=== alu_imm_iq_multi_flat ===
### Metal layers overlaid, alu_imm_iq_multi_flat

Bar = 100 µm.
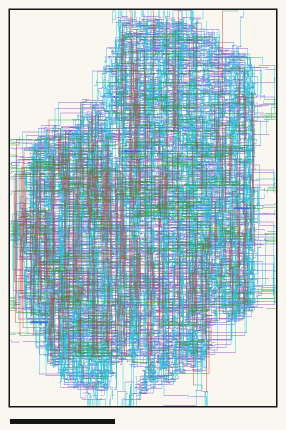

$ cat src/rtl/core_types_pkg.sv
// Core-wide widths and the ALU reg-imm issue queue entry payload.
package core_types_pkg;

    localparam int unsigned LOG_PR_COUNT       = 7;
    localparam int unsigned LOG_ROB_ENTRIES    = 5;
    localparam int unsigned PRF_BANK_COUNT     = 4;
    localparam int unsigned LOG_PRF_BANK_COUNT = 2;

    typedef struct packed {
        logic [3:0]                 op;
        logic [11:0]                imm12;
        logic [LOG_PR_COUNT-1:0]    A_PR;
        logic                       A_ready;
        logic                       A_is_zero;
        logic [LOG_PR_COUNT-1:0]    dest_PR;
        logic [LOG_ROB_ENTRIES-1:0] ROB_index;
    } alu_imm_iq_entry_t;

endpackage

$ cat src/rtl/alu_imm_iq_multi_pkg.sv
// Writeback-bus types and forwarding helpers for the multi-enqueue ALU reg-imm issue queue.
package alu_imm_iq_multi_pkg;

    import core_types_pkg::*;

    localparam int unsigned WB_UPPER_W = LOG_PR_COUNT - LOG_PRF_BANK_COUNT;

    typedef logic [PRF_BANK_COUNT-1:0][WB_UPPER_W-1:0] wb_upper_t;

    function automatic logic [LOG_PRF_BANK_COUNT-1:0] pr_bank(input logic [LOG_PR_COUNT-1:0] pr);
        return pr[LOG_PRF_BANK_COUNT-1:0];
    endfunction

    // A PR is being written this cycle when its bank's writeback carries the same upper bits.
    function automatic logic fwd_hit(input logic [LOG_PR_COUNT-1:0]   pr,
                                     input logic [PRF_BANK_COUNT-1:0] wb_valid,
                                     input wb_upper_t                 wb_upper);
        logic [LOG_PRF_BANK_COUNT-1:0] bank;
        bank = pr_bank(pr);
        return wb_valid[bank] && (wb_upper[bank] == pr[LOG_PR_COUNT-1:LOG_PRF_BANK_COUNT]);
    endfunction

endpackage

$ cat src/rtl/alu_imm_iq_multi_if.sv
// Dispatch, writeback, kill and issue signals of the ALU reg-imm issue queue.
interface alu_imm_iq_multi_if #(
    parameter int unsigned IQ_ENTRIES = 12,
    parameter int unsigned ENQ_WIDTH  = 2
);
    import core_types_pkg::*;
    import alu_imm_iq_multi_pkg::*;

    localparam int unsigned OCC_W = $clog2(IQ_ENTRIES + 1);

    logic [ENQ_WIDTH-1:0]                      iq_enq_valid;
    logic [ENQ_WIDTH-1:0][3:0]                 iq_enq_op;
    logic [ENQ_WIDTH-1:0][11:0]                iq_enq_imm12;
    logic [ENQ_WIDTH-1:0][LOG_PR_COUNT-1:0]    iq_enq_A_PR;
    logic [ENQ_WIDTH-1:0]                      iq_enq_A_ready;
    logic [ENQ_WIDTH-1:0]                      iq_enq_A_is_zero;
    logic [ENQ_WIDTH-1:0][LOG_PR_COUNT-1:0]    iq_enq_dest_PR;
    logic [ENQ_WIDTH-1:0][LOG_ROB_ENTRIES-1:0] iq_enq_ROB_index;
    logic [ENQ_WIDTH-1:0]                      iq_enq_ready;
    logic [OCC_W-1:0]                          iq_occupancy;

    logic [PRF_BANK_COUNT-1:0]                 WB_bus_valid_by_bank;
    wb_upper_t                                 WB_bus_upper_PR_by_bank;

    logic [LOG_ROB_ENTRIES-1:0]                rob_head_index;
    logic                                      kill_valid;
    logic [LOG_ROB_ENTRIES-1:0]                kill_ROB_index;

    logic                                      issue_valid;
    logic [3:0]                                issue_op;
    logic [11:0]                               issue_imm12;
    logic                                      issue_A_forward;
    logic                                      issue_A_is_zero;
    logic [LOG_PRF_BANK_COUNT-1:0]             issue_A_bank;
    logic [LOG_PR_COUNT-1:0]                   issue_dest_PR;
    logic [LOG_ROB_ENTRIES-1:0]                issue_ROB_index;
    logic                                      issue_ready;
    logic                                      PRF_req_A_valid;
    logic [LOG_PR_COUNT-1:0]                   PRF_req_A_PR;

    modport master (
        output iq_enq_valid, iq_enq_op, iq_enq_imm12, iq_enq_A_PR, iq_enq_A_ready,
               iq_enq_A_is_zero, iq_enq_dest_PR, iq_enq_ROB_index,
               WB_bus_valid_by_bank, WB_bus_upper_PR_by_bank,
               rob_head_index, kill_valid, kill_ROB_index, issue_ready,
        input  iq_enq_ready, iq_occupancy,
               issue_valid, issue_op, issue_imm12, issue_A_forward, issue_A_is_zero,
               issue_A_bank, issue_dest_PR, issue_ROB_index, PRF_req_A_valid, PRF_req_A_PR
    );

    modport slave (
        input  iq_enq_valid, iq_enq_op, iq_enq_imm12, iq_enq_A_PR, iq_enq_A_ready,
               iq_enq_A_is_zero, iq_enq_dest_PR, iq_enq_ROB_index,
               WB_bus_valid_by_bank, WB_bus_upper_PR_by_bank,
               rob_head_index, kill_valid, kill_ROB_index, issue_ready,
        output iq_enq_ready, iq_occupancy,
               issue_valid, issue_op, issue_imm12, issue_A_forward, issue_A_is_zero,
               issue_A_bank, issue_dest_PR, issue_ROB_index, PRF_req_A_valid, PRF_req_A_PR
    );

endinterface

$ cat src/rtl/pe_lsb.sv
// Priority encoder: index of the lowest set request bit.
module pe_lsb #(
    parameter int unsigned WIDTH = 8,
    parameter int unsigned IDX_W = (WIDTH > 1) ? $clog2(WIDTH) : 1
) (
    input  logic [WIDTH-1:0] req,
    output logic             valid_c,
    output logic [IDX_W-1:0] idx_c
);

    always_comb begin
        valid_c = |req;
        idx_c   = '0;
        for (int i = int'(WIDTH) - 1; i >= 0; i--) begin
            if (req[i]) idx_c = IDX_W'(i);
        end
    end

endmodule

$ cat src/rtl/rob_age_kill_cmp.sv
// Per-entry kill decision: entry dies when it is no older than the kill point, ages taken from the ROB head.
module rob_age_kill_cmp
    import core_types_pkg::*;
(
    input  logic                       entry_valid,
    input  logic [LOG_ROB_ENTRIES-1:0] rob_index,
    input  logic [LOG_ROB_ENTRIES-1:0] rob_head_index,
    input  logic                       kill_valid,
    input  logic [LOG_ROB_ENTRIES-1:0] kill_rob_index,
    output logic                       kill_c
);

    logic [LOG_ROB_ENTRIES-1:0] entry_age;
    logic [LOG_ROB_ENTRIES-1:0] kill_age;

    always_comb begin
        entry_age = LOG_ROB_ENTRIES'(rob_index - rob_head_index);
        kill_age  = LOG_ROB_ENTRIES'(kill_rob_index - rob_head_index);
        kill_c    = entry_valid & kill_valid & (entry_age >= kill_age);
    end

endmodule

$ cat src/rtl/alu_imm_iq_multi.sv
// Compacting, age-ordered ALU reg-imm issue queue: ENQ_WIDTH dispatches in, one oldest-ready issue out per cycle.
module alu_imm_iq_multi
    import core_types_pkg::*;
    import alu_imm_iq_multi_pkg::*;
#(
    parameter int unsigned IQ_ENTRIES = 12,
    parameter int unsigned ENQ_WIDTH  = 2
) (
    input logic               CLK,
    input logic               nRST,
    alu_imm_iq_multi_if.slave iq
);

    localparam int unsigned OCC_W = $clog2(IQ_ENTRIES + 1);
    localparam int unsigned IDX_W = $clog2(IQ_ENTRIES);

    alu_imm_iq_entry_t       entry_q     [IQ_ENTRIES];
    logic [IQ_ENTRIES-1:0]   valid_q;
    alu_imm_iq_entry_t       entry_d     [IQ_ENTRIES];
    logic [IQ_ENTRIES-1:0]   valid_d;

    logic [OCC_W-1:0]        occ_c;
    int unsigned             free_slots_c;
    logic [ENQ_WIDTH-1:0]    enq_ready_c;
    logic [ENQ_WIDTH-1:0]    enq_accept_c;
    logic [IQ_ENTRIES-1:0]   kill_c;
    logic [IQ_ENTRIES-1:0]   ready_c;
    logic [IQ_ENTRIES-1:0]   req_c;
    logic                    sel_valid_c;
    logic [IDX_W-1:0]        sel_idx_c;
    alu_imm_iq_entry_t       sel_entry_c;
    logic                    sel_fwd_c;
    alu_imm_iq_entry_t       pre_entry_c [IQ_ENTRIES+1];
    logic [IQ_ENTRIES:0]     pre_valid_c;
    logic [OCC_W-1:0]        slot_c;

    // Dispatch credit comes only from registered state.
    always_comb begin
        occ_c        = OCC_W'($countones(valid_q));
        free_slots_c = IQ_ENTRIES - 32'(occ_c);
        for (int k = 0; k < int'(ENQ_WIDTH); k++) begin
            enq_ready_c[k] = free_slots_c > 32'(k);
        end
        iq.iq_enq_ready = enq_ready_c;
        iq.iq_occupancy = occ_c;
    end

    for (genvar i = 0; i < IQ_ENTRIES; i++) begin : g_kill
        rob_age_kill_cmp u_kill_cmp (
            .entry_valid    (valid_q[i]),
            .rob_index      (entry_q[i].ROB_index),
            .rob_head_index (iq.rob_head_index),
            .kill_valid     (iq.kill_valid),
            .kill_rob_index (iq.kill_ROB_index),
            .kill_c         (kill_c[i])
        );
    end

    always_comb begin
        for (int i = 0; i < int'(IQ_ENTRIES); i++) begin
            ready_c[i] = valid_q[i] & ~kill_c[i]
                       & (entry_q[i].A_ready | entry_q[i].A_is_zero
                          | fwd_hit(entry_q[i].A_PR, iq.WB_bus_valid_by_bank, iq.WB_bus_upper_PR_by_bank));
        end
        req_c = ready_c & {IQ_ENTRIES{iq.issue_ready}};
    end

    pe_lsb #(.WIDTH(IQ_ENTRIES), .IDX_W(IDX_W)) u_issue_sel (
        .req     (req_c),
        .valid_c (sel_valid_c),
        .idx_c   (sel_idx_c)
    );

    always_comb begin
        sel_entry_c        = entry_q[sel_idx_c];
        sel_fwd_c          = fwd_hit(sel_entry_c.A_PR, iq.WB_bus_valid_by_bank, iq.WB_bus_upper_PR_by_bank);
        iq.issue_valid     = sel_valid_c;
        iq.issue_op        = sel_entry_c.op;
        iq.issue_imm12     = sel_entry_c.imm12;
        iq.issue_A_forward = sel_fwd_c;
        iq.issue_A_is_zero = sel_entry_c.A_is_zero;
        iq.issue_A_bank    = pr_bank(sel_entry_c.A_PR);
        iq.issue_dest_PR   = sel_entry_c.dest_PR;
        iq.issue_ROB_index = sel_entry_c.ROB_index;
        iq.PRF_req_A_valid = sel_valid_c & ~sel_fwd_c & ~sel_entry_c.A_is_zero;
        iq.PRF_req_A_PR    = sel_entry_c.A_PR;
    end

    // Build the pre-issue image (survivors plus dispatched lanes), then close the issued hole.
    always_comb begin
        pre_valid_c = '0;
        slot_c      = '0;
        for (int i = 0; i <= int'(IQ_ENTRIES); i++) pre_entry_c[i] = '0;
        for (int i = 0; i < int'(IQ_ENTRIES); i++) begin
            pre_valid_c[i] = valid_q[i] & ~kill_c[i];
            pre_entry_c[i] = entry_q[i];
        end
        for (int k = 0; k < int'(ENQ_WIDTH); k++) begin
            enq_accept_c[k] = iq.iq_enq_valid[k] & enq_ready_c[k] & ~iq.kill_valid;
            if (enq_accept_c[k]) begin
                slot_c                        = occ_c + OCC_W'(k);
                pre_valid_c[slot_c]           = 1'b1;
                pre_entry_c[slot_c].op        = iq.iq_enq_op[k];
                pre_entry_c[slot_c].imm12     = iq.iq_enq_imm12[k];
                pre_entry_c[slot_c].A_PR      = iq.iq_enq_A_PR[k];
                pre_entry_c[slot_c].A_ready   = iq.iq_enq_A_ready[k];
                pre_entry_c[slot_c].A_is_zero = iq.iq_enq_A_is_zero[k];
                pre_entry_c[slot_c].dest_PR   = iq.iq_enq_dest_PR[k];
                pre_entry_c[slot_c].ROB_index = iq.iq_enq_ROB_index[k];
            end
        end
        for (int i = 0; i < int'(IQ_ENTRIES); i++) begin
            if (sel_valid_c && (IDX_W'(i) >= sel_idx_c)) begin
                valid_d[i] = pre_valid_c[i+1];
                entry_d[i] = pre_entry_c[i+1];
            end else begin
                valid_d[i] = pre_valid_c[i];
                entry_d[i] = pre_entry_c[i];
            end
            entry_d[i].A_ready = entry_d[i].A_ready
                               | fwd_hit(entry_d[i].A_PR, iq.WB_bus_valid_by_bank, iq.WB_bus_upper_PR_by_bank);
        end
    end

    always_ff @(posedge CLK or negedge nRST) begin
        if (!nRST) begin
            valid_q <= '0;
            for (int i = 0; i < int'(IQ_ENTRIES); i++) entry_q[i] <= '0;
        end else begin
            valid_q <= valid_d;
            for (int i = 0; i < int'(IQ_ENTRIES); i++) entry_q[i] <= entry_d[i];
        end
    end

endmodule

$ cat src/flat_wrapper.sv
// flat-port wrapper written by rule: the top's interface ports become plain ports
module alu_imm_iq_multi_flat import core_types_pkg::*; import alu_imm_iq_multi_pkg::*;
#(
    parameter int unsigned IQ_ENTRIES = 12,
    parameter int unsigned ENQ_WIDTH  = 2
)
  (CLK, nRST, iq_iq_enq_valid, iq_iq_enq_op, iq_iq_enq_imm12, iq_iq_enq_A_PR, iq_iq_enq_A_ready, iq_iq_enq_A_is_zero, iq_iq_enq_dest_PR, iq_iq_enq_ROB_index, iq_WB_bus_valid_by_bank, iq_WB_bus_upper_PR_by_bank, iq_rob_head_index, iq_kill_valid, iq_kill_ROB_index, iq_issue_ready, iq_iq_enq_ready, iq_iq_occupancy, iq_issue_valid, iq_issue_op, iq_issue_imm12, iq_issue_A_forward, iq_issue_A_is_zero, iq_issue_A_bank, iq_issue_dest_PR, iq_issue_ROB_index, iq_PRF_req_A_valid, iq_PRF_req_A_PR);
  alu_imm_iq_multi_if #(.IQ_ENTRIES(IQ_ENTRIES), .ENQ_WIDTH(ENQ_WIDTH)) iq_i ();
  input logic CLK;
  input logic nRST;
  input wire logic [$bits(iq_i.iq_enq_valid)-1:0] iq_iq_enq_valid;
  input wire logic [$bits(iq_i.iq_enq_op)-1:0] iq_iq_enq_op;
  input wire logic [$bits(iq_i.iq_enq_imm12)-1:0] iq_iq_enq_imm12;
  input wire logic [$bits(iq_i.iq_enq_A_PR)-1:0] iq_iq_enq_A_PR;
  input wire logic [$bits(iq_i.iq_enq_A_ready)-1:0] iq_iq_enq_A_ready;
  input wire logic [$bits(iq_i.iq_enq_A_is_zero)-1:0] iq_iq_enq_A_is_zero;
  input wire logic [$bits(iq_i.iq_enq_dest_PR)-1:0] iq_iq_enq_dest_PR;
  input wire logic [$bits(iq_i.iq_enq_ROB_index)-1:0] iq_iq_enq_ROB_index;
  input wire logic [$bits(iq_i.WB_bus_valid_by_bank)-1:0] iq_WB_bus_valid_by_bank;
  input wire logic [$bits(iq_i.WB_bus_upper_PR_by_bank)-1:0] iq_WB_bus_upper_PR_by_bank;
  input wire logic [$bits(iq_i.rob_head_index)-1:0] iq_rob_head_index;
  input wire logic [$bits(iq_i.kill_valid)-1:0] iq_kill_valid;
  input wire logic [$bits(iq_i.kill_ROB_index)-1:0] iq_kill_ROB_index;
  input wire logic [$bits(iq_i.issue_ready)-1:0] iq_issue_ready;
  output wire logic [$bits(iq_i.iq_enq_ready)-1:0] iq_iq_enq_ready;
  output wire logic [$bits(iq_i.iq_occupancy)-1:0] iq_iq_occupancy;
  output wire logic [$bits(iq_i.issue_valid)-1:0] iq_issue_valid;
  output wire logic [$bits(iq_i.issue_op)-1:0] iq_issue_op;
  output wire logic [$bits(iq_i.issue_imm12)-1:0] iq_issue_imm12;
  output wire logic [$bits(iq_i.issue_A_forward)-1:0] iq_issue_A_forward;
  output wire logic [$bits(iq_i.issue_A_is_zero)-1:0] iq_issue_A_is_zero;
  output wire logic [$bits(iq_i.issue_A_bank)-1:0] iq_issue_A_bank;
  output wire logic [$bits(iq_i.issue_dest_PR)-1:0] iq_issue_dest_PR;
  output wire logic [$bits(iq_i.issue_ROB_index)-1:0] iq_issue_ROB_index;
  output wire logic [$bits(iq_i.PRF_req_A_valid)-1:0] iq_PRF_req_A_valid;
  output wire logic [$bits(iq_i.PRF_req_A_PR)-1:0] iq_PRF_req_A_PR;
  assign iq_i.iq_enq_valid = iq_iq_enq_valid;
  assign iq_i.iq_enq_op = iq_iq_enq_op;
  assign iq_i.iq_enq_imm12 = iq_iq_enq_imm12;
  assign iq_i.iq_enq_A_PR = iq_iq_enq_A_PR;
  assign iq_i.iq_enq_A_ready = iq_iq_enq_A_ready;
  assign iq_i.iq_enq_A_is_zero = iq_iq_enq_A_is_zero;
  assign iq_i.iq_enq_dest_PR = iq_iq_enq_dest_PR;
  assign iq_i.iq_enq_ROB_index = iq_iq_enq_ROB_index;
  assign iq_i.WB_bus_valid_by_bank = iq_WB_bus_valid_by_bank;
  assign iq_i.WB_bus_upper_PR_by_bank = iq_WB_bus_upper_PR_by_bank;
  assign iq_i.rob_head_index = iq_rob_head_index;
  assign iq_i.kill_valid = iq_kill_valid;
  assign iq_i.kill_ROB_index = iq_kill_ROB_index;
  assign iq_i.issue_ready = iq_issue_ready;
  assign iq_iq_enq_ready = iq_i.iq_enq_ready;
  assign iq_iq_occupancy = iq_i.iq_occupancy;
  assign iq_issue_valid = iq_i.issue_valid;
  assign iq_issue_op = iq_i.issue_op;
  assign iq_issue_imm12 = iq_i.issue_imm12;
  assign iq_issue_A_forward = iq_i.issue_A_forward;
  assign iq_issue_A_is_zero = iq_i.issue_A_is_zero;
  assign iq_issue_A_bank = iq_i.issue_A_bank;
  assign iq_issue_dest_PR = iq_i.issue_dest_PR;
  assign iq_issue_ROB_index = iq_i.issue_ROB_index;
  assign iq_PRF_req_A_valid = iq_i.PRF_req_A_valid;
  assign iq_PRF_req_A_PR = iq_i.PRF_req_A_PR;
  alu_imm_iq_multi #(.IQ_ENTRIES(IQ_ENTRIES), .ENQ_WIDTH(ENQ_WIDTH)) u_core (.CLK(CLK), .nRST(nRST), .iq(iq_i));
endmodule
$ cat config.mk
export PLATFORM = sky130hd
export DESIGN_NAME = alu_imm_iq_multi_flat
export DESIGN_NICKNAME = d
export VERILOG_FILES = /design/src/rtl/core_types_pkg.sv /design/src/rtl/alu_imm_iq_multi_pkg.sv /design/src/rtl/alu_imm_iq_multi_if.sv /design/src/rtl/pe_lsb.sv /design/src/rtl/rob_age_kill_cmp.sv /design/src/rtl/alu_imm_iq_multi.sv /design/src/flat_wrapper.sv
export SDC_FILE = /design/constraint.sdc
export NUM_CORES = 2
export LEC_CHECK = 0
export ABC_CLOCK_PERIOD_IN_PS = 10700
export CORE_AREA = 4 4 250 374
export CTS_CLUSTER_SIZE = 14
export DETAILED_ROUTE_END_ITERATION = 12
export DIE_AREA = 0 0 254 378
export PLACE_DENSITY = 0.73
export SLEW_MARGIN = 10
export SYNTH_ARGS = -nofsm -noshare
export SYNTH_HDL_FRONTEND = slang
export SYNTH_SLANG_ARGS = --single-unit
$ cat constraint.sdc
create_clock -name CLK -period 10.7 [get_ports CLK]
set_input_delay 2.14 -clock CLK [delete_from_list [all_inputs] [get_ports CLK]]
set_output_delay 2.14 -clock CLK [all_outputs]
set_load 0.02 [all_outputs]
=== uart_alu_interface_flat ===
===== src/rtl/uart_alu_interface_if.sv =====
// Signal bundle between the UART RX/TX, the ALU and the command decoder.
// The slave modport is the decoder's view; master is the surrounding logic.
interface uart_alu_interface_if #(
  parameter int unsigned NB_DATA = 8,
  parameter int unsigned NB_OP   = 6
);
  logic [NB_DATA-1:0] i_rx_data;
  logic               i_rx_done;
  logic [NB_DATA-1:0] i_alu_result;
  logic               i_tx_done;
  logic [NB_DATA-1:0] o_data_a;
  logic [NB_DATA-1:0] o_data_b;
  logic [NB_OP-1:0]   o_op;
  logic [NB_DATA-1:0] o_tx_data;
  logic               o_tx_start;
  logic               o_err;

  modport slave (
    input  i_rx_data, i_rx_done, i_alu_result, i_tx_done,
    output o_data_a, o_data_b, o_op, o_tx_data, o_tx_start, o_err
  );

  modport master (
    output i_rx_data, i_rx_done, i_alu_result, i_tx_done,
    input  o_data_a, o_data_b, o_op, o_tx_data, o_tx_start, o_err
  );
endinterface


===== src/rtl/uart_alu_interface.sv =====
// Command decoder: (header, value) byte pairs load operand A, operand B or the opcode;
// an opcode value triggers sampling of the ALU result and one UART TX transfer.
module uart_alu_interface #(
  parameter int unsigned NB_DATA     = 8,
  parameter int unsigned NB_OP       = 6,
  parameter int unsigned TIMEOUT_CYC = 1000000
) (
  input logic                  clk,
  input logic                  i_rst,
  uart_alu_interface_if.slave  bus
);
  localparam int unsigned NB_TIMER = $clog2(TIMEOUT_CYC) + 1;
  localparam logic [NB_TIMER-1:0] TimerLast = NB_TIMER'(TIMEOUT_CYC - 1);
  localparam logic [NB_TIMER-1:0] TimerMax  = {NB_TIMER{1'b1}};
  localparam logic [7:0] HdrA  = 8'h08;
  localparam logic [7:0] HdrB  = 8'h10;
  localparam logic [7:0] HdrOp = 8'h20;

  typedef enum logic [2:0] {StIdle, StWaitVal, StExec, StSend, StWaitTx} state_e;
  typedef enum logic [1:0] {SelA, SelB, SelOp} sel_e;

  state_e             state_q, state_d;
  sel_e               sel_q, sel_d;
  logic [NB_TIMER-1:0] timer_q, timer_d;
  logic [NB_DATA-1:0] a_q, a_d;
  logic [NB_DATA-1:0] b_q, b_d;
  logic [NB_OP-1:0]   op_q, op_d;
  logic [NB_DATA-1:0] tx_q, tx_d;
  logic               err_q, err_d;

  always_ff @(posedge clk) begin
    if (i_rst) begin
      state_q <= StIdle;
      sel_q   <= SelA;
      timer_q <= '0;
      a_q     <= '0;
      b_q     <= '0;
      op_q    <= '0;
      tx_q    <= '0;
      err_q   <= 1'b0;
    end else begin
      state_q <= state_d;
      sel_q   <= sel_d;
      timer_q <= timer_d;
      a_q     <= a_d;
      b_q     <= b_d;
      op_q    <= op_d;
      tx_q    <= tx_d;
      err_q   <= err_d;
    end
  end

  always_comb begin
    state_d = state_q;
    sel_d   = sel_q;
    timer_d = timer_q;
    a_d     = a_q;
    b_d     = b_q;
    op_d    = op_q;
    tx_d    = tx_q;
    err_d   = 1'b0;
    unique case (state_q)
      StIdle: begin
        if (bus.i_rx_done) begin
          state_d = StWaitVal;
          timer_d = '0;
          case (bus.i_rx_data[7:0])
            HdrA:    sel_d = SelA;
            HdrB:    sel_d = SelB;
            HdrOp:   sel_d = SelOp;
            default: begin
              state_d = StIdle;
              err_d   = 1'b1;
            end
          endcase
        end
      end
      StWaitVal: begin
        if (timer_q != TimerMax) timer_d = timer_q + NB_TIMER'(1);
        // An arriving byte takes priority over a simultaneous timeout.
        if (bus.i_rx_done) begin
          state_d = StIdle;
          case (sel_q)
            SelA:    a_d = bus.i_rx_data;
            SelB:    b_d = bus.i_rx_data;
            default: begin
              op_d    = bus.i_rx_data[NB_OP-1:0];
              state_d = StExec;
            end
          endcase
        end else if (timer_q == TimerLast) begin
          err_d   = 1'b1;
          state_d = StIdle;
        end
      end
      StExec: begin
        tx_d    = bus.i_alu_result;
        state_d = StSend;
        err_d   = bus.i_rx_done;
      end
      StSend: begin
        state_d = StWaitTx;
        err_d   = bus.i_rx_done;
      end
      StWaitTx: begin
        if (bus.i_tx_done) state_d = StIdle;
        err_d = bus.i_rx_done;
      end
      default: state_d = StIdle;
    endcase
  end

  assign bus.o_data_a   = a_q;
  assign bus.o_data_b   = b_q;
  assign bus.o_op       = op_q;
  assign bus.o_tx_data  = tx_q;
  assign bus.o_tx_start = (state_q == StSend);
  assign bus.o_err      = err_q;
endmodule


===== src/flat_wrapper.sv =====
// flat-port wrapper written by rule: the top's interface ports become plain ports
module uart_alu_interface_flat 
#(
  parameter int unsigned NB_DATA     = 8,
  parameter int unsigned NB_OP       = 6,
  parameter int unsigned TIMEOUT_CYC = 1000000
)
  (clk, i_rst, bus_i_rx_data, bus_i_rx_done, bus_i_alu_result, bus_i_tx_done, bus_o_data_a, bus_o_data_b, bus_o_op, bus_o_tx_data, bus_o_tx_start, bus_o_err);
  uart_alu_interface_if #(.NB_DATA(NB_DATA), .NB_OP(NB_OP)) bus_i ();
  input logic clk;
  input logic i_rst;
  input wire logic [$bits(bus_i.i_rx_data)-1:0] bus_i_rx_data;
  input wire logic [$bits(bus_i.i_rx_done)-1:0] bus_i_rx_done;
  input wire logic [$bits(bus_i.i_alu_result)-1:0] bus_i_alu_result;
  input wire logic [$bits(bus_i.i_tx_done)-1:0] bus_i_tx_done;
  output wire logic [$bits(bus_i.o_data_a)-1:0] bus_o_data_a;
  output wire logic [$bits(bus_i.o_data_b)-1:0] bus_o_data_b;
  output wire logic [$bits(bus_i.o_op)-1:0] bus_o_op;
  output wire logic [$bits(bus_i.o_tx_data)-1:0] bus_o_tx_data;
  output wire logic [$bits(bus_i.o_tx_start)-1:0] bus_o_tx_start;
  output wire logic [$bits(bus_i.o_err)-1:0] bus_o_err;
  assign bus_i.i_rx_data = bus_i_rx_data;
  assign bus_i.i_rx_done = bus_i_rx_done;
  assign bus_i.i_alu_result = bus_i_alu_result;
  assign bus_i.i_tx_done = bus_i_tx_done;
  assign bus_o_data_a = bus_i.o_data_a;
  assign bus_o_data_b = bus_i.o_data_b;
  assign bus_o_op = bus_i.o_op;
  assign bus_o_tx_data = bus_i.o_tx_data;
  assign bus_o_tx_start = bus_i.o_tx_start;
  assign bus_o_err = bus_i.o_err;
  uart_alu_interface #(.NB_DATA(NB_DATA), .NB_OP(NB_OP), .TIMEOUT_CYC(TIMEOUT_CYC)) u_core (.clk(clk), .i_rst(i_rst), .bus(bus_i));
endmodule

===== config.mk =====
export PLATFORM = sky130hd
export DESIGN_NAME = uart_alu_interface_flat
export DESIGN_NICKNAME = d
export VERILOG_FILES = /design/src/rtl/uart_alu_interface_if.sv /design/src/rtl/uart_alu_interface.sv /design/src/flat_wrapper.sv
export SDC_FILE = /design/constraint.sdc
export NUM_CORES = 1
export LEC_CHECK = 0
export ABC_AREA = 1
export ABC_CLOCK_PERIOD_IN_PS = 2200
export CAP_MARGIN = 20
export CORE_MARGIN = 5
export CORE_UTILIZATION = 50
export DETAILED_ROUTE_END_ITERATION = 6
export PLACE_DENSITY = 0.85
export SYNTH_ARGS = -nofsm -noshare
export SYNTH_HDL_FRONTEND = slang
export SYNTH_SLANG_ARGS = --single-unit

===== constraint.sdc =====
create_clock -name clk -period 2.2 [get_ports clk]
set_clock_uncertainty 0.1 [all_clocks]
set_input_delay 0.44 -clock clk [delete_from_list [all_inputs] [get_ports clk]]
set_output_delay 0.44 -clock clk [all_outputs]
set_load 0.02 [all_outputs]

=== dm_access_unit ===
[config.mk]
export PLATFORM = sky130hd
export DESIGN_NAME = dm_access_unit
export DESIGN_NICKNAME = d
export VERILOG_FILES = /design/src/rtl/dm_access_unit.sv
export SDC_FILE = /design/constraint.sdc
export NUM_CORES = 1
export LEC_CHECK = 0
export CAP_MARGIN = 20
export CORE_MARGIN = 8
export CORE_UTILIZATION = 47
export CTS_CLUSTER_SIZE = 24
export DETAILED_ROUTE_END_ITERATION = 8
export GPL_TIMING_DRIVEN = 0
export PLACE_DENSITY = 0.81
export SYNTH_ARGS = -nofsm -noshare
export SYNTH_HDL_FRONTEND = slang
export SYNTH_SLANG_ARGS = --single-unit
export TNS_END_PERCENT = 5
[constraint.sdc]
create_clock -name clock -period 1.9 [get_ports clock]
set_input_delay 0.285 -clock clock [delete_from_list [all_inputs] [get_ports clock]]
set_output_delay 0.285 -clock clock [all_outputs]
set_load 0.02 [all_outputs]
[src/rtl/dm_access_unit.sv]
// dm_access_unit: byte/half/word load-store initiator for a word-wide data memory.
// Define DM_ACCESS_BIG_ENDIAN_EN for big-endian lane placement (little-endian by default).
module dm_access_unit #(
  parameter int ADDR_W       = 32,
  parameter bit MISALIGN_ERR = 1'b1
) (
  input  logic              clock,
  input  logic              reset,
  input  logic              req_valid,
  output logic              req_ready,
  input  logic              req_we,
  input  logic [1:0]        req_size,
  input  logic              req_unsigned,
  input  logic [ADDR_W-1:0] req_addr,
  input  logic [31:0]       req_wdata,
  output logic              resp_valid,
  input  logic              resp_ready,
  output logic [31:0]       resp_rdata,
  output logic              resp_err,
  output logic [ADDR_W-1:0] dmAddress,
  output logic              dmWriteEnabled,
  output logic [31:0]       dmWriteInput,
  input  logic [31:0]       dmReadResult
);
  typedef enum logic [1:0] {IDLE, ACCESS, MERGE_WR, DONE} state_t;
  state_t r_state, w_next;
  logic r_we, r_uns, r_err;
  logic [1:0] r_size;
  logic [ADDR_W-1:0] r_addr;
  logic [31:0] r_wdata, r_merge, r_rdata;
  logic w_accept, w_err, w_sub;
  logic [1:0] w_lo;
  logic [4:0] w_bsh, w_hsh;
  logic [7:0] w_byte;
  logic [15:0] w_half;
  logic [31:0] w_load, w_mask, w_ins;
  assign w_accept = req_valid && r_state == IDLE;
  assign w_err = req_size == 2'b11 || (MISALIGN_ERR && ((req_size == 2'b01 && req_addr[0]) ||
                 (req_size == 2'b10 && req_addr[1:0] != 2'b00)));
  // Force-align is harmless when misalignment is an error: those requests never access memory.
  assign w_lo = req_size == 2'b10 ? 2'b00 : req_size == 2'b01 ? {req_addr[1], 1'b0} : req_addr[1:0];
  assign w_sub = r_we && r_size != 2'b10;
`ifdef DM_ACCESS_BIG_ENDIAN_EN
  assign w_bsh = {~r_addr[1:0], 3'b000};
  assign w_hsh = {~r_addr[1], 4'b0000};
`else
  assign w_bsh = {r_addr[1:0], 3'b000};
  assign w_hsh = {r_addr[1], 4'b0000};
`endif
  assign w_byte = 8'(dmReadResult >> w_bsh);
  assign w_half = 16'(dmReadResult >> w_hsh);
  assign w_load = r_size == 2'b00 ? {{24{w_byte[7] & ~r_uns}}, w_byte} :
                  r_size == 2'b01 ? {{16{w_half[15] & ~r_uns}}, w_half} : dmReadResult;
  assign w_mask = r_size == 2'b00 ? 32'h0000_00FF << w_bsh : 32'h0000_FFFF << w_hsh;
  assign w_ins = r_size == 2'b00 ? {24'd0, r_wdata[7:0]} << w_bsh : {16'd0, r_wdata[15:0]} << w_hsh;
  assign resp_rdata = r_rdata;
  assign resp_err = r_err;
  always_ff @(posedge clock) begin
    if (!reset) r_state <= IDLE;
    else r_state <= w_next;
  end
  always_comb begin
    w_next = r_state == IDLE ? (req_valid ? (w_err ? DONE : ACCESS) : IDLE) :
             r_state == ACCESS ? (w_sub ? MERGE_WR : DONE) :
             r_state == MERGE_WR ? DONE : (resp_ready ? IDLE : DONE);
  end
  // Reset gates the write strobe combinationally so an interrupted write never commits.
  always_comb begin
    req_ready = r_state == IDLE;
    resp_valid = r_state == DONE;
    dmAddress = (r_state == ACCESS || r_state == MERGE_WR) ? {r_addr[ADDR_W-1:2], 2'b00} : '0;
    dmWriteEnabled = reset && ((r_state == ACCESS && r_we && r_size == 2'b10) || r_state == MERGE_WR);
    dmWriteInput = r_state == MERGE_WR ? (r_merge & ~w_mask) | (w_ins & w_mask) : r_wdata;
  end
  always_ff @(posedge clock) begin
    if (!reset) begin
      r_we <= 1'b0;
      r_size <= 2'b00;
      r_uns <= 1'b0;
      r_addr <= '0;
      r_wdata <= '0;
      r_merge <= '0;
      r_rdata <= '0;
      r_err <= 1'b0;
    end else if (w_accept) begin
      r_we <= req_we;
      r_size <= req_size;
      r_uns <= req_unsigned;
      r_addr <= {req_addr[ADDR_W-1:2], w_lo};
      r_wdata <= req_wdata;
      r_rdata <= '0;
      r_err <= w_err;
    end else if (r_state == ACCESS) begin
      if (!r_we) r_rdata <= w_load;
      if (w_sub) r_merge <= dmReadResult;
    end
  end
endmodule

### Sequential cells colored by netlist name, alu_imm_iq_multi_flat

Bar = 100 µm. Other cells in gray.
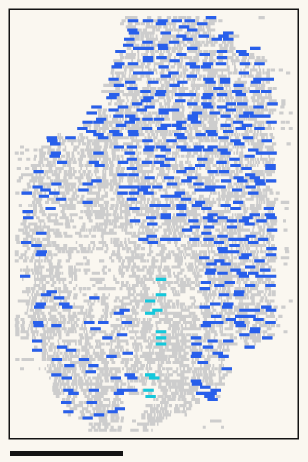
`u_core.valid_q` -> cyan  # flops 12, where south
`u_core.entry_q` -> blue  # flops 444, where spread over the die
sequential share of cell area: 25.4%

About 'Metal layers overlaid' of alu_imm_iq_multi_flat:
M5 -> blue  # wire length 42.3 µm
M4 -> red  # wire length 18,400 µm
M3 -> green  # wire length 15,000 µm
M2 -> cyan  # wire length 75.5 mm
M1 -> purple  # wire length 57.9 mm
final WL: 167 mm
vias after detailed routing: 38,600
routed length per placed instance: 28.1 µm

==> writeup.txt, alu_imm_iq_multi_flat <==
The run finished with clean final reports. With the via count of the first global-routing pass at 37,800, the clock edge transition at the registers on the reported setup and hold paths is 60 ps. Routed signal wires occupy layers up through met5. Most area-hungry cell class in the final design: multi-input combinational cells. According to the floorplan report, the placeable core area is 0.0902 mm². Counting endpoints that fail hold in the final report gives 0. The final layout report lists a filler cell count of 8,470. The final timing report lists a max-slew violation count of 0.

The main area contributors are dfrtp_1, mux2i_1, nand2_1. TritonCTS created 48 clock buffers. In the hold timing report, the worst path depth is 4. The category of the critical setup timing path is in -> out. The number of multi-input combinational cells in the layout is 3,790.

The tools report the maximum operating frequency as 96.0 MHz. Synthesis handed over a netlist of 4,799 instances. Leading cell type in the layout, fill and taps excluded: nand2_1. For the max-slew headroom at the worst pin, the log shows 5.44%. Traced cell by cell, the critical path runs through clkdlybuf4s50_1 > buf_4 > buf_4 > ha_1 > inv_1 > fa_1 > ha_1 > a21o_1 > a21o_1 > maj3_1 > o211a_1 > and4bb_1 > o2111ai_1 > a21oi_4 > buf_4 > buf_12 > buf_4 > nand2_1 > and3_1 > a31oi_1 > a221o_1 > clkdlybuf4s50_1.

The critical path endpoint has a required time of 8560 ps. Number of port buffers: 160. According to the floorplan log, the row count is 135. Length in cells of the worst reg-to-reg path: 20.

For the post-place instance area, the log shows 0.0432 mm². STA reports a reg2reg setup slack of 1970 ps. The run gives 13 for the antenna diode count. The minimum clock period after layout works out to 10,420 ps. Launch point of the critical path: iq_rob_head_index[0].
-- alu_imm_iq_multi_flat: flip-flops by register name (all words and copies together), names as in the netlist --
register,cells
u_core.entry_q,444
u_core.valid_q,12
-- alu_imm_iq_multi_flat: through the flow --
| stage | setup TNS [ps] | setup WS [ps] | cells |
|---|---|---|---|
| floorplan | 0 | 897 | 4799 |
| global placement | 0 | 315 | 5838 |
| detailed placement | 0 | 290 | 5838 |
| CTS | 0 | 265 | 5922 |
| global route | -58.3 | -58.3 | 5930 |
| finish | 0 | 279 | 5938 |
### Gate-type map, dm_access_unit

Bar = 50 µm.
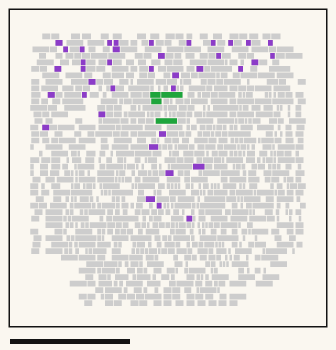
fa/ha/maj cells -> green  # cells 4, where north
and/or cells -> purple  # cells 38, most used and2_1
number of non-filler instances in the completed layout: 1,127
most common cell after layout, fill and taps aside: clkdlybuf4s50_1
Comb area share: 37.0%

==> writeup.txt, dm_access_unit <==
The tools report the launch instance of the worst min-delay path as reset. The detailed router reports a met3 wire length of 2.31 mm. TritonCTS built the clock tree.

Multiplexer cells account for 3.00% of the synthesized area. Note, the detailed placer reported a final HPWL of 17.4 mm. The most used flip-flop cell after synthesis is dfxtp_1. The run finished, with violations left. CTS placed an instance of clkbuf_16 at the clock tree root. Category of the critical setup timing path: reg -> out. The run gives 42.7% for the register area share after synthesis. The run gives -435 ps as the worst setup slack after layout.

The checks that failed: negative setup slack. The tools report the capture instance of the worst register-to-register path as resp_rdata[0]$_SDFFE_PP0P_. The tools report the antenna diode count as 0. The launch point of the critical path is r_size[0]$_SDFFE_PN0P_.

The number of maximum-capacitance violations recorded for the run is 0. The run gives 0.00633 mm² as the area of the mapped netlist. Across all register-to-register paths, the minimum setup slack is -70 ps.

The number of setup violations in the final report came out at 77. Max-slew headroom at the worst pin: 62.4%. Per the Yosys statistics, synthesis produced 705 cells. For reference, the critical path cell chain is buf_6 > buf_4 > o21ai_0 > o21ai_0 > a221oi_2 > nor2_1 > buf_4.
-- dm_access_unit: area by class of cell --
type                            count  area share, %
Buffer                             59           4.00
Clock buffer                       24           5.06
Clock inverter                      7           1.21
Inverter                           16          0.721
Multi-Input combinational cell    492           37.0
Sequential cell                   135           27.9
Tap cell                          176           2.27
Timing Repair Buffer              218           21.8
-- dm_access_unit: through the flow --
stage | hold slack (ps) | cells | setup WS, ps
after floorplan | 410 | 706 | -76.7
after global placement | 442 | 1082 | -693
after detailed placement | 446 | 1082 | -693
after CTS | 196 | 1122 | -347
after global routing | 217 | 1127 | -434
final | 221 | 1127 | -435
### Layout detail, uart_alu_interface_flat

Bar = 5 µm. Region (33, 50) to (53, 70) µm. Cells in gray, sequential cells in the stronger gray; small squares are vias.
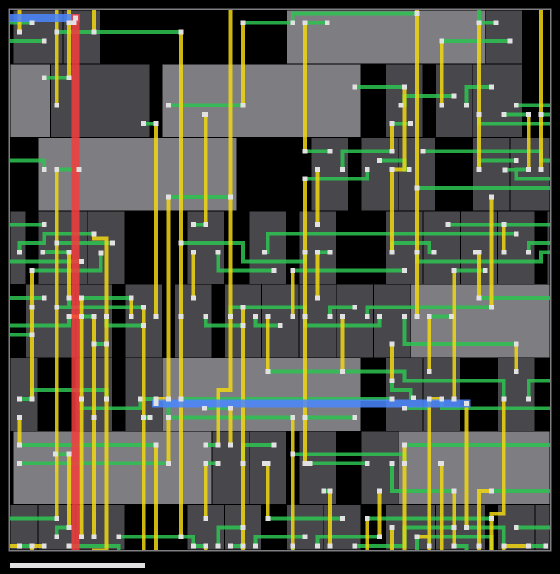
M1 -> green
M2 -> yellow
M4 -> red
M3 -> blue
cells with their middle in the window = 56
most frequent = nand2_1 (21), inv_1 (11), nor2_1 (8)
sequential cells in the window = 7
netlist names of flops here include = `u_core.timer_q` (5)

### Metal layers overlaid, uart_alu_interface_flat

Bar = 20 µm.
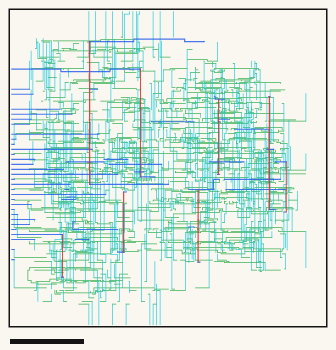
M1 -> green  # wire length 3,150 µm
M4 -> red  # wire length 180 µm
M2 -> cyan  # wire length 3,480 µm
M3 -> blue  # wire length 483 µm

==> writeup.txt, uart_alu_interface_flat <==
The flow ran to the end, and the final reports show no timing, DRC or antenna violations. The combinational gate area was 0.00142 mm². The first global-routing pass estimated 12.5 mm of wire. The wire length per cell after detailed routing is 12.8 µm. The number of warnings reported in the stage logs is 26. The post-cts hold buffer count was 0. The tree built by TritonCTS fans out to 57 sinks. The first routing iteration left 188 violations. Looking at the worst setup and hold paths, the clock pins of their registers show a slew of 70 ps. Counting only logic cells after layout, the most numerous master is nand2_1. The register area share after synthesis is 39.8%, and the minimum setup slack among reg-to-reg paths is 220 ps. The chip area estimate from yosys synthesis was 0.00287 mm²; the worst setup slack after layout was 204 ps.

52 I/O pins were placed. Synthesis produced 435 cells. Utilization of the core after routing: 66.7%. CTS built an H-tree with a depth of 3. With the via count of the first global-routing pass at 2,905, the antenna diode count is 0.

Per the layout report, the design carries 61 non-clock buffers. The run gives 2 for the number of buffers between clock root and the deepest sink.
==> uart_alu_interface_flat: metal layers <==
metal  GRT usage (%)  vias up
li1                -     1487
met1            24.1     1294
met2            35.1       84
met3            6.44       18
met4            11.1        0
met5               0        -
==> uart_alu_interface_flat: logic make-up after synthesis <==
logic type | after synthesis | synth area share (%)
XOR/XNOR | 2 | 0.611
buffers and inverters | 78 | 10.9
AND/OR/NAND/NOR | 225 | 35.0
flip-flops | 57 | 39.8
adder cells (fa/ha/maj) | 1 | 0.436
AND-OR/OR-AND | 72 | 13.3

=== traffic_light_controller ===
### Gate-type map, traffic_light_controller

Bar = 20 µm.
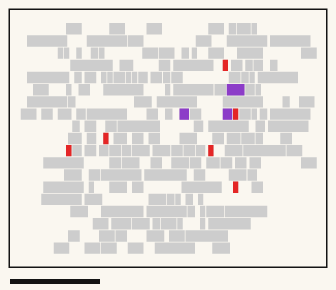

### src/rtl/tlc_pkg.sv
// tlc_pkg: shared state, phase, light and selector encodings for the traffic light controller
package tlc_pkg;
    typedef enum logic [2:0] {MG = 3'd0, MY = 3'd1, WALK = 3'd2, SG = 3'd3, SGX = 3'd4, SY = 3'd5} state_t;
    typedef enum logic [1:0] {LOAD = 2'd0, GUARD = 2'd1, WAIT = 2'd2} phase_t;
    localparam logic [2:0] RED = 3'b100;
    localparam logic [2:0] YEL = 3'b010;
    localparam logic [2:0] GRN = 3'b001;
    localparam logic [1:0] SEL_BASE = 2'b00;
    localparam logic [1:0] SEL_EXT = 2'b01;
    localparam logic [1:0] SEL_YEL = 2'b10;
endpackage

### src/rtl/timing_param_regs.sv
// timing_param_regs: run-time programmable durations; zero is stored as one since the timer wraps on zero
module timing_param_regs
    import tlc_pkg::*;
#(
    parameter logic [3:0] T_BASE_DEF = 4'd6,
    parameter logic [3:0] T_EXT_DEF = 4'd3,
    parameter logic [3:0] T_YEL_DEF = 4'd2
) (
    input  logic       clock,
    input  logic       reset_sync_n,
    input  logic       prog_sync,
    input  logic [1:0] time_param_sel,
    input  logic [3:0] time_value,
    output logic [3:0] t_base,
    output logic [3:0] t_ext,
    output logic [3:0] t_yel
);
    logic [3:0] clamped;
    assign clamped = time_value == 4'd0 ? 4'd1 : time_value;
    always_ff @(posedge clock or negedge reset_sync_n)
        if (!reset_sync_n) begin
            t_base <= T_BASE_DEF;
            t_ext <= T_EXT_DEF;
            t_yel <= T_YEL_DEF;
        end else if (prog_sync) begin
            if (time_param_sel == SEL_BASE) t_base <= clamped;
            if (time_param_sel == SEL_EXT) t_ext <= clamped;
            if (time_param_sel == SEL_YEL) t_yel <= clamped;
        end
endmodule

### src/rtl/traffic_light_controller.sv
// traffic_light_controller: light-sequencing FSM that loads the countdown timer on every state entry
module traffic_light_controller
    import tlc_pkg::*;
#(
    parameter logic [3:0] T_BASE_DEF = 4'd6,
    parameter logic [3:0] T_EXT_DEF = 4'd3,
    parameter logic [3:0] T_YEL_DEF = 4'd2
) (
    input  logic       clock,
    input  logic       reset_sync_n,
    input  logic       sensor,
    input  logic       walk_push,
    input  logic       prog_sync,
    input  logic [1:0] time_param_sel,
    input  logic [3:0] time_value,
    input  logic       expired,
    output logic       start_timer,
    output logic [3:0] value,
    output logic [2:0] main_lights,
    output logic [2:0] side_lights,
    output logic       walk_light
);
    logic [3:0] t_base, t_ext, t_yel, dur;
    state_t state, nxt;
    phase_t phase;
    logic ext, walk_pend, go;

    timing_param_regs #(.T_BASE_DEF(T_BASE_DEF), .T_EXT_DEF(T_EXT_DEF), .T_YEL_DEF(T_YEL_DEF)) u_regs (
        .clock(clock),
        .reset_sync_n(reset_sync_n),
        .prog_sync(prog_sync),
        .time_param_sel(time_param_sel),
        .time_value(time_value),
        .t_base(t_base),
        .t_ext(t_ext),
        .t_yel(t_yel)
    );

    assign go = phase == WAIT && expired;
    assign dur = state == MG ? (ext ? t_ext : t_base) :
                 state == SG ? t_base :
                 (state == SGX || state == WALK) ? t_ext : t_yel;

    always_comb begin
        nxt = MG;
        case (state)
            MG:      nxt = (walk_pend || sensor) ? MY : MG;
            MY:      nxt = walk_pend ? WALK : SG;
            WALK:    nxt = SG;
            SG:      nxt = sensor ? SGX : SY;
            SGX:     nxt = SY;
            default: nxt = MG;
        endcase
    end

    // expired only counts in WAIT, so power-up and stale timer pulses are masked
    always_ff @(posedge clock or negedge reset_sync_n)
        if (!reset_sync_n) begin
            state <= MG;
            phase <= LOAD;
            ext <= 1'b0;
            walk_pend <= 1'b0;
            start_timer <= 1'b0;
            value <= T_BASE_DEF;
            main_lights <= RED;
            side_lights <= RED;
            walk_light <= 1'b0;
        end else begin
            start_timer <= phase == LOAD;
            walk_pend <= walk_push || (walk_pend && !(go && nxt == WALK));
            if (phase == LOAD) begin
                value <= dur;
                main_lights <= state == MG ? GRN : state == MY ? YEL : RED;
                side_lights <= (state == SG || state == SGX) ? GRN : state == SY ? YEL : RED;
                walk_light <= state == WALK;
                phase <= GUARD;
            end else if (phase == GUARD) begin
                phase <= WAIT;
            end else if (expired) begin
                state <= nxt;
                phase <= LOAD;
                ext <= state == MG && nxt == MG;
            end
        end
endmodule

### config.mk
export PLATFORM = sky130hd
export DESIGN_NAME = traffic_light_controller
export DESIGN_NICKNAME = d
export VERILOG_FILES = /design/src/rtl/tlc_pkg.sv /design/src/rtl/timing_param_regs.sv /design/src/rtl/traffic_light_controller.sv
export SDC_FILE = /design/constraint.sdc
export NUM_CORES = 1
export LEC_CHECK = 0
export CORE_ASPECT_RATIO = 0.8
export CORE_MARGIN = 2
export CORE_UTILIZATION = 45
export CTS_BUF_LIST = sky130_fd_sc_hd__clkbuf_4
export CTS_CLUSTER_DIAMETER = 50
export DETAILED_ROUTE_END_ITERATION = 8
export PLACE_DENSITY = 0.69
export SLEW_MARGIN = 0
export SYNTH_ARGS = -nofsm -noshare
export SYNTH_HDL_FRONTEND = slang
export SYNTH_SLANG_ARGS = --single-unit
export TNS_END_PERCENT = 30
### constraint.sdc
create_clock -name clock -period 2.5 [get_ports clock]
set_clock_uncertainty 0.1 [all_clocks]
set_input_delay 0.625 -clock clock [delete_from_list [all_inputs] [get_ports clock]]
set_output_delay 0.625 -clock clock [all_outputs]
set_load 0.03 [all_outputs]
=== dds_doppler_sweep_flat ===
<file path="config.mk">
export PLATFORM = sky130hd
export DESIGN_NAME = dds_doppler_sweep_flat
export DESIGN_NICKNAME = d
export VERILOG_FILES = /design/src/rtl/dds_pkg.sv /design/src/rtl/dds_doppler_sweep_if.sv /design/src/rtl/dds_dwell_counter.sv /design/src/rtl/dds_doppler_sweep.sv /design/src/flat_wrapper.sv
export SDC_FILE = /design/constraint.sdc
export NUM_CORES = 1
export LEC_CHECK = 0
export ABC_AREA = 1
export CAP_MARGIN = 25
export CORE_ASPECT_RATIO = 0.75
export CORE_UTILIZATION = 54
export DETAILED_ROUTE_END_ITERATION = 10
export PLACE_DENSITY = 0.81
export SKIP_CTS_REPAIR_TIMING = 1
export SKIP_LAST_GASP = 1
export SLEW_MARGIN = 40
export SYNTH_ARGS = -nofsm -noshare
export SYNTH_HDL_FRONTEND = slang
export SYNTH_HIERARCHICAL = 1
export SYNTH_SLANG_ARGS = --single-unit
</file>
<file path="constraint.sdc">
create_clock -name clk -period 2.6 [get_ports clk]
set_input_delay 0.26 -clock clk [delete_from_list [all_inputs] [get_ports clk]]
set_output_delay 0.26 -clock clk [all_outputs]
set_load 0.05 [all_outputs]
</file>
<file path="src/rtl/dds_pkg.sv">
// Shared types and constants for the Doppler sweep sequencer.
// The SETTLE state exists only when DDS_SWEEP_SETTLE_EN is defined.
package dds_pkg;

    localparam int unsigned PHASE_INC_WIDTH_DEFAULT = 20;
    localparam int unsigned CA_INC                  = 1021613;
    localparam int unsigned INC_CALC_WIDTH          = 32;

    typedef enum logic [1:0] {
        ST_IDLE   = 2'd0,
        ST_DWELL  = 2'd1,
        ST_STEP   = 2'd2
`ifdef DDS_SWEEP_SETTLE_EN
        ,
        ST_SETTLE = 2'd3
`endif
    } sweep_state_t;

    // Two's-complement add; callers truncate to their increment width, giving modulo wrap.
    function automatic logic [INC_CALC_WIDTH-1:0] inc_add(
        input logic [INC_CALC_WIDTH-1:0] a,
        input logic [INC_CALC_WIDTH-1:0] b
    );
        return a + b;
    endfunction

endpackage

</file>
<file path="src/rtl/dds_doppler_sweep_if.sv">
// Control/status bundle between acquisition control (master) and the sweep sequencer (slave).
// settle_active is present only when DDS_SWEEP_SETTLE_EN is defined.
interface dds_doppler_sweep_if
    import dds_pkg::*;
#(
    parameter int unsigned PHASE_INC_WIDTH = PHASE_INC_WIDTH_DEFAULT,
    parameter int unsigned BIN_WIDTH       = 6,
    parameter int unsigned DWELL_WIDTH     = 16
);

    logic                       start;
    logic                       abort;
    logic [PHASE_INC_WIDTH-1:0] base_inc;
    logic [PHASE_INC_WIDTH-1:0] step_inc;
    logic [BIN_WIDTH-1:0]       num_bins;
    logic [DWELL_WIDTH-1:0]     dwell_cycles;
    logic [PHASE_INC_WIDTH-1:0] inc;
    logic [BIN_WIDTH-1:0]       bin_index;
    logic                       bin_done;
    logic                       busy;
    logic                       done;
`ifdef DDS_SWEEP_SETTLE_EN
    logic                       settle_active;

    modport master (
        output start, abort, base_inc, step_inc, num_bins, dwell_cycles,
        input  inc, bin_index, bin_done, busy, done, settle_active
    );

    modport slave (
        input  start, abort, base_inc, step_inc, num_bins, dwell_cycles,
        output inc, bin_index, bin_done, busy, done, settle_active
    );
`else
    modport master (
        output start, abort, base_inc, step_inc, num_bins, dwell_cycles,
        input  inc, bin_index, bin_done, busy, done
    );

    modport slave (
        input  start, abort, base_inc, step_inc, num_bins, dwell_cycles,
        output inc, bin_index, bin_done, busy, done
    );
`endif

endinterface

</file>
<file path="src/rtl/dds_dwell_counter.sv">
// Loadable down-counter timing one bin's dwell; last is high while the count sits at 1.
module dds_dwell_counter #(
    parameter int unsigned WIDTH = 16
) (
    input  logic             clk,
    input  logic             reset,
    input  logic             load,
    input  logic [WIDTH-1:0] load_val,
    input  logic             en,
    output logic             last
);

    logic [WIDTH-1:0] count;

    always_ff @(posedge clk) begin
        if (reset) begin
            count <= '0;
        end else if (load) begin
            count <= load_val;
        end else if (en && (count != '0)) begin
            count <= count - WIDTH'(1);
        end
    end

    assign last = (count == WIDTH'(1));

endmodule

</file>
<file path="src/rtl/dds_doppler_sweep.sv">
// Doppler-bin sweep sequencer driving the DDS phase increment during acquisition.
// Optional per-bin settle interval compiled in with DDS_SWEEP_SETTLE_EN.
module dds_doppler_sweep
    import dds_pkg::*;
#(
    parameter int unsigned PHASE_INC_WIDTH = PHASE_INC_WIDTH_DEFAULT,
    parameter int unsigned BIN_WIDTH       = 6,
    parameter int unsigned DWELL_WIDTH     = 16
`ifdef DDS_SWEEP_SETTLE_EN
    ,
    parameter int unsigned SETTLE_CYCLES   = 4
`endif
) (
    input  logic               clk,
    input  logic               reset,
    dds_doppler_sweep_if.slave bus
);

    localparam int unsigned PW = PHASE_INC_WIDTH;
    localparam int unsigned BW = BIN_WIDTH;
    localparam int unsigned DW = DWELL_WIDTH;

`ifdef DDS_SWEEP_SETTLE_EN
    localparam int unsigned SW = (SETTLE_CYCLES > 1) ? $clog2(SETTLE_CYCLES) : 1;
    localparam sweep_state_t ST_BIN_ENTRY = ST_SETTLE;
    logic [SW-1:0] settle_cnt;
`else
    localparam sweep_state_t ST_BIN_ENTRY = ST_DWELL;
`endif

    sweep_state_t  state;
    logic [PW-1:0] inc_q;
    logic [PW-1:0] step_q;
    logic [BW-1:0] idx_q;
    logic [BW-1:0] last_bin_q;
    logic [DW-1:0] dwell_q;
    logic          busy_q;
    logic          done_q;

    logic          start_go;
    logic [DW-1:0] dwell_eff;
    logic          cnt_load;
    logic [DW-1:0] cnt_load_val;
    logic          cnt_en;
    logic          cnt_last;

    // A zero dwell would never expire, so it is promoted to one cycle.
    assign dwell_eff    = (bus.dwell_cycles == '0) ? DW'(1) : bus.dwell_cycles;
    assign start_go     = bus.start && !bus.abort && (state == ST_IDLE);
    assign cnt_load     = (start_go && (bus.num_bins != '0)) || (state == ST_STEP);
    assign cnt_load_val = (state == ST_IDLE) ? dwell_eff : dwell_q;
    assign cnt_en       = (state == ST_DWELL);

    dds_dwell_counter #(
        .WIDTH (DW)
    ) u_dwell (
        .clk      (clk),
        .reset    (reset),
        .load     (cnt_load),
        .load_val (cnt_load_val),
        .en       (cnt_en),
        .last     (cnt_last)
    );

    always_ff @(posedge clk) begin
        if (reset) begin
            state      <= ST_IDLE;
            inc_q      <= '0;
            step_q     <= '0;
            idx_q      <= '0;
            last_bin_q <= '0;
            dwell_q    <= '0;
            busy_q     <= 1'b0;
            done_q     <= 1'b0;
`ifdef DDS_SWEEP_SETTLE_EN
            settle_cnt <= '0;
`endif
        end else begin
            done_q <= 1'b0;
            case (state)
                ST_IDLE: begin
                    if (start_go) begin
                        if (bus.num_bins != '0) begin
                            inc_q      <= bus.base_inc;
                            step_q     <= bus.step_inc;
                            last_bin_q <= bus.num_bins - BW'(1);
                            dwell_q    <= dwell_eff;
                            idx_q      <= '0;
                            busy_q     <= 1'b1;
                            state      <= ST_BIN_ENTRY;
`ifdef DDS_SWEEP_SETTLE_EN
                            settle_cnt <= SW'(SETTLE_CYCLES - 1);
`endif
                        end else begin
                            done_q <= 1'b1;
                        end
                    end
                end
`ifdef DDS_SWEEP_SETTLE_EN
                ST_SETTLE: begin
                    if (bus.abort) begin
                        busy_q <= 1'b0;
                        state  <= ST_IDLE;
                    end else if (settle_cnt == '0) begin
                        state <= ST_DWELL;
                    end else begin
                        settle_cnt <= settle_cnt - SW'(1);
                    end
                end
`endif
                ST_DWELL: begin
                    if (bus.abort) begin
                        busy_q <= 1'b0;
                        state  <= ST_IDLE;
                    end else if (cnt_last) begin
                        if (idx_q == last_bin_q) begin
                            busy_q <= 1'b0;
                            done_q <= 1'b1;
                            state  <= ST_IDLE;
                        end else begin
                            state <= ST_STEP;
                        end
                    end
                end
                ST_STEP: begin
                    if (bus.abort) begin
                        busy_q <= 1'b0;
                        state  <= ST_IDLE;
                    end else begin
                        inc_q <= PW'(inc_add(INC_CALC_WIDTH'(inc_q), INC_CALC_WIDTH'(step_q)));
                        idx_q <= idx_q + BW'(1);
                        state <= ST_BIN_ENTRY;
`ifdef DDS_SWEEP_SETTLE_EN
                        settle_cnt <= SW'(SETTLE_CYCLES - 1);
`endif
                    end
                end
                default: begin
                    busy_q <= 1'b0;
                    state  <= ST_IDLE;
                end
            endcase
        end
    end

    // bin_done is gated by abort so an abort on the final dwell cycle retracts it.
    assign bus.inc       = inc_q;
    assign bus.bin_index = idx_q;
    assign bus.busy      = busy_q;
    assign bus.done      = done_q;
    assign bus.bin_done  = (state == ST_DWELL) && cnt_last && !bus.abort;
`ifdef DDS_SWEEP_SETTLE_EN
    assign bus.settle_active = (state == ST_SETTLE);
`endif

endmodule
</file>
<file path="src/flat_wrapper.sv">
// flat-port wrapper written by rule: the top's interface ports become plain ports
module dds_doppler_sweep_flat import dds_pkg::*;
#(
    parameter int unsigned PHASE_INC_WIDTH = PHASE_INC_WIDTH_DEFAULT,
    parameter int unsigned BIN_WIDTH       = 6,
    parameter int unsigned DWELL_WIDTH     = 16

)
  (clk, reset, bus_start, bus_abort, bus_base_inc, bus_step_inc, bus_num_bins, bus_dwell_cycles, bus_inc, bus_bin_index, bus_bin_done, bus_busy, bus_done);
  dds_doppler_sweep_if #(.PHASE_INC_WIDTH(PHASE_INC_WIDTH), .BIN_WIDTH(BIN_WIDTH), .DWELL_WIDTH(DWELL_WIDTH)) bus_i ();
  input  logic clk;
  input  logic reset;
  input wire logic [$bits(bus_i.start)-1:0] bus_start;
  input wire logic [$bits(bus_i.abort)-1:0] bus_abort;
  input wire logic [$bits(bus_i.base_inc)-1:0] bus_base_inc;
  input wire logic [$bits(bus_i.step_inc)-1:0] bus_step_inc;
  input wire logic [$bits(bus_i.num_bins)-1:0] bus_num_bins;
  input wire logic [$bits(bus_i.dwell_cycles)-1:0] bus_dwell_cycles;
  output wire logic [$bits(bus_i.inc)-1:0] bus_inc;
  output wire logic [$bits(bus_i.bin_index)-1:0] bus_bin_index;
  output wire logic [$bits(bus_i.bin_done)-1:0] bus_bin_done;
  output wire logic [$bits(bus_i.busy)-1:0] bus_busy;
  output wire logic [$bits(bus_i.done)-1:0] bus_done;
  assign bus_i.start = bus_start;
  assign bus_i.abort = bus_abort;
  assign bus_i.base_inc = bus_base_inc;
  assign bus_i.step_inc = bus_step_inc;
  assign bus_i.num_bins = bus_num_bins;
  assign bus_i.dwell_cycles = bus_dwell_cycles;
  assign bus_inc = bus_i.inc;
  assign bus_bin_index = bus_i.bin_index;
  assign bus_bin_done = bus_i.bin_done;
  assign bus_busy = bus_i.busy;
  assign bus_done = bus_i.done;
  dds_doppler_sweep #(.PHASE_INC_WIDTH(PHASE_INC_WIDTH), .BIN_WIDTH(BIN_WIDTH), .DWELL_WIDTH(DWELL_WIDTH)) u_core (.clk(clk), .reset(reset), .bus(bus_i));
endmodule
</file>
=== syscall_unit ===
File: config.mk
export PLATFORM = sky130hd
export DESIGN_NAME = syscall_unit
export DESIGN_NICKNAME = d
export VERILOG_FILES = /design/src/rtl/syscall_unit.sv
export SDC_FILE = /design/constraint.sdc
export NUM_CORES = 1
export LEC_CHECK = 0
export CAP_MARGIN = 20
export CORE_UTILIZATION = 50
export CTS_CLUSTER_DIAMETER = 60
export DETAILED_ROUTE_END_ITERATION = 7
export PLACE_DENSITY = 0.75
export SYNTH_ARGS = -nofsm -noshare
export SYNTH_HDL_FRONTEND = slang
export SYNTH_SLANG_ARGS = --single-unit
File: constraint.sdc
create_clock -name clk -period 11 [get_ports clk]
set_input_delay 3.3 -clock clk [delete_from_list [all_inputs] [get_ports clk]]
set_output_delay 3.3 -clock clk [all_outputs]
set_load 0.01 [all_outputs]
File: src/rtl/syscall_unit.sv
// Syscall service responder: latches $v0/$a0, stalls the CPU while it prints
// integers/strings/chars to a byte stream, services sbrk or halts.
module syscall_unit #(
    parameter logic [31:0] HEAP_BASE  = 32'h00000080,
    parameter logic [31:0] HEAP_LIMIT = 32'h00001000,
    parameter int          MAX_STR    = 256
) (
    input  logic        clk,
    input  logic        reset,
    input  logic        syscall,
    input  logic [31:0] v0_data,
    input  logic [31:0] a0_data,
    output logic        stall,
    output logic        rf_we,
    output logic [4:0]  rf_waddr,
    output logic [31:0] rf_wdata,
    output logic        mem_rd,
    output logic [31:0] mem_addr,
    input  logic [31:0] mem_rdata,
    output logic [7:0]  tx_data,
    output logic        tx_valid,
    input  logic        tx_ready,
    output logic [31:0] heap_ptr,
    output logic        halted,
    output logic        err
);
    localparam int CNT_W = $clog2(MAX_STR + 1);

    typedef enum logic [3:0] {
        S_IDLE, S_SIGN, S_CONV, S_IEMIT, S_SFETCH, S_SEMIT, S_CEMIT, S_DONE, S_HALT
    } state_t;

    state_t             state;
    logic [31:0]        code;
    logic [31:0]        arg;
    logic [31:0]        bin;
    logic [39:0]        bcd;
    logic [4:0]         bit_cnt;
    logic [3:0]         digit_idx;
    logic [CNT_W-1:0]   char_cnt;

    logic        tx_fire;
    logic [39:0] bcd_adj;
    logic [39:0] bcd_shift;
    logic [39:0] bcd_aligned;
    logic [3:0]  lead_idx;
    logic [7:0]  mem_byte;
    logic [31:0] sbrk_req;
    logic [32:0] heap_sum;
    logic        heap_fits;

    assign tx_fire  = tx_valid & tx_ready;
    assign rf_waddr = 5'd2;
    assign mem_rd   = (state == S_SFETCH);
    assign mem_addr = {arg[31:2], 2'b00};

    // One double-dabble step, plus the result left-aligned so the most
    // significant non-zero digit sits in bcd[39:36] ready for emission.
    always_comb begin
        bcd_adj  = '0;
        lead_idx = '0;
        for (int i = 0; i < 10; i++) begin
            bcd_adj[4*i +: 4] = (bcd[4*i +: 4] >= 4'd5) ? bcd[4*i +: 4] + 4'd3 : bcd[4*i +: 4];
        end
        bcd_shift = {bcd_adj[38:0], bin[31]};
        for (int i = 0; i < 10; i++) begin
            if (bcd_shift[4*i +: 4] != 4'd0) lead_idx = 4'(i);
        end
        bcd_aligned = bcd_shift << {4'd9 - lead_idx, 2'b00};
    end

    always_comb begin
        case (arg[1:0])
            2'd0:    mem_byte = mem_rdata[31:24];
            2'd1:    mem_byte = mem_rdata[23:16];
            2'd2:    mem_byte = mem_rdata[15:8];
            default: mem_byte = mem_rdata[7:0];
        endcase
    end

    // The 33-bit sum catches wrap-around as well as the heap limit.
    always_comb begin
        sbrk_req  = (arg + 32'd3) & ~32'd3;
        heap_sum  = {1'b0, heap_ptr} + {1'b0, sbrk_req};
        heap_fits = ~heap_sum[32] && (heap_sum[31:0] <= HEAP_LIMIT);
    end

    always_comb begin
        case (state)
            S_IDLE:  stall = syscall;
            S_DONE:  stall = 1'b0;
            default: stall = 1'b1;
        endcase
        rf_we    = (state == S_DONE) && (code == 32'd9);
        rf_wdata = rf_we ? (heap_fits ? heap_ptr : 32'hFFFF_FFFF) : 32'd0;
    end

    always_ff @(posedge clk) begin
        if (reset) begin
            state     <= S_IDLE;
            code      <= '0;
            arg       <= '0;
            bin       <= '0;
            bcd       <= '0;
            bit_cnt   <= '0;
            digit_idx <= '0;
            char_cnt  <= '0;
            tx_data   <= '0;
            tx_valid  <= 1'b0;
            heap_ptr  <= HEAP_BASE;
            halted    <= 1'b0;
            err       <= 1'b0;
        end else begin
            case (state)
                S_IDLE: if (syscall) begin
                    code <= v0_data;
                    arg  <= a0_data;
                    case (v0_data)
                        32'd1: begin
                            bin     <= a0_data[31] ? -a0_data : a0_data;
                            bcd     <= '0;
                            bit_cnt <= '0;
                            if (a0_data[31]) begin
                                tx_data  <= 8'h2D;
                                tx_valid <= 1'b1;
                                state    <= S_SIGN;
                            end else begin
                                state <= S_CONV;
                            end
                        end
                        32'd4: begin
                            char_cnt <= '0;
                            state    <= S_SFETCH;
                        end
                        32'd10: begin
                            halted <= 1'b1;
                            state  <= S_HALT;
                        end
                        32'd11: begin
                            tx_data  <= a0_data[7:0];
                            tx_valid <= 1'b1;
                            state    <= S_CEMIT;
                        end
                        default: state <= S_DONE;
                    endcase
                end
                S_SIGN: if (tx_fire) begin
                    tx_valid <= 1'b0;
                    state    <= S_CONV;
                end
                S_CONV: begin
                    bcd     <= bcd_shift;
                    bin     <= bin << 1;
                    bit_cnt <= bit_cnt + 5'd1;
                    if (bit_cnt == 5'd31) begin
                        bcd       <= bcd_aligned;
                        digit_idx <= lead_idx;
                        tx_data   <= {4'h3, bcd_aligned[39:36]};
                        tx_valid  <= 1'b1;
                        state     <= S_IEMIT;
                    end
                end
                // digit_idx counts the digits still to send after the current one.
                S_IEMIT: if (tx_fire) begin
                    if (digit_idx == 4'd0) begin
                        tx_valid <= 1'b0;
                        state    <= S_DONE;
                    end else begin
                        bcd       <= bcd << 4;
                        tx_data   <= {4'h3, bcd[35:32]};
                        digit_idx <= digit_idx - 4'd1;
                    end
                end
                S_SFETCH: begin
                    if (mem_byte == 8'd0 || char_cnt == CNT_W'(MAX_STR)) begin
                        state <= S_DONE;
                    end else begin
                        tx_data  <= mem_byte;
                        tx_valid <= 1'b1;
                        state    <= S_SEMIT;
                    end
                end
                S_SEMIT: if (tx_fire) begin
                    tx_valid <= 1'b0;
                    arg      <= arg + 32'd1;
                    char_cnt <= char_cnt + 1'b1;
                    state    <= S_SFETCH;
                end
                S_CEMIT: if (tx_fire) begin
                    tx_valid <= 1'b0;
                    state    <= S_DONE;
                end
                S_DONE: begin
                    if (code == 32'd9) begin
                        if (heap_fits) heap_ptr <= heap_sum[31:0];
                        else           err      <= 1'b1;
                    end
                    state <= S_IDLE;
                end
                S_HALT:  state <= S_HALT;
                default: state <= S_IDLE;
            endcase
        end
    end
endmodule

=== mem_stage_access ===
--- src/rtl/mem_stage_access.sv ---
`default_nettype none
`timescale 1ns/1ps
// +--------------------------------------------------------------------------+
// | Module   : mem_stage_access                                              |
// | Purpose  : MEM pipeline stage bus master. Turns a load/store request     |
// |            from the EX/MEM register into a single bus transfer with      |
// |            big-endian lane steering, load extension and a bus timeout.   |
// | Ports    : clk, rst (async, active-low)                                  |
// |            MemRead_in, MemWrite_in, BHW_in[1:0], DataMemExtendSign_in,   |
// |            ALUResult_in[31:0] (address), ReadData2_in[31:0] (store data) |
// |            mem_req, mem_we, mem_addr[31:0], mem_wdata[31:0], mem_be[3:0],|
// |            mem_ack, mem_rdata[31:0]                                      |
// |            LoadData_out[31:0], Stall_out, Misaligned_out, BusError_out   |
// | Options  : MEM_ALIGN_CHECK_EN - reject misaligned accesses and flag them |
// |            on Misaligned_out; otherwise low address bits are ignored.    |
// | Revision : 1.0 - initial release                                         |
// +--------------------------------------------------------------------------+
module mem_stage_access (
    input  logic        clk,
    input  logic        rst,
    input  logic        MemRead_in,
    input  logic        MemWrite_in,
    input  logic [1:0]  BHW_in,
    input  logic        DataMemExtendSign_in,
    input  logic [31:0] ALUResult_in,
    input  logic [31:0] ReadData2_in,
    output logic        mem_req,
    output logic        mem_we,
    output logic [31:0] mem_addr,
    output logic [31:0] mem_wdata,
    output logic [3:0]  mem_be,
    input  logic        mem_ack,
    input  logic [31:0] mem_rdata,
    output logic [31:0] LoadData_out,
    output logic        Stall_out,
    output logic        Misaligned_out,
    output logic        BusError_out
);

    localparam logic [1:0] c_SZ_WORD      = 2'd0;
    localparam logic [1:0] c_SZ_HALF      = 2'd1;
    localparam logic [1:0] c_SZ_BYTE      = 2'd2;
    // Count value seen during the 16th un-acked REQ cycle
    localparam logic [4:0] c_TIMEOUT_LAST = 5'd15;

    typedef enum logic [1:0] {
        IDLE = 2'd0,
        REQ  = 2'd1,
        DONE = 2'd2
    } state_t;

    state_t      r_state;
    state_t      w_stateNext;
    logic [31:0] r_addr;
    logic        r_we;
    logic [3:0]  r_be;
    logic [31:0] r_wdata;
    logic [1:0]  r_size;
    logic [1:0]  r_off;
    logic        r_sign;
    logic [4:0]  r_timeout;
    logic [31:0] r_loadData;
    logic        r_misaligned;
    logic        r_busError;

    logic        w_req;
    logic        w_fault;
    logic        w_accept;
    logic        w_timeout;
    logic [1:0]  w_size;
    logic [1:0]  w_off;
    logic [3:0]  w_be;
    logic [31:0] w_wdata;
    logic [7:0]  w_byteLane;
    logic [15:0] w_halfLane;
    logic [31:0] w_loadExt;

    // ---------------- request decode ----------------
    assign w_req  = MemRead_in | MemWrite_in;
    assign w_size = (BHW_in == 2'b11) ? c_SZ_WORD : BHW_in;

`ifdef MEM_ALIGN_CHECK_EN
    logic w_misalign;
    assign w_misalign = ((w_size == c_SZ_HALF) && ALUResult_in[0]) ||
                        ((w_size == c_SZ_WORD) && (ALUResult_in[1:0] != 2'b00));
    assign w_fault    = w_misalign;
`else
    assign w_fault    = 1'b0;
`endif

    // Offset is forced aligned to the access size, so without the check
    // a misaligned address simply lands on the containing half/word.
    always_comb begin
        w_off   = 2'b00;
        w_be    = 4'b1111;
        w_wdata = ReadData2_in;
        case (w_size)
            c_SZ_HALF: begin
                w_off   = {ALUResult_in[1], 1'b0};
                w_be    = ALUResult_in[1] ? 4'b0011 : 4'b1100;
                w_wdata = {2{ReadData2_in[15:0]}};
            end
            c_SZ_BYTE: begin
                w_off   = ALUResult_in[1:0];
                w_be    = 4'b1000 >> ALUResult_in[1:0];
                w_wdata = {4{ReadData2_in[7:0]}};
            end
            default: ;
        endcase
    end

    // ---------------- read lane select / extend (big-endian) ----------------
    always_comb begin
        case (r_off)
            2'd0:    w_byteLane = mem_rdata[31:24];
            2'd1:    w_byteLane = mem_rdata[23:16];
            2'd2:    w_byteLane = mem_rdata[15:8];
            default: w_byteLane = mem_rdata[7:0];
        endcase
        w_halfLane = r_off[1] ? mem_rdata[15:0] : mem_rdata[31:16];
        case (r_size)
            c_SZ_HALF: w_loadExt = {{16{r_sign & w_halfLane[15]}}, w_halfLane};
            c_SZ_BYTE: w_loadExt = {{24{r_sign & w_byteLane[7]}}, w_byteLane};
            default:   w_loadExt = mem_rdata;
        endcase
    end

    // ---------------- FSM next-state / outputs ----------------
    always_comb begin
        w_stateNext = r_state;
        w_accept    = 1'b0;
        w_timeout   = 1'b0;
        mem_req     = 1'b0;
        Stall_out   = 1'b0;
        case (r_state)
            IDLE: begin
                if (w_req && !w_fault) begin
                    w_accept    = 1'b1;
                    Stall_out   = 1'b1;
                    w_stateNext = REQ;
                end
            end
            REQ: begin
                mem_req   = 1'b1;
                Stall_out = 1'b1;
                if (mem_ack) begin
                    w_stateNext = DONE;
                end else if (r_timeout == c_TIMEOUT_LAST) begin
                    w_timeout   = 1'b1;
                    w_stateNext = DONE;
                end
            end
            DONE: begin
                w_stateNext = IDLE;
            end
            default: begin
                w_stateNext = IDLE;
            end
        endcase
    end

    // ---------------- state and datapath registers ----------------
    always_ff @(posedge clk or negedge rst) begin
        if (!rst) begin
            r_state      <= IDLE;
            r_addr       <= 32'd0;
            r_we         <= 1'b0;
            r_be         <= 4'd0;
            r_wdata      <= 32'd0;
            r_size       <= c_SZ_WORD;
            r_off        <= 2'd0;
            r_sign       <= 1'b0;
            r_timeout    <= 5'd0;
            r_loadData   <= 32'd0;
            r_misaligned <= 1'b0;
            r_busError   <= 1'b0;
        end else begin
            r_state      <= w_stateNext;
            r_busError   <= w_timeout;
            r_misaligned <= (r_state == IDLE) && w_req && w_fault;
            if (w_accept) begin
                r_addr    <= {ALUResult_in[31:2], 2'b00};
                r_we      <= MemWrite_in;    // read+write collapses to write
                r_be      <= w_be;
                r_wdata   <= w_wdata;
                r_size    <= w_size;
                r_off     <= w_off;
                r_sign    <= DataMemExtendSign_in;
                r_timeout <= 5'd0;
            end
            if ((r_state == REQ) && !mem_ack) begin
                r_timeout <= r_timeout + 5'd1;
            end
            if ((r_state == REQ) && mem_ack && !r_we) begin
                r_loadData <= w_loadExt;
            end
        end
    end

    assign mem_we         = r_we;
    assign mem_addr       = r_addr;
    assign mem_wdata      = r_wdata;
    assign mem_be         = r_be;
    assign LoadData_out   = r_loadData;
    assign Misaligned_out = r_misaligned;
    assign BusError_out   = r_busError;

endmodule
`default_nettype wire

--- config.mk ---
export PLATFORM = sky130hd
export DESIGN_NAME = mem_stage_access
export DESIGN_NICKNAME = d
export VERILOG_FILES = /design/src/rtl/mem_stage_access.sv
export SDC_FILE = /design/constraint.sdc
export NUM_CORES = 1
export LEC_CHECK = 0
export CAP_MARGIN = 0
export CORE_ASPECT_RATIO = 1.1
export CORE_UTILIZATION = 44
export DETAILED_ROUTE_END_ITERATION = 12
export GPL_TIMING_DRIVEN = 0
export PLACE_DENSITY = 0.89
export SETUP_SLACK_MARGIN = 0.1
export SYNTH_ARGS = -nofsm -noshare
export SYNTH_HDL_FRONTEND = slang
export SYNTH_SLANG_ARGS = --single-unit
--- constraint.sdc ---
create_clock -name clk -period 2.04 [get_ports clk]
set_input_delay 0.306 -clock clk [delete_from_list [all_inputs] [get_ports clk]]
set_output_delay 0.306 -clock clk [all_outputs]
set_load 0.01 [all_outputs]
### Gate-type map, dds_doppler_sweep_flat

Bar = 20 µm.
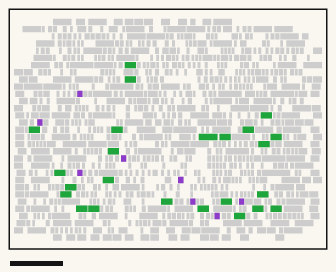
fa/ha/maj cells -> green  # cells 24, most used ha_1
and/or cells -> purple  # cells 8, most used or2_2
Comb area share: 47.2%
number of non-filler instances in the completed layout: 1,114

==> writeup.txt, dds_doppler_sweep_flat <==
Length of routed met2 wiring: 6.16 mm. Nets still carrying antenna violations after routing amount to 0. The flow measured a signed area growth from synthesis to layout of 24.5%.

For the required time at the worst-slack endpoint, the log shows 2340 ps. The synthesized design contains 0 enable-type register cells. The flow ran to the end, and the final reports show no timing, DRC or antenna violations. Between clock sinks in the finished design, the worst skew comes to 6.87 ps. For the completed layout, the total cell area is recorded as 0.00697 mm². The tools report the length of the first detailed-routing pass in iterations as 5. The run gives 1.66 mW for the power drawn by the combinational cells.

Along the worst path, the maximum fanout reaches 5. At floorplan, the net count of the design was reported as 977. In the global route stage, met1 resource usage came out at 44.7%.

The run gives 56.9% as the core utilization before placement. The detailed router used layers up to and including met4. The largest power group was combinational cells.

The wire length the detailed router placed on met1 was 7.85 mm. In this run the worst setup path begins at u_core/u_dwell/count[7]$_SDFFE_PP0P_. The critical-path cell with the highest stage delay is dfxtp_1. A synthesized cell averages 6.32 µm².

Counting the inverters off the clock network in the layout gives 110. For this run, the leading register cell type out of synthesis is dfxtp_1. Worst setup slack after layout: 287 ps. The worst hold path terminates at u_core/dwell_q[7]$_SDFFE_PP0P_. The run gives 2 for the number of buffers between clock root and the deepest sink.

By area, the combinational part of the netlist is dominated by simple AND/OR/NAND/NOR gates. The number of maximum-capacitance violations recorded for the run is 0. The run gives 31.4% for the register area share after synthesis.

The mapped netlist covers 0.00560 mm². For reference, the top cells by area after synthesis are dfxtp_1, nand2_1, nor2_1.
-- dds_doppler_sweep_flat: registers in the layout, indices dropped and copies added, names as in the netlist --
register	cells
u_core/bus.busy	1
u_core/bus.done	1
u_core/state	2
u_core/step_q	20
u_core/dwell_q	16
u_core/bus.bin_index	6
u_core/bus.inc	20
u_core/u_dwell/count	16
u_core/last_bin_q	6
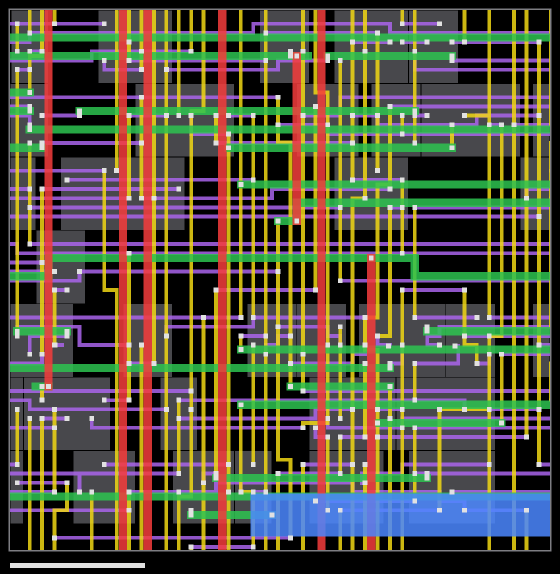
*Layout detail, syscall_unit*
Bar = 5 µm. Region (80, 116) to (100, 136) µm. Cells in gray, sequential cells in the stronger gray; small squares are vias.
M2 -> yellow
M5 -> blue
M4 -> red
M3 -> green
M1 -> purple
most frequent = o21ai_0 (3), a211oi_1 (3), nand2_1 (3)
cells with their middle in the window = 28
sequential cells in the window = 0

==> writeup.txt, syscall_unit <==
Per the detail_route report, the via count comes to 17,400. The tools report the launch point of the critical path as arg[0]$_SDFFE_PP0P_. The warning tally printed by Yosys for this design is 0. For the number of levels the H-tree was split into, the log shows 4.

The critical path maximum fanout is 32. In the per-layer summary, the met1 wirelength comes to 24.0 mm. The flow ran to the end, and the final reports show no timing, DRC or antenna violations. The maximum operating frequency is 96.3 MHz, and the number of standard cells after synthesis is 2,211. The number of maximum-capacitance violations recorded for the run is 0.

The layer flagged by global routing as most heavily used is met2. The leakage power was 6.69 nW; the number of port buffers was 205. For this run, the number of standard cells in the final layout without fillers is 2,677. TritonCTS built the clock tree. Looking at the critical path, the single cell with the biggest stage delay is nor4_1. TritonCTS created 17 clock buffers.

Dividing the synthesized area by the synthesized cell count gives 7.21 µm². The clock network accounts for 11.2% of the total power. For the number of remaining DRC errors, the log shows 0. The run gives 15,900 as the via count of the first global-routing pass. The largest share of the power goes to combinational cells.
syscall_unit: cells in the final DEF, fill, tap and decap left out, drive strengths merged, types with 53 or more instances in the layout:
cell type      synthesis  routed
a21oi                206     206
nand2                236     236
nor2                 245     245
nand3                 88      88
a211oi                70      70
dfxtp                199     199
xor2                  54      54
nor3                  53      53
ha                    63      63
inv                   53      62
clkdlybuf4s50          0     204
o21ai                132     132
syscall_unit: metrics by stage:
stage | hold slack [ps] | power [mW]
floorplan | 432 | 4.14
global placement | 441 | 5.31
detailed placement | 447 | 5.31
CTS | 457 | 6.03
global route | 475 | 6.59
finish | 455 | 6.23
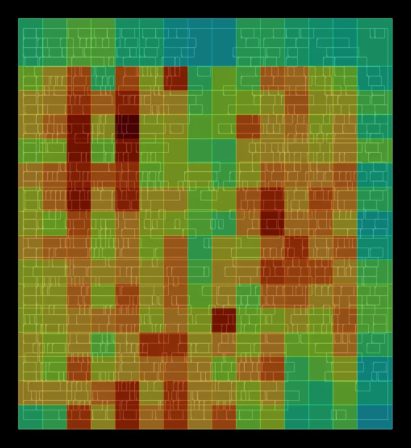
*Routing congestion map, mem_stage_access*
global router's overall resource usage: 26.7%
final core occ: 68.2%
routing usage on met1: 32.8%

==> writeup.txt, mem_stage_access <==
Timing would allow up to 537 MHz. For the last weighted congestion value of the routability-driven placer, the log shows 0.922. The cell area that synthesis handed to floorplanning was 0.00530 mm². The run gives 964 for the final standard cell count with taps included and fillers excluded. Total power normalized to cell area comes to 1520 mW/mm². At the pin with the least slew margin, the transition time is 543 ps. Yosys reported a register bit count of 112. With the number of port buffers at 205, the count of distinct cell types in the synthesized netlist is 39.

After clock tree synthesis, the clock-pin slew on the worst setup and hold paths is 70 ps. The number of setup buffers added after CTS came out at 0. The critical-path cell with the highest stage delay is clkdlybuf4s50_1. In the final layout, flip-flops and latches take up 35.4% of the cell area. For this sky-water flow run, the detailed-routed wirelength per cell is reported as 16.6 µm.

The run finished with clean final reports. Compared with the post-synthesis result, the final layout area differs by 49.2%. Setup repair after global routing left no endpoint under its margin. Per the cell usage report, the commonest logic cells after layout are clkdlybuf4s50_1, nand2_1, dfrtp_1.

After layout, the worst path uses 91.3% of the clock period. The most used flip-flop cell after synthesis was dfrtp_1. Logic depth along the worst register-to-register path is recorded as 8.
mem_stage_access: flip-flops by register name, summed over array words and instances, names as in the netlist:
register	flops
r_size	2
r_off	2
BusError_out	1
r_state	2
LoadData_out	32
r_sign	1
mem_be	4
r_timeout	5
mem_we	1
mem_addr	30
mem_wdata	32
mem_stage_access: worst max-delay path: cells and delay by family:
| kind | cells | cell delay [ps] |
|---|---|---|
| buf+inv | 2 | 1090 |
| simple gates | 2 | 150 |
### Metal layers overlaid, traffic_light_controller

Bar = 20 µm.
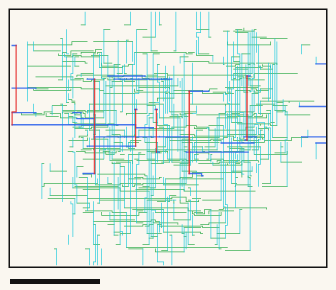
M1 -> green  # wire length 1,580 µm
M4 -> red  # wire length 90.0 µm
M2 -> cyan  # wire length 1,700 µm
M3 -> blue  # wire length 156 µm
vias after detailed routing: 1,256
routed length per placed instance: 16.2 µm
global router's overall resource usage: 19.3%
final WL: 3.53 mm

About 'Gate-type map' of traffic_light_controller:
and/or cells -> purple  # cells 3
inv cells -> red  # cells 6, most used inv_1
Comb area share: 38.2%
most common cell after layout, fill and taps aside: clkdlybuf4s50_1
number of non-filler instances in the completed layout: 218

==> writeup.txt, traffic_light_controller <==
The data arrival time reported for the critical path is 1540 ps. Grouping stages by cell kind, the critical path spends the most delay in buffers and inverters. The detailed router used layers up to and including met4. Leaving out fill and tap cells, the most frequent cells in the layout are clkdlybuf4s50_1, dfrtp_1, mux2_2. Per the CTS log, the root buffer master is clkbuf_4. The smallest clock period supported by the final layout is computed as 2260 ps. Setup repair after global routing left no endpoint under its margin. The final report gives the standard cell area, fillers excluded, as 0.00191 mm². The flow ran to the end, and the final reports show no timing, DRC or antenna violations.

Derived from the worst setup path, the maximum achievable clock frequency is 442 MHz. The max-slew check reports its worst relative slack as 63.2%. Met1 routing resource usage after global routing: 24.9%. Once placement finished, the instance area stood at 0.00186 mm².

Per the detail_route log, met2 wirelength is 1.70 mm. Per the GRT congestion report, total overflow comes to 0.
## traffic_light_controller: power by group
group          total [mW]  internal [mW]  switching (mW)
Sequential          0.912          0.714           0.198
Combinational        1.18          0.531           0.651
Clock               0.281          0.115           0.167
Total                2.37           1.36            1.01
## traffic_light_controller: layout make-up
cell class | count | share of cell area, %
Sequential cell | 31 | 41.1
Multi-Input combinational cell | 103 | 38.2
Timing Repair Buffer | 28 | 14.0
Tap cell | 42 | 2.75
Clock buffer | 6 | 2.35
Inverter | 6 | 1.18
Clock inverter | 2 | 0.392

==> gallery <==
Sequential cells colored by netlist name.
picture 1
Bar = 20 µm. Other sequential cells in the stronger gray, the rest of the logic in the fainter gray.
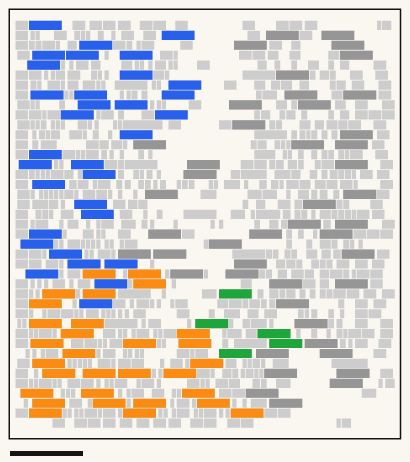
picture 2
Bar = 20 µm. Other sequential cells in the stronger gray, the rest of the logic in the fainter gray.
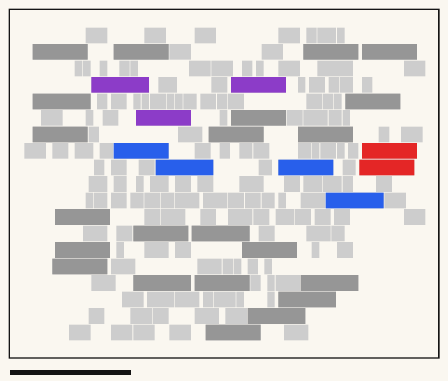
picture 3
Bar = 50 µm. Other sequential cells in the stronger gray, the rest of the logic in the fainter gray.
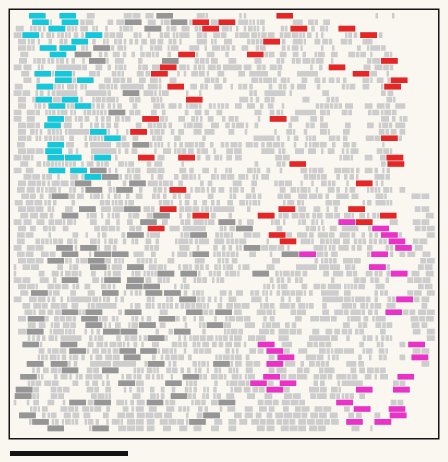
picture 4
Bar = 20 µm. Other sequential cells in the stronger gray, the rest of the logic in the fainter gray.
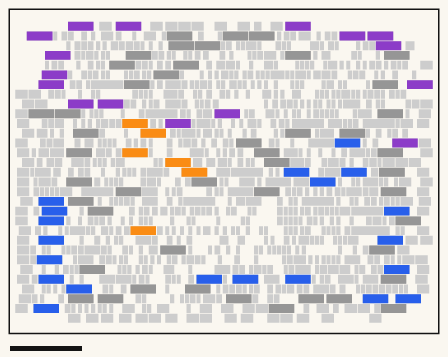
| from | picture |
|---|---|
| dds_doppler_sweep_flat | picture 4 |
| mem_stage_access | picture 1 |
| syscall_unit | picture 3 |
| traffic_light_controller | picture 2 |
The one with the smallest die is picture 2.
The one with the most cells is picture 3.

Key to picture 4:
`u_core/step_q` -> blue  # flops 20
`u_core/dwell_q` -> purple  # flops 16
`u_core/bus.bin_index` -> orange  # flops 6
not colored = 46


=== xspi_slave_8s ===
`config.mk`:
```
export PLATFORM = sky130hd
export DESIGN_NAME = xspi_slave_8s
export DESIGN_NICKNAME = d
export VERILOG_FILES = /design/src/rtl/xspi_slave_8s.sv
export SDC_FILE = /design/constraint.sdc
export NUM_CORES = 2
export LEC_CHECK = 0
export CORE_MARGIN = 2
export CORE_UTILIZATION = 53
export CTS_BUF_LIST = sky130_fd_sc_hd__clkbuf_16
export DETAILED_ROUTE_END_ITERATION = 8
export PLACE_DENSITY = 0.74
export SLEW_MARGIN = 20
export SYNTH_ARGS = -nofsm -noshare
export SYNTH_HDL_FRONTEND = slang
export SYNTH_SLANG_ARGS = --single-unit
```
`constraint.sdc`:
```
create_clock -name clk_i -period 11.46 [get_ports clk_i]
set_input_delay 1.146 -clock clk_i [delete_from_list [all_inputs] [get_ports clk_i]]
set_output_delay 1.146 -clock clk_i [all_outputs]
set_load 0.01 [all_outputs]
```
`src/rtl/xspi_slave_8s.sv`:
```
// Octal (x8) SPI-style slave with a 16 x 64-bit word memory.
//
// A transaction is framed by cs_n_i low. It starts with one opcode byte, then 4 address bytes
// (MSB first). A write opcode is followed by 8 data bytes (MSB first), which are committed to
// memory on the 8th byte. A read opcode is followed by DUMMY_CYCLES turnaround cycles and then
// 8 data bytes that the slave drives (MSB first). The word index is addr[6:3]; all other address
// bits alias.
//
// Ports:
//   clk_i      - single clock; every bus signal is sampled and driven on its rising edge
//   rst_i      - synchronous, active-high reset
//   cs_n_i     - chip select, active low
//   io_in_i    - 8-bit bus from the master
//   io_out_o   - 8-bit bus to the master (registered)
//   io_oe_o    - output enable for io_out_o (registered)
//   ready_o    - single pulse in the first cycle after reset release
//   wr_done_o  - pulse: a 64-bit word has been committed to memory
//   rd_done_o  - pulse: the 8th read byte has been driven
//   busy_o     - high whenever the controller is not idle
module xspi_slave_8s #(
    parameter int unsigned DUMMY_CYCLES = 4,
    parameter logic [7:0]  CMD_WRITE    = 8'h02,
    parameter logic [7:0]  CMD_READ     = 8'h0B
) (
    input  logic       clk_i,
    input  logic       rst_i,
    input  logic       cs_n_i,
    input  logic [7:0] io_in_i,
    output logic [7:0] io_out_o,
    output logic       io_oe_o,
    output logic       ready_o,
    output logic       wr_done_o,
    output logic       rd_done_o,
    output logic       busy_o
);

    typedef enum logic [2:0] {StIdle, StAddr, StDummy, StRdata, StWdata, StWait} state_e;

    localparam logic [3:0] DummyLast = 4'(DUMMY_CYCLES - 1);

    state_e      state_q, state_d;
    logic [3:0]  cnt_q, cnt_d;
    logic [31:0] addr_q, addr_d;
    logic [63:0] sh_q, sh_d;
    logic        is_rd_q, is_rd_d;
    // Set by any cycle with cs_n high; an opcode is only accepted while set. Cleared by reset so
    // that a cs_n held low across reset release is not taken as an opcode.
    logic        armed_q, armed_d;
    logic        init_q, ready_q;
    logic [7:0]  io_out_q, io_out_d;
    logic        io_oe_q, io_oe_d;
    logic        wr_done_q, wr_done_d;
    logic        rd_done_q, rd_done_d;
    logic [63:0] mem_q [16];
    logic        mem_we;
    logic [63:0] mem_wdata;
    logic [63:0] rd_word;
    logic        abort;

    assign abort   = (state_q != StIdle) && cs_n_i;
    assign rd_word = mem_q[addr_q[6:3]];

    // State register
    always_ff @(posedge clk_i) begin
        if (rst_i) begin
            state_q <= StIdle;
        end else begin
            state_q <= state_d;
        end
    end

    // Next-state logic
    always_comb begin
        state_d = state_q;
        if (abort) begin
            state_d = StIdle;
        end else begin
            unique case (state_q)
                StIdle: begin
                    if (!cs_n_i && armed_q) begin
                        state_d = (io_in_i == CMD_WRITE || io_in_i == CMD_READ) ? StAddr : StWait;
                    end
                end
                StAddr:  if (cnt_q == 4'd3) state_d = is_rd_q ? StDummy : StWdata;
                StDummy: if (cnt_q == DummyLast) state_d = StRdata;
                StRdata: if (cnt_q == 4'd7) state_d = StWait;
                StWdata: if (cnt_q == 4'd7) state_d = StWait;
                StWait:  state_d = StWait;
                default: state_d = StIdle;
            endcase
        end
    end

    // Output and datapath next-state logic
    always_comb begin
        cnt_d     = cnt_q;
        addr_d    = addr_q;
        sh_d      = sh_q;
        is_rd_d   = is_rd_q;
        armed_d   = cs_n_i ? 1'b1 : armed_q;
        io_out_d  = io_out_q;
        io_oe_d   = 1'b0;
        wr_done_d = 1'b0;
        rd_done_d = 1'b0;
        mem_we    = 1'b0;
        mem_wdata = {sh_q[55:0], io_in_i};
        if (abort) begin
            io_out_d = 8'h00;
        end else begin
            unique case (state_q)
                StIdle: begin
                    if (!cs_n_i && armed_q) begin
                        is_rd_d = (io_in_i == CMD_READ);
                        cnt_d   = 4'd0;
                        armed_d = 1'b0;
                    end
                end
                StAddr: begin
                    addr_d = {addr_q[23:0], io_in_i};
                    cnt_d  = (cnt_q == 4'd3) ? 4'd0 : cnt_q + 4'd1;
                end
                StDummy: begin
                    if (cnt_q == DummyLast) begin
                        // Fetch the word and present its first byte so it is valid for the
                        // whole first data cycle.
                        io_oe_d  = 1'b1;
                        io_out_d = rd_word[63:56];
                        sh_d     = {rd_word[55:0], 8'h00};
                        cnt_d    = 4'd0;
                    end else begin
                        cnt_d = cnt_q + 4'd1;
                    end
                end
                StRdata: begin
                    if (cnt_q == 4'd7) begin
                        rd_done_d = 1'b1;
                        io_out_d  = 8'h00;
                        cnt_d     = 4'd0;
                    end else begin
                        io_oe_d  = 1'b1;
                        io_out_d = sh_q[63:56];
                        sh_d     = {sh_q[55:0], 8'h00};
                        cnt_d    = cnt_q + 4'd1;
                    end
                end
                StWdata: begin
                    sh_d = {sh_q[55:0], io_in_i};
                    if (cnt_q == 4'd7) begin
                        mem_we    = 1'b1;
                        wr_done_d = 1'b1;
                        cnt_d     = 4'd0;
                    end else begin
                        cnt_d = cnt_q + 4'd1;
                    end
                end
                StWait: io_out_d = 8'h00;
                default: io_out_d = 8'h00;
            endcase
        end
    end

    // Datapath and memory registers
    always_ff @(posedge clk_i) begin
        if (rst_i) begin
            cnt_q     <= '0;
            addr_q    <= '0;
            sh_q      <= '0;
            is_rd_q   <= 1'b0;
            armed_q   <= 1'b0;
            init_q    <= 1'b0;
            ready_q   <= 1'b0;
            io_out_q  <= '0;
            io_oe_q   <= 1'b0;
            wr_done_q <= 1'b0;
            rd_done_q <= 1'b0;
            for (int i = 0; i < 16; i++) begin
                mem_q[i] <= '0;
            end
        end else begin
            cnt_q     <= cnt_d;
            addr_q    <= addr_d;
            sh_q      <= sh_d;
            is_rd_q   <= is_rd_d;
            armed_q   <= armed_d;
            init_q    <= 1'b1;
            ready_q   <= ~init_q;
            io_out_q  <= io_out_d;
            io_oe_q   <= io_oe_d;
            wr_done_q <= wr_done_d;
            rd_done_q <= rd_done_d;
            if (mem_we) begin
                mem_q[addr_q[6:3]] <= mem_wdata;
            end
        end
    end

    assign io_out_o  = io_out_q;
    assign io_oe_o   = io_oe_q;
    assign ready_o   = ready_q;
    assign wr_done_o = wr_done_q;
    assign rd_done_o = rd_done_q;
    assign busy_o    = (state_q != StIdle);

endmodule

```
=== seven_seg_scan_ctrl_flat ===
`src/rtl/seven_seg_scan_ctrl_if.sv`:
```
// Bus between the display controller and whoever drives it: the value and
// load request go in, and the status, digit enables and segments come out.
interface seven_seg_scan_ctrl_if;
   logic [7:0] value;     // binary value to display, taken when a load is accepted
   logic       load;      // conversion request
   logic       blank_lz;  // leading-zero blanking enable, used live
   logic       busy;      // conversion in progress
   logic       done;      // one-cycle pulse: new digits are on the display
   logic [2:0] an_n;      // active-low digit enables: bit0 ones, bit1 tens, bit2 hundreds
   logic [7:0] display;   // segments a..g in bits 0..6, bit 7 always 0

   modport master (
      output value, load, blank_lz,
      input  busy, done, an_n, display
   );

   modport slave (
      input  value, load, blank_lz,
      output busy, done, an_n, display
   );
endinterface

```
`src/rtl/seven_seg_scan_ctrl.sv`:
```
// Three-digit multiplexed seven-segment controller. An 8-bit value is turned
// into BCD with a double-dabble FSM, one shift per clock, and the finished
// digits are copied into the display registers in a single step. A free-running
// refresh counter scans the ones, tens and hundreds digits in turn.

// Team 4-bit seven-segment decoder: 0..9 light the usual segments, and every
// other code leaves all segments off.
module seg7_decoder (
   input  logic [3:0] digit_i,
   output logic [6:0] seg_o
);
   // Map one BCD digit to segments a..g (bit 0 = a).
   always_comb begin
      // NOTE: giving every combinational output a default before the case means
      // no path leaves it unassigned, so no latch is inferred.
      seg_o = 7'h00;
      case (digit_i)
         4'd0:    seg_o = 7'h3F;
         4'd1:    seg_o = 7'h06;
         4'd2:    seg_o = 7'h5B;
         4'd3:    seg_o = 7'h4F;
         4'd4:    seg_o = 7'h66;
         4'd5:    seg_o = 7'h6D;
         4'd6:    seg_o = 7'h7D;
         4'd7:    seg_o = 7'h07;
         4'd8:    seg_o = 7'h7F;
         4'd9:    seg_o = 7'h6F;
         default: seg_o = 7'h00;
      endcase
   end
endmodule

module seven_seg_scan_ctrl #(
   parameter int unsigned REFRESH_DIV = 50000  // cycles each digit stays lit, 2..2^20
) (
   input logic                 clk,
   input logic                 rst_n,
   seven_seg_scan_ctrl_if.slave bus
);
   localparam logic [1:0] ST_IDLE    = 2'd0;
   localparam logic [1:0] ST_CONVERT = 2'd1;
   localparam logic [1:0] ST_UPDATE  = 2'd2;

   // 20 bits reach the largest terminal count, 2^20 - 1.
   localparam int unsigned     CNT_W    = 20;
   localparam logic [CNT_W-1:0] CNT_LAST = CNT_W'(REFRESH_DIV - 1);

   localparam logic [1:0] DIG_ONES = 2'd0;
   localparam logic [1:0] DIG_TENS = 2'd1;
   localparam logic [1:0] DIG_HUND = 2'd2;

   logic [1:0]       state_q,   state_d;
   logic [7:0]       bin_q,     bin_d;      // binary bits still to be shifted in
   logic [11:0]      bcd_q,     bcd_d;      // hundreds/tens/ones scratch nibbles
   logic [2:0]       step_q,    step_d;     // shift steps already taken
   logic [3:0]       hund_q,    hund_d;
   logic [3:0]       tens_q,    tens_d;
   logic [3:0]       ones_q,    ones_d;
   logic             done_q,    done_d;
   logic [CNT_W-1:0] refresh_q, refresh_d;
   logic [1:0]       idx_q,     idx_d;

   logic [11:0] bcd_adj;
   logic        blank_hund;
   logic        blank_tens;
   logic [3:0]  dec_digit;
   logic [6:0]  dec_seg;

   // Add 3 to every BCD nibble that is 5 or more, ahead of the shift.
   always_comb begin
      bcd_adj = bcd_q;
      for (int i = 0; i < 3; i++) begin
         if (bcd_q[4*i +: 4] >= 4'd5) begin
            bcd_adj[4*i +: 4] = bcd_q[4*i +: 4] + 4'd3;
         end
      end
   end

   // Conversion FSM: latch the value, shift eight times, then publish the digits.
   always_comb begin
      state_d = state_q;
      bin_d   = bin_q;
      bcd_d   = bcd_q;
      step_d  = step_q;
      hund_d  = hund_q;
      tens_d  = tens_q;
      ones_d  = ones_q;
      done_d  = 1'b0;
      case (state_q)
         ST_IDLE: begin
            if (bus.load) begin
               bin_d   = bus.value;
               bcd_d   = '0;
               step_d  = '0;
               state_d = ST_CONVERT;
            end
         end
         ST_CONVERT: begin
            bcd_d  = {bcd_adj[10:0], bin_q[7]};
            bin_d  = {bin_q[6:0], 1'b0};
            step_d = step_q + 3'd1;
            if (step_q == 3'd7) begin
               state_d = ST_UPDATE;
            end
         end
         ST_UPDATE: begin
            hund_d  = bcd_q[11:8];
            tens_d  = bcd_q[7:4];
            ones_d  = bcd_q[3:0];
            done_d  = 1'b1;
            state_d = ST_IDLE;
         end
         default: state_d = ST_IDLE;
      endcase
   end

   // Refresh counter and digit rotation ones -> tens -> hundreds -> ones.
   always_comb begin
      refresh_d = refresh_q + 1'b1;
      idx_d     = idx_q;
      if (refresh_q == CNT_LAST) begin
         refresh_d = '0;
         idx_d     = (idx_q == DIG_HUND) ? DIG_ONES : idx_q + 2'd1;
      end
   end

   // All state registers; each takes its next-state value on the rising edge.
   always_ff @(posedge clk or negedge rst_n) begin
      if (!rst_n) begin
         state_q   <= ST_IDLE;
         bin_q     <= '0;
         bcd_q     <= '0;
         step_q    <= '0;
         hund_q    <= '0;
         tens_q    <= '0;
         ones_q    <= '0;
         done_q    <= 1'b0;
         refresh_q <= '0;
         idx_q     <= DIG_ONES;
      end else begin
         // NOTE: non-blocking assignments let every register read the
         // pre-edge value of the others, which is what real flops do.
         state_q   <= state_d;
         bin_q     <= bin_d;
         bcd_q     <= bcd_d;
         step_q    <= step_d;
         hund_q    <= hund_d;
         tens_q    <= tens_d;
         ones_q    <= ones_d;
         done_q    <= done_d;
         refresh_q <= refresh_d;
         idx_q     <= idx_d;
      end
   end

   // Leading zeros: hundreds blank when zero; tens blank only behind a blank hundreds.
   assign blank_hund = bus.blank_lz && (hund_q == 4'd0);
   assign blank_tens = blank_hund && (tens_q == 4'd0);

   // Pick the active digit for the decoder and its enable; 4'hF shows nothing.
   always_comb begin
      dec_digit  = ones_q;
      bus.an_n   = 3'b110;
      case (idx_q)
         DIG_TENS: begin
            dec_digit = blank_tens ? 4'hF : tens_q;
            bus.an_n  = 3'b101;
         end
         DIG_HUND: begin
            dec_digit = blank_hund ? 4'hF : hund_q;
            bus.an_n  = 3'b011;
         end
         default: begin
            dec_digit = ones_q;
            bus.an_n  = 3'b110;
         end
      endcase
   end

   seg7_decoder u_dec (
      .digit_i (dec_digit),
      .seg_o   (dec_seg)
   );

   assign bus.display = {1'b0, dec_seg};
   assign bus.busy    = (state_q != ST_IDLE);
   assign bus.done    = done_q;
endmodule

```
`src/flat_wrapper.sv`:
```
// flat-port wrapper written by rule: the top's interface ports become plain ports
module seven_seg_scan_ctrl_flat 
#(
   parameter int unsigned REFRESH_DIV = 50000                                         
)
  (clk, rst_n, bus_value, bus_load, bus_blank_lz, bus_busy, bus_done, bus_an_n, bus_display);
  seven_seg_scan_ctrl_if bus_i ();
  input logic clk;
  input logic rst_n;
  input wire logic [$bits(bus_i.value)-1:0] bus_value;
  input wire logic [$bits(bus_i.load)-1:0] bus_load;
  input wire logic [$bits(bus_i.blank_lz)-1:0] bus_blank_lz;
  output wire logic [$bits(bus_i.busy)-1:0] bus_busy;
  output wire logic [$bits(bus_i.done)-1:0] bus_done;
  output wire logic [$bits(bus_i.an_n)-1:0] bus_an_n;
  output wire logic [$bits(bus_i.display)-1:0] bus_display;
  assign bus_i.value = bus_value;
  assign bus_i.load = bus_load;
  assign bus_i.blank_lz = bus_blank_lz;
  assign bus_busy = bus_i.busy;
  assign bus_done = bus_i.done;
  assign bus_an_n = bus_i.an_n;
  assign bus_display = bus_i.display;
  seven_seg_scan_ctrl #(.REFRESH_DIV(REFRESH_DIV)) u_core (.clk(clk), .rst_n(rst_n), .bus(bus_i));
endmodule
```
`config.mk`:
```
export PLATFORM = sky130hd
export DESIGN_NAME = seven_seg_scan_ctrl_flat
export DESIGN_NICKNAME = d
export VERILOG_FILES = /design/src/rtl/seven_seg_scan_ctrl_if.sv /design/src/rtl/seven_seg_scan_ctrl.sv /design/src/flat_wrapper.sv
export SDC_FILE = /design/constraint.sdc
export NUM_CORES = 1
export LEC_CHECK = 0
export CAP_MARGIN = 20
export CORE_MARGIN = 1
export CORE_UTILIZATION = 54
export DETAILED_ROUTE_END_ITERATION = 8
export DONT_BUFFER_PORTS = 1
export GPL_ROUTABILITY_DRIVEN = 0
export GPL_TIMING_DRIVEN = 0
export HOLD_SLACK_MARGIN = 0.15
export PLACE_DENSITY = 0.75
export SETUP_SLACK_MARGIN = 0.1
export SYNTH_ARGS = -nofsm -noshare
export SYNTH_HDL_FRONTEND = slang
export SYNTH_SLANG_ARGS = --single-unit
```
`constraint.sdc`:
```
create_clock -name clk -period 5.2 [get_ports clk]
set_input_delay 1.3 -clock clk [delete_from_list [all_inputs] [get_ports clk]]
set_output_delay 1.3 -clock clk [all_outputs]
set_load 0.02 [all_outputs]
```
=== fmap_stream_reader_flat ===
===== config.mk =====
export PLATFORM = sky130hd
export DESIGN_NAME = fmap_stream_reader_flat
export DESIGN_NICKNAME = d
export VERILOG_FILES = /design/src/rtl/fmap_pkg.sv /design/src/rtl/fmap_stream_reader_if.sv /design/src/rtl/fmap_skid_fifo.sv /design/src/rtl/fmap_stream_reader.sv /design/src/flat_wrapper.sv
export SDC_FILE = /design/constraint.sdc
export NUM_CORES = 1
export LEC_CHECK = 0
export CAP_MARGIN = 25
export CORE_ASPECT_RATIO = 0.5
export CORE_MARGIN = 1.5
export CORE_UTILIZATION = 50
export DETAILED_ROUTE_END_ITERATION = 10
export GPL_TIMING_DRIVEN = 0
export MAX_ROUTING_LAYER = met4
export PLACE_DENSITY = 0.81
export SLEW_MARGIN = 25
export SYNTH_ARGS = -nofsm -noshare
export SYNTH_HDL_FRONTEND = slang
export SYNTH_HIERARCHICAL = 1
export SYNTH_SLANG_ARGS = --single-unit

===== constraint.sdc =====
create_clock -name clk -period 4.8 [get_ports clk]
set_clock_uncertainty 0.1 [all_clocks]
set_input_delay 0.96 -clock clk [delete_from_list [all_inputs] [get_ports clk]]
set_output_delay 0.96 -clock clk [all_outputs]
set_load 0.05 [all_outputs]

===== src/rtl/fmap_pkg.sv =====
// Shared types, default sizes and the address-wrap helper for the
// feature-map stream reader.
package fmap_pkg;

    localparam int DEFAULT_DATA_WIDTH = 32;
    localparam int DEFAULT_MEM_SIZE   = 28 * 28;

    typedef enum logic [1:0] {
        ST_IDLE,
        ST_READ,
        ST_DRAIN,
        ST_DONE
    } fmap_state_e;

    function automatic int unsigned fmap_wrap_inc(input int unsigned addr,
                                                  input int unsigned mem_size);
        return (addr >= mem_size - 32'd1) ? 32'd0 : addr + 32'd1;
    endfunction

endpackage


===== src/rtl/fmap_stream_reader_if.sv =====
// Command, memory-port and output-stream signals of the feature-map reader;
// master is the reader, slave is whatever sits around it.
interface fmap_stream_reader_if
    import fmap_pkg::*;
#(
    parameter int DATA_WIDTH = DEFAULT_DATA_WIDTH,
    parameter int MEM_SIZE   = DEFAULT_MEM_SIZE
);
    localparam int ADDR_WIDTH = $clog2(MEM_SIZE);
    localparam int LEN_WIDTH  = $clog2(MEM_SIZE + 1);

    logic                  start;
    logic [ADDR_WIDTH-1:0] base_addr;
    logic [LEN_WIDTH-1:0]  length;
    logic                  busy;
    logic                  done;
    logic                  mem_rd_en;
    logic [ADDR_WIDTH-1:0] mem_addr;
    logic [DATA_WIDTH-1:0] mem_rd_data;
    logic                  out_valid;
    logic                  out_ready;
    logic [DATA_WIDTH-1:0] out_data;
    logic                  out_last;

    modport master (
        input  start, base_addr, length, mem_rd_data, out_ready,
        output busy, done, mem_rd_en, mem_addr, out_valid, out_data, out_last
    );

    modport slave (
        output start, base_addr, length, mem_rd_data, out_ready,
        input  busy, done, mem_rd_en, mem_addr, out_valid, out_data, out_last
    );

endinterface


===== src/rtl/fmap_skid_fifo.sv =====
// Two-entry FIFO that catches returning read words; head is visible
// combinationally so the stream word is stable until popped.
module fmap_skid_fifo
    import fmap_pkg::*;
#(
    parameter int DATA_WIDTH = DEFAULT_DATA_WIDTH
) (
    input  logic                  clk,
    input  logic                  rst,
    input  logic                  push_i,
    input  logic [DATA_WIDTH-1:0] push_data_i,
    input  logic                  pop_i,
    output logic [DATA_WIDTH-1:0] head_o,
    output logic [1:0]            count_o
);

    logic [DATA_WIDTH-1:0] mem_q [2];
    logic                  wr_ptr_q;
    logic                  rd_ptr_q;
    logic [1:0]            count_q;
    logic                  do_push;
    logic                  do_pop;

    assign do_pop  = pop_i && (count_q != 2'd0);
    assign do_push = push_i && ((count_q != 2'd2) || do_pop);

    always_ff @(posedge clk or posedge rst) begin
        if (rst) begin
            mem_q[0] <= '0;
            mem_q[1] <= '0;
            wr_ptr_q <= 1'b0;
            rd_ptr_q <= 1'b0;
            count_q  <= 2'd0;
        end else begin
            if (do_push) begin
                mem_q[wr_ptr_q] <= push_data_i;
                wr_ptr_q        <= ~wr_ptr_q;
            end
            if (do_pop) begin
                rd_ptr_q <= ~rd_ptr_q;
            end
            count_q <= count_q + {1'b0, do_push} - {1'b0, do_pop};
        end
    end

    assign head_o  = mem_q[rd_ptr_q];
    assign count_o = count_q;

endmodule


===== src/rtl/fmap_stream_reader.sv =====
// Burst read initiator for the feature-map memory: issues sequential reads,
// soaks up the 1-cycle read latency and presents a valid/ready stream.
//
//   state    | meaning
//   ---------+----------------------------------------------------------
//   ST_IDLE  | waiting for start; captures base_addr/length
//   ST_READ  | issuing reads while buffer + in-flight leaves room
//   ST_DRAIN | all reads issued; waiting for the last word to be taken
//   ST_DONE  | pulses done, then back to idle
module fmap_stream_reader
    import fmap_pkg::*;
#(
    parameter int DATA_WIDTH = DEFAULT_DATA_WIDTH,
    parameter int MEM_SIZE   = DEFAULT_MEM_SIZE
) (
    input  logic                 clk,
    input  logic                 rst,
    fmap_stream_reader_if.master bus
);

    localparam int ADDR_WIDTH = $clog2(MEM_SIZE);
    localparam int LEN_WIDTH  = $clog2(MEM_SIZE + 1);

    fmap_state_e           state_q;
    logic                  busy_q;
    logic                  done_q;
    logic [ADDR_WIDTH-1:0] addr_q;
    logic [LEN_WIDTH-1:0]  rd_left_q;
    logic [LEN_WIDTH-1:0]  ret_left_q;
    logic                  inflight_q;

    logic [DATA_WIDTH:0]   fifo_head;
    logic [1:0]            fifo_count;
    logic                  fifo_valid;
    logic                  pop;
    logic [2:0]            occ;
    logic                  rd_issue;
    logic                  push_last;

    assign fifo_valid = (fifo_count != 2'd0);
    assign pop        = fifo_valid && bus.out_ready;
    assign occ        = {1'b0, fifo_count} + {2'b0, inflight_q};
    // A slot freed by this cycle's pop can be reused by this cycle's read.
    assign rd_issue   = (state_q == ST_READ) &&
                        ((occ <= 3'd1) || ((occ == 3'd2) && pop));
    assign push_last  = (ret_left_q == LEN_WIDTH'(1));

    always_ff @(posedge clk or posedge rst) begin
        if (rst) begin
            state_q    <= ST_IDLE;
            busy_q     <= 1'b0;
            done_q     <= 1'b0;
            addr_q     <= '0;
            rd_left_q  <= '0;
            ret_left_q <= '0;
            inflight_q <= 1'b0;
        end else begin
            inflight_q <= rd_issue;
            if (inflight_q) begin
                ret_left_q <= ret_left_q - LEN_WIDTH'(1);
            end
            if (rd_issue) begin
                addr_q    <= ADDR_WIDTH'(fmap_wrap_inc(32'(addr_q), MEM_SIZE));
                rd_left_q <= rd_left_q - LEN_WIDTH'(1);
            end
            case (state_q)
                ST_IDLE: begin
                    if (bus.start) begin
                        addr_q     <= bus.base_addr;
                        rd_left_q  <= bus.length;
                        ret_left_q <= bus.length;
                        busy_q     <= 1'b1;
                        state_q    <= (bus.length == '0) ? ST_DONE : ST_READ;
                    end
                end
                ST_READ: begin
                    if (rd_issue && (rd_left_q == LEN_WIDTH'(1))) begin
                        state_q <= ST_DRAIN;
                    end
                end
                ST_DRAIN: begin
                    if (pop && fifo_head[DATA_WIDTH]) begin
                        done_q  <= 1'b1;
                        busy_q  <= 1'b0;
                        state_q <= ST_DONE;
                    end
                end
                ST_DONE: begin
                    // Zero-length bursts arrive with done still low and spend
                    // one extra cycle here before pulsing.
                    if (!done_q) begin
                        done_q <= 1'b1;
                        busy_q <= 1'b0;
                    end else begin
                        done_q  <= 1'b0;
                        state_q <= ST_IDLE;
                    end
                end
                default: state_q <= ST_IDLE;
            endcase
        end
    end

    fmap_skid_fifo #(
        .DATA_WIDTH (DATA_WIDTH + 1)
    ) u_fifo (
        .clk         (clk),
        .rst         (rst),
        .push_i      (inflight_q),
        .push_data_i ({push_last, bus.mem_rd_data}),
        .pop_i       (pop),
        .head_o      (fifo_head),
        .count_o     (fifo_count)
    );

    assign bus.busy      = busy_q;
    assign bus.done      = done_q;
    assign bus.mem_rd_en = rd_issue;
    assign bus.mem_addr  = addr_q;
    assign bus.out_valid = fifo_valid;
    assign bus.out_data  = fifo_head[DATA_WIDTH-1:0];
    assign bus.out_last  = fifo_valid && fifo_head[DATA_WIDTH];

endmodule


===== src/flat_wrapper.sv =====
// flat-port wrapper written by rule: the top's interface ports become plain ports
module fmap_stream_reader_flat import fmap_pkg::*;
#(
    parameter int DATA_WIDTH = DEFAULT_DATA_WIDTH,
    parameter int MEM_SIZE   = DEFAULT_MEM_SIZE
)
  (clk, rst, bus_start, bus_base_addr, bus_length, bus_mem_rd_data, bus_out_ready, bus_busy, bus_done, bus_mem_rd_en, bus_mem_addr, bus_out_valid, bus_out_data, bus_out_last);
  fmap_stream_reader_if #(.DATA_WIDTH(DATA_WIDTH), .MEM_SIZE(MEM_SIZE)) bus_i ();
  input  logic clk;
  input  logic rst;
  input wire logic [$bits(bus_i.start)-1:0] bus_start;
  input wire logic [$bits(bus_i.base_addr)-1:0] bus_base_addr;
  input wire logic [$bits(bus_i.length)-1:0] bus_length;
  input wire logic [$bits(bus_i.mem_rd_data)-1:0] bus_mem_rd_data;
  input wire logic [$bits(bus_i.out_ready)-1:0] bus_out_ready;
  output wire logic [$bits(bus_i.busy)-1:0] bus_busy;
  output wire logic [$bits(bus_i.done)-1:0] bus_done;
  output wire logic [$bits(bus_i.mem_rd_en)-1:0] bus_mem_rd_en;
  output wire logic [$bits(bus_i.mem_addr)-1:0] bus_mem_addr;
  output wire logic [$bits(bus_i.out_valid)-1:0] bus_out_valid;
  output wire logic [$bits(bus_i.out_data)-1:0] bus_out_data;
  output wire logic [$bits(bus_i.out_last)-1:0] bus_out_last;
  assign bus_i.start = bus_start;
  assign bus_i.base_addr = bus_base_addr;
  assign bus_i.length = bus_length;
  assign bus_i.mem_rd_data = bus_mem_rd_data;
  assign bus_i.out_ready = bus_out_ready;
  assign bus_busy = bus_i.busy;
  assign bus_done = bus_i.done;
  assign bus_mem_rd_en = bus_i.mem_rd_en;
  assign bus_mem_addr = bus_i.mem_addr;
  assign bus_out_valid = bus_i.out_valid;
  assign bus_out_data = bus_i.out_data;
  assign bus_out_last = bus_i.out_last;
  fmap_stream_reader #(.DATA_WIDTH(DATA_WIDTH), .MEM_SIZE(MEM_SIZE)) u_core (.clk(clk), .rst(rst), .bus(bus_i));
endmodule

### Layout detail, seven_seg_scan_ctrl_flat

Bar = 5 µm. Region (30, 46) to (50, 66) µm. Cells in gray, sequential cells in the stronger gray; small squares are vias.
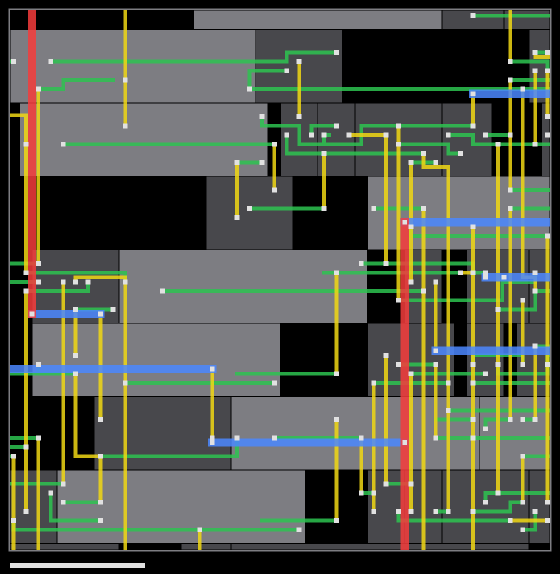
M3 -> blue
M2 -> yellow
M4 -> red
M1 -> green
cells with their middle in the window = 26
most frequent = dfrtp_1 (7), nor2_1 (5)
sequential cells in the window = 7
netlist names of flops here include = `u_core.refresh_q` (5), `u_core.bcd_q` (2)

==> writeup.txt, seven_seg_scan_ctrl_flat <==
The flow ran to the end, and the final reports show no timing, DRC or antenna violations. TritonCTS built the clock tree. For this run, the post-layout net count is 368.

The via count of the first global-routing pass is 2,275. With the depth of the critical timing path with buffers and inverters included at 7, the chip area is 0.00636 mm². 0 antenna diodes ended up in the layout. Once routing completed, OpenROAD measured the worst setup slack at 1020 ps. Looking at the gate-level netlist, the highest instance count belongs to dfrtp_1.

The number of buffer and inverter stages on the critical path is 2, and the number of setup violations in the final report is 0. For this run the aggregate overflow at the end of global routing stands at 0. For this run, the leading register cell type out of synthesis is dfrtp_1. The run gives 79.7 µm for the die outline width.

Row generation in the floorplan step produced 27 rows. The OpenROAD warning count was 37; the clock latency reported for the late side of the worst-skew pair was 340 ps. The switching share of total power was 36.1%; the number of buffers added by the clock tree synthesis step was 9. The tools report the number of flip-flops and latches as 60. The detailed router finished its first iteration with 121 violations. The group that draws the most power in this run is registers. In this run, placement finished with an instance count of 398. Looking at the critical path, the highest net fanout was 9.

The layout summary lists the proportion of cells stronger than drive strength 1 as 10.6%. The die height works out to 79.7 µm. With fillers left out, the area of the finished cells amounts to 0.00356 mm².

For this run, the number of standard cells in the final layout without fillers is 413. The post-synthesis simple-gate area fraction is 16.8%. The most area-hungry cell class in the final design is multi-input combinational cells.
## seven_seg_scan_ctrl_flat: metal layers
layer | wire length, µm | GRT usage [%]
met1 | 2940 | 29.8
met2 | 2770 | 33.7
met3 | 245 | 5.83
met4 | 73 | 7.64
met5 | 0 | 0
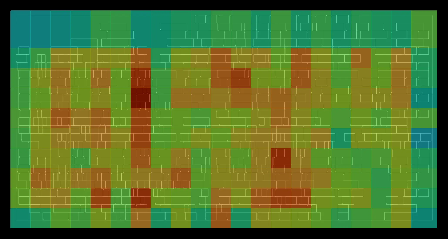
*Routing congestion map, fmap_stream_reader_flat*
routing usage on met1: 26.5%
routed length per placed instance: 15.4 µm

==> writeup.txt, fmap_stream_reader_flat <==
For the worst flop-to-flop path, the logic depth is 10. Capture instance of the worst register-to-register path: u_core/bus.mem_addr[5]$_DFF_PP0_. The area recorded from the Yosys report for this design is 0.00518 mm². The post-synthesis area per instance is 11.8 µm². The tools report the initial antenna violation count as 0. Buffer type at the clock tree root: clkbuf_16.

In the layout the commonest cells are dfrtp_1, clkdlybuf4s50_1, mux2_2. Per STA, the worst path accumulates the most delay in the family buffers and inverters. The kind of start point of the critical path was an input port. The tools report the worst setup slack after layout as 217 ps. Setup repair after global routing left no endpoint under its margin. Clock tree synthesis inserted a total of 9 buffers.

At the end of the flow, the number of nets in the layout was 626. In this run the tool buffered the top-level ports with 102 buffer cells. The run gives 11 for the largest fanout of any net on the critical path. The sequential share of cell area is 39.2%, and the via count of the first global-routing pass is 3,687.

The flow ran to the end, and the final reports show no timing, DRC or antenna violations. Critical path endpoint category: an output port. The power per cell area came out at 809 mW/mm². In the log, the iteration count for the first detailed-route pass is 5. The tally of clock buffers in the finished layout was 9.

The synthesis report lists the Yosys warning total as 6. The minimum setup slack among reg-to-reg paths is 1570 ps.
## fmap_stream_reader_flat: metrics by stage
stage,instances,utilization [%],TNS [ps],cell area [µm²]
final,698,66.1,0,6710
after detailed placement,682,63.1,-57.0,6400
after global routing,698,66.1,0,6710
after floorplan,439,-,0,5180
after global placement,681,62.8,-83.1,6370
after CTS,698,66.1,0,6710
## fmap_stream_reader_flat: routing by layer
metal | vias up | share of wire (%) | track usage [%]
li1 | 1788 | - | -
met1 | 1857 | 46 | 26.5
met2 | 85 | 48 | 35.8
met3 | 9 | 4.8 | 4.85
met4 | 0 | 1.0 | 5.00
met5 | - | 0 | -
### Sequential cells colored by netlist name, xspi_slave_8s

Bar = 100 µm. Other sequential cells in the stronger gray, the rest of the logic in the fainter gray.
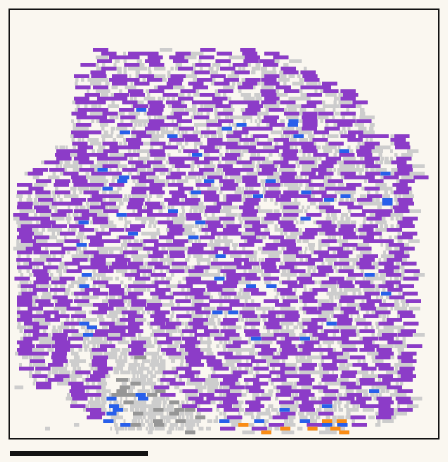
`io_out_o` -> orange  # flops 8, where south-east
`mem_q` -> purple  # flops 1,024, where spread over the die
`sh_q` -> blue  # flops 64
not colored = 22

==> writeup.txt, xspi_slave_8s <==
In this run the power spent charging and discharging nets is 2.34 mW. Counting flops with a built-in enable in the synthesized netlist gives 1,024. The number of setup buffers added after CTS was 0. Tap insertion was completed with 1,254 tapcells. Across all register-to-register paths, the minimum setup slack is 6550 ps. The leakage power is 18.8 nW, and the via count of the first global-routing pass is 30,000. The chip occupies 0.0964 mm².

The worst hold path endpoint is ready_o$_SDFF_PP0_. Among all stages on the critical path, the maximum delay recorded is 830 ps. The initialized floorplan defines 112 standard-cell rows.

Routing resource usage on met1 recorded by global route was 37.5%. Sequential cells account for 52.0% of the total power. The register area share after synthesis was 65.6%; the maximum number of pins on one net before global-route repair was 120.

The run finished with clean final reports. The multi-input gate share of total cell area was 29.4%. Counting flops per register, the top entry is mem_q.
[xspi_slave_8s: cell usage in the layout (no fill, tap or decap), drive strengths merged, types with 23 or more instances in the layout]
cell           Yosys  routed
o22ai             24      24
clkinv             0      58
nor2              51      51
clkdlybuf4s50      0      23
buf               53      62
mux4             200     200
o21ai            172     172
and3              32      32
a22o              24      24
o2bb2ai           56      56
clkbuf           252     109
mux2i             84      84
edfxtp          1024    1024
inv                3      27
dfxtp             94      94
and2            1026    1026
a22oi             32      32
mux2              48      48
a221oi            32      32

==> gallery <==
Metal layers overlaid.
shot_01.png
Bar = 100 µm.
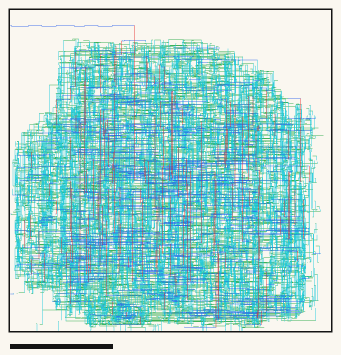
shot_02.png
Bar = 20 µm.
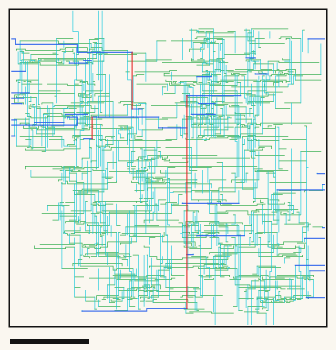
shot_03.png
Bar = 50 µm.
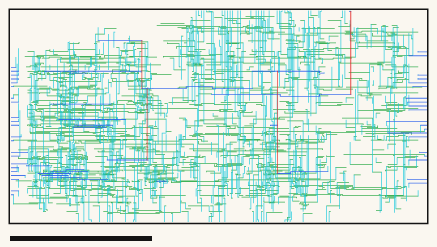
- shot_03.png = fmap_stream_reader_flat
- shot_02.png = seven_seg_scan_ctrl_flat
- shot_01.png = xspi_slave_8s
- smallest die: shot_02.png

Key to shot_02.png:
M4 -> red  # wire length 73.4 µm
M1 -> green  # wire length 2,940 µm
M3 -> blue  # wire length 245 µm
M2 -> cyan  # wire length 2,770 µm



## Gallery

Layout detail.
(a)
Bar = 5 µm. Region (145, 207) to (165, 227) µm. Cells in gray, sequential cells in the stronger gray; small squares are vias.
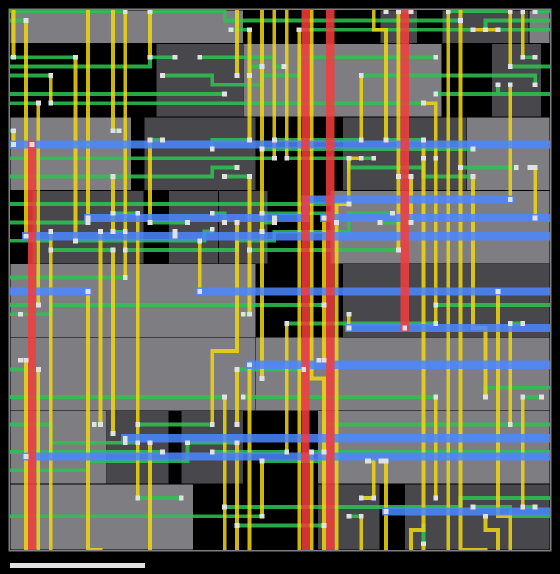
(b)
Bar = 5 µm. Region (43, 72) to (63, 92) µm. Cells in gray, sequential cells in the stronger gray; small squares are vias.
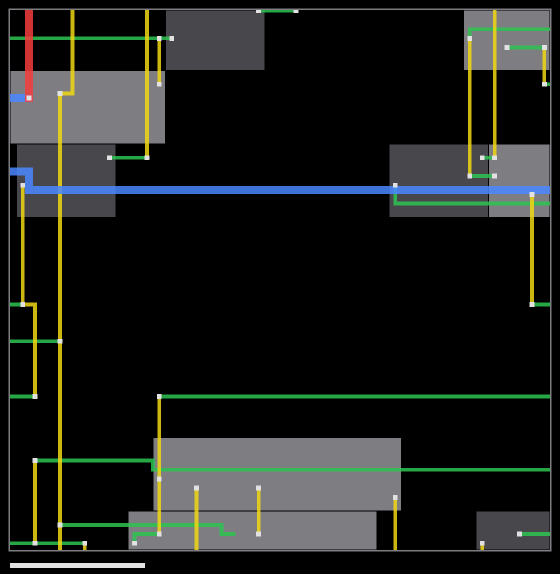
(c)
Bar = 5 µm. Region (56, 82) to (76, 102) µm. Cells in gray, sequential cells in the stronger gray; small squares are vias.
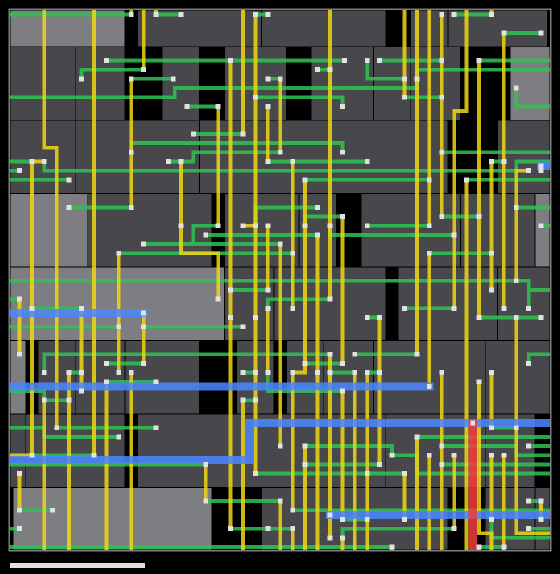
(d)
Bar = 5 µm. Region (50, 53) to (70, 73) µm. Cells in gray, sequential cells in the stronger gray; small squares are vias.
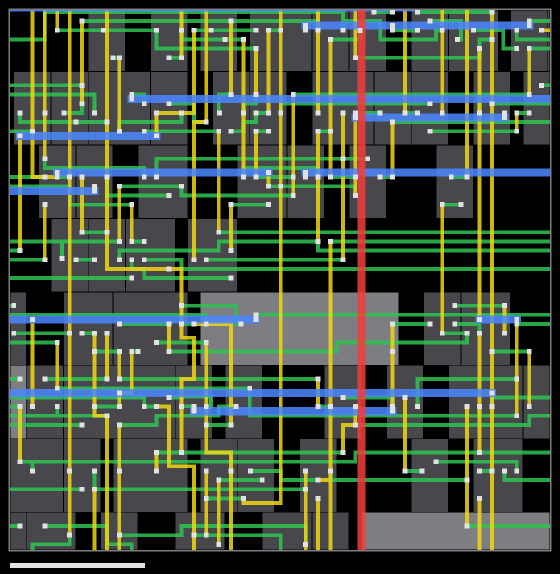
(e)
Bar = 5 µm. Region (117, 255) to (137, 275) µm. Cells in gray, sequential cells in the stronger gray; small squares are vias.
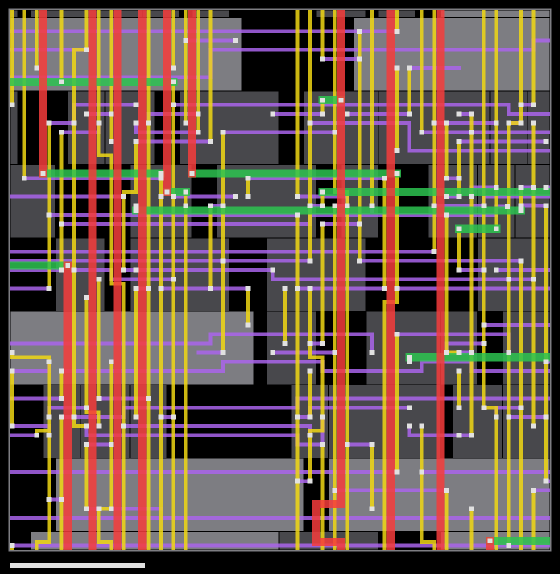
(f)
Bar = 5 µm. Region (25, 30) to (45, 50) µm. Cells in gray, sequential cells in the stronger gray; small squares are vias.
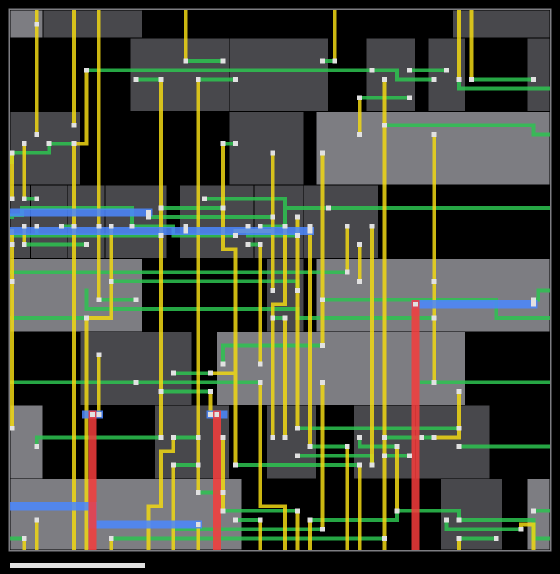
For dm_access_unit, see (c).
For alu_imm_iq_multi_flat, see (e).
For traffic_light_controller, see (f).
For mem_stage_access, see (b).
For dds_doppler_sweep_flat, see (d).
For xspi_slave_8s, see (a).
The one with the smallest die is (f).

Key to (b):
M2 -> yellow
M4 -> red
M1 -> green
M3 -> blue
most frequent = dfrtp_1 (3), clkdlybuf4s50_1 (3), buf_4 (1)
sequential cells in the window = 3
netlist names of flops here include = `r_size` (2), `mem_wdata` (1)
cells with their middle in the window = 7


## Gallery

Routing congestion map.
panel A
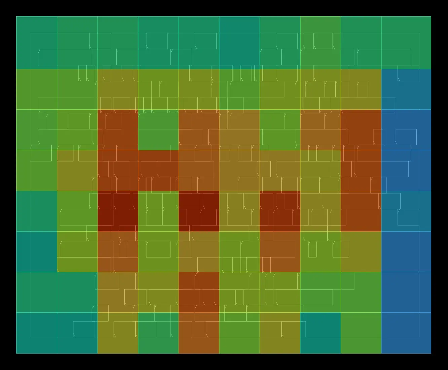
panel B
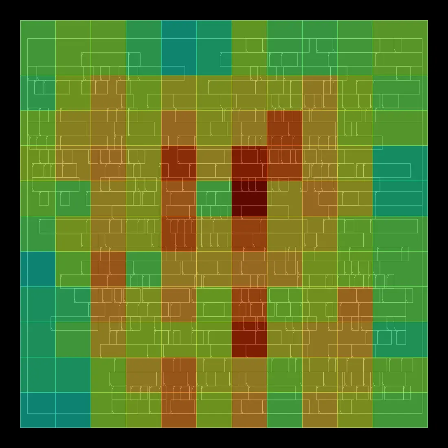
panel C
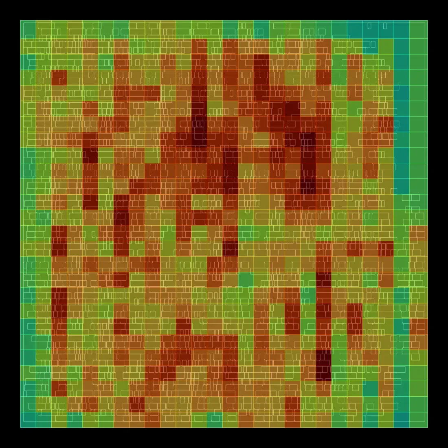
panel D
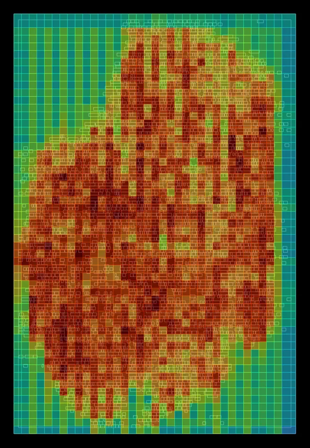
panel E
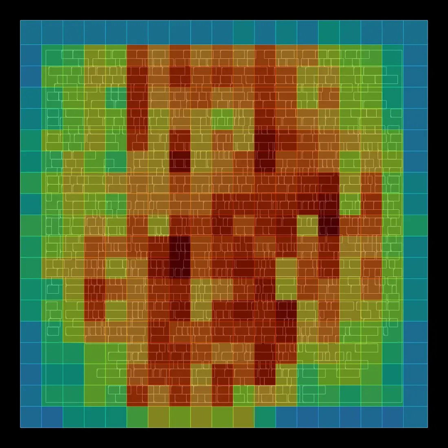
panel F
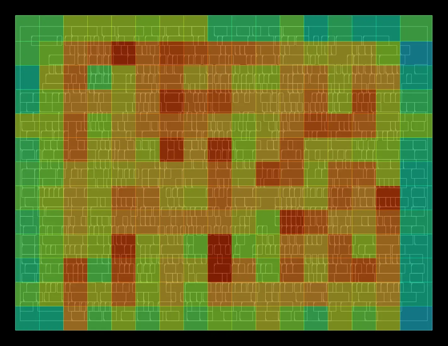
| from | picture |
|---|---|
| traffic_light_controller | panel A |
| syscall_unit | panel C |
| dds_doppler_sweep_flat | panel F |
| dm_access_unit | panel E |
| alu_imm_iq_multi_flat | panel D |
| seven_seg_scan_ctrl_flat | panel B |

Power and IR drop assume default switching activity.
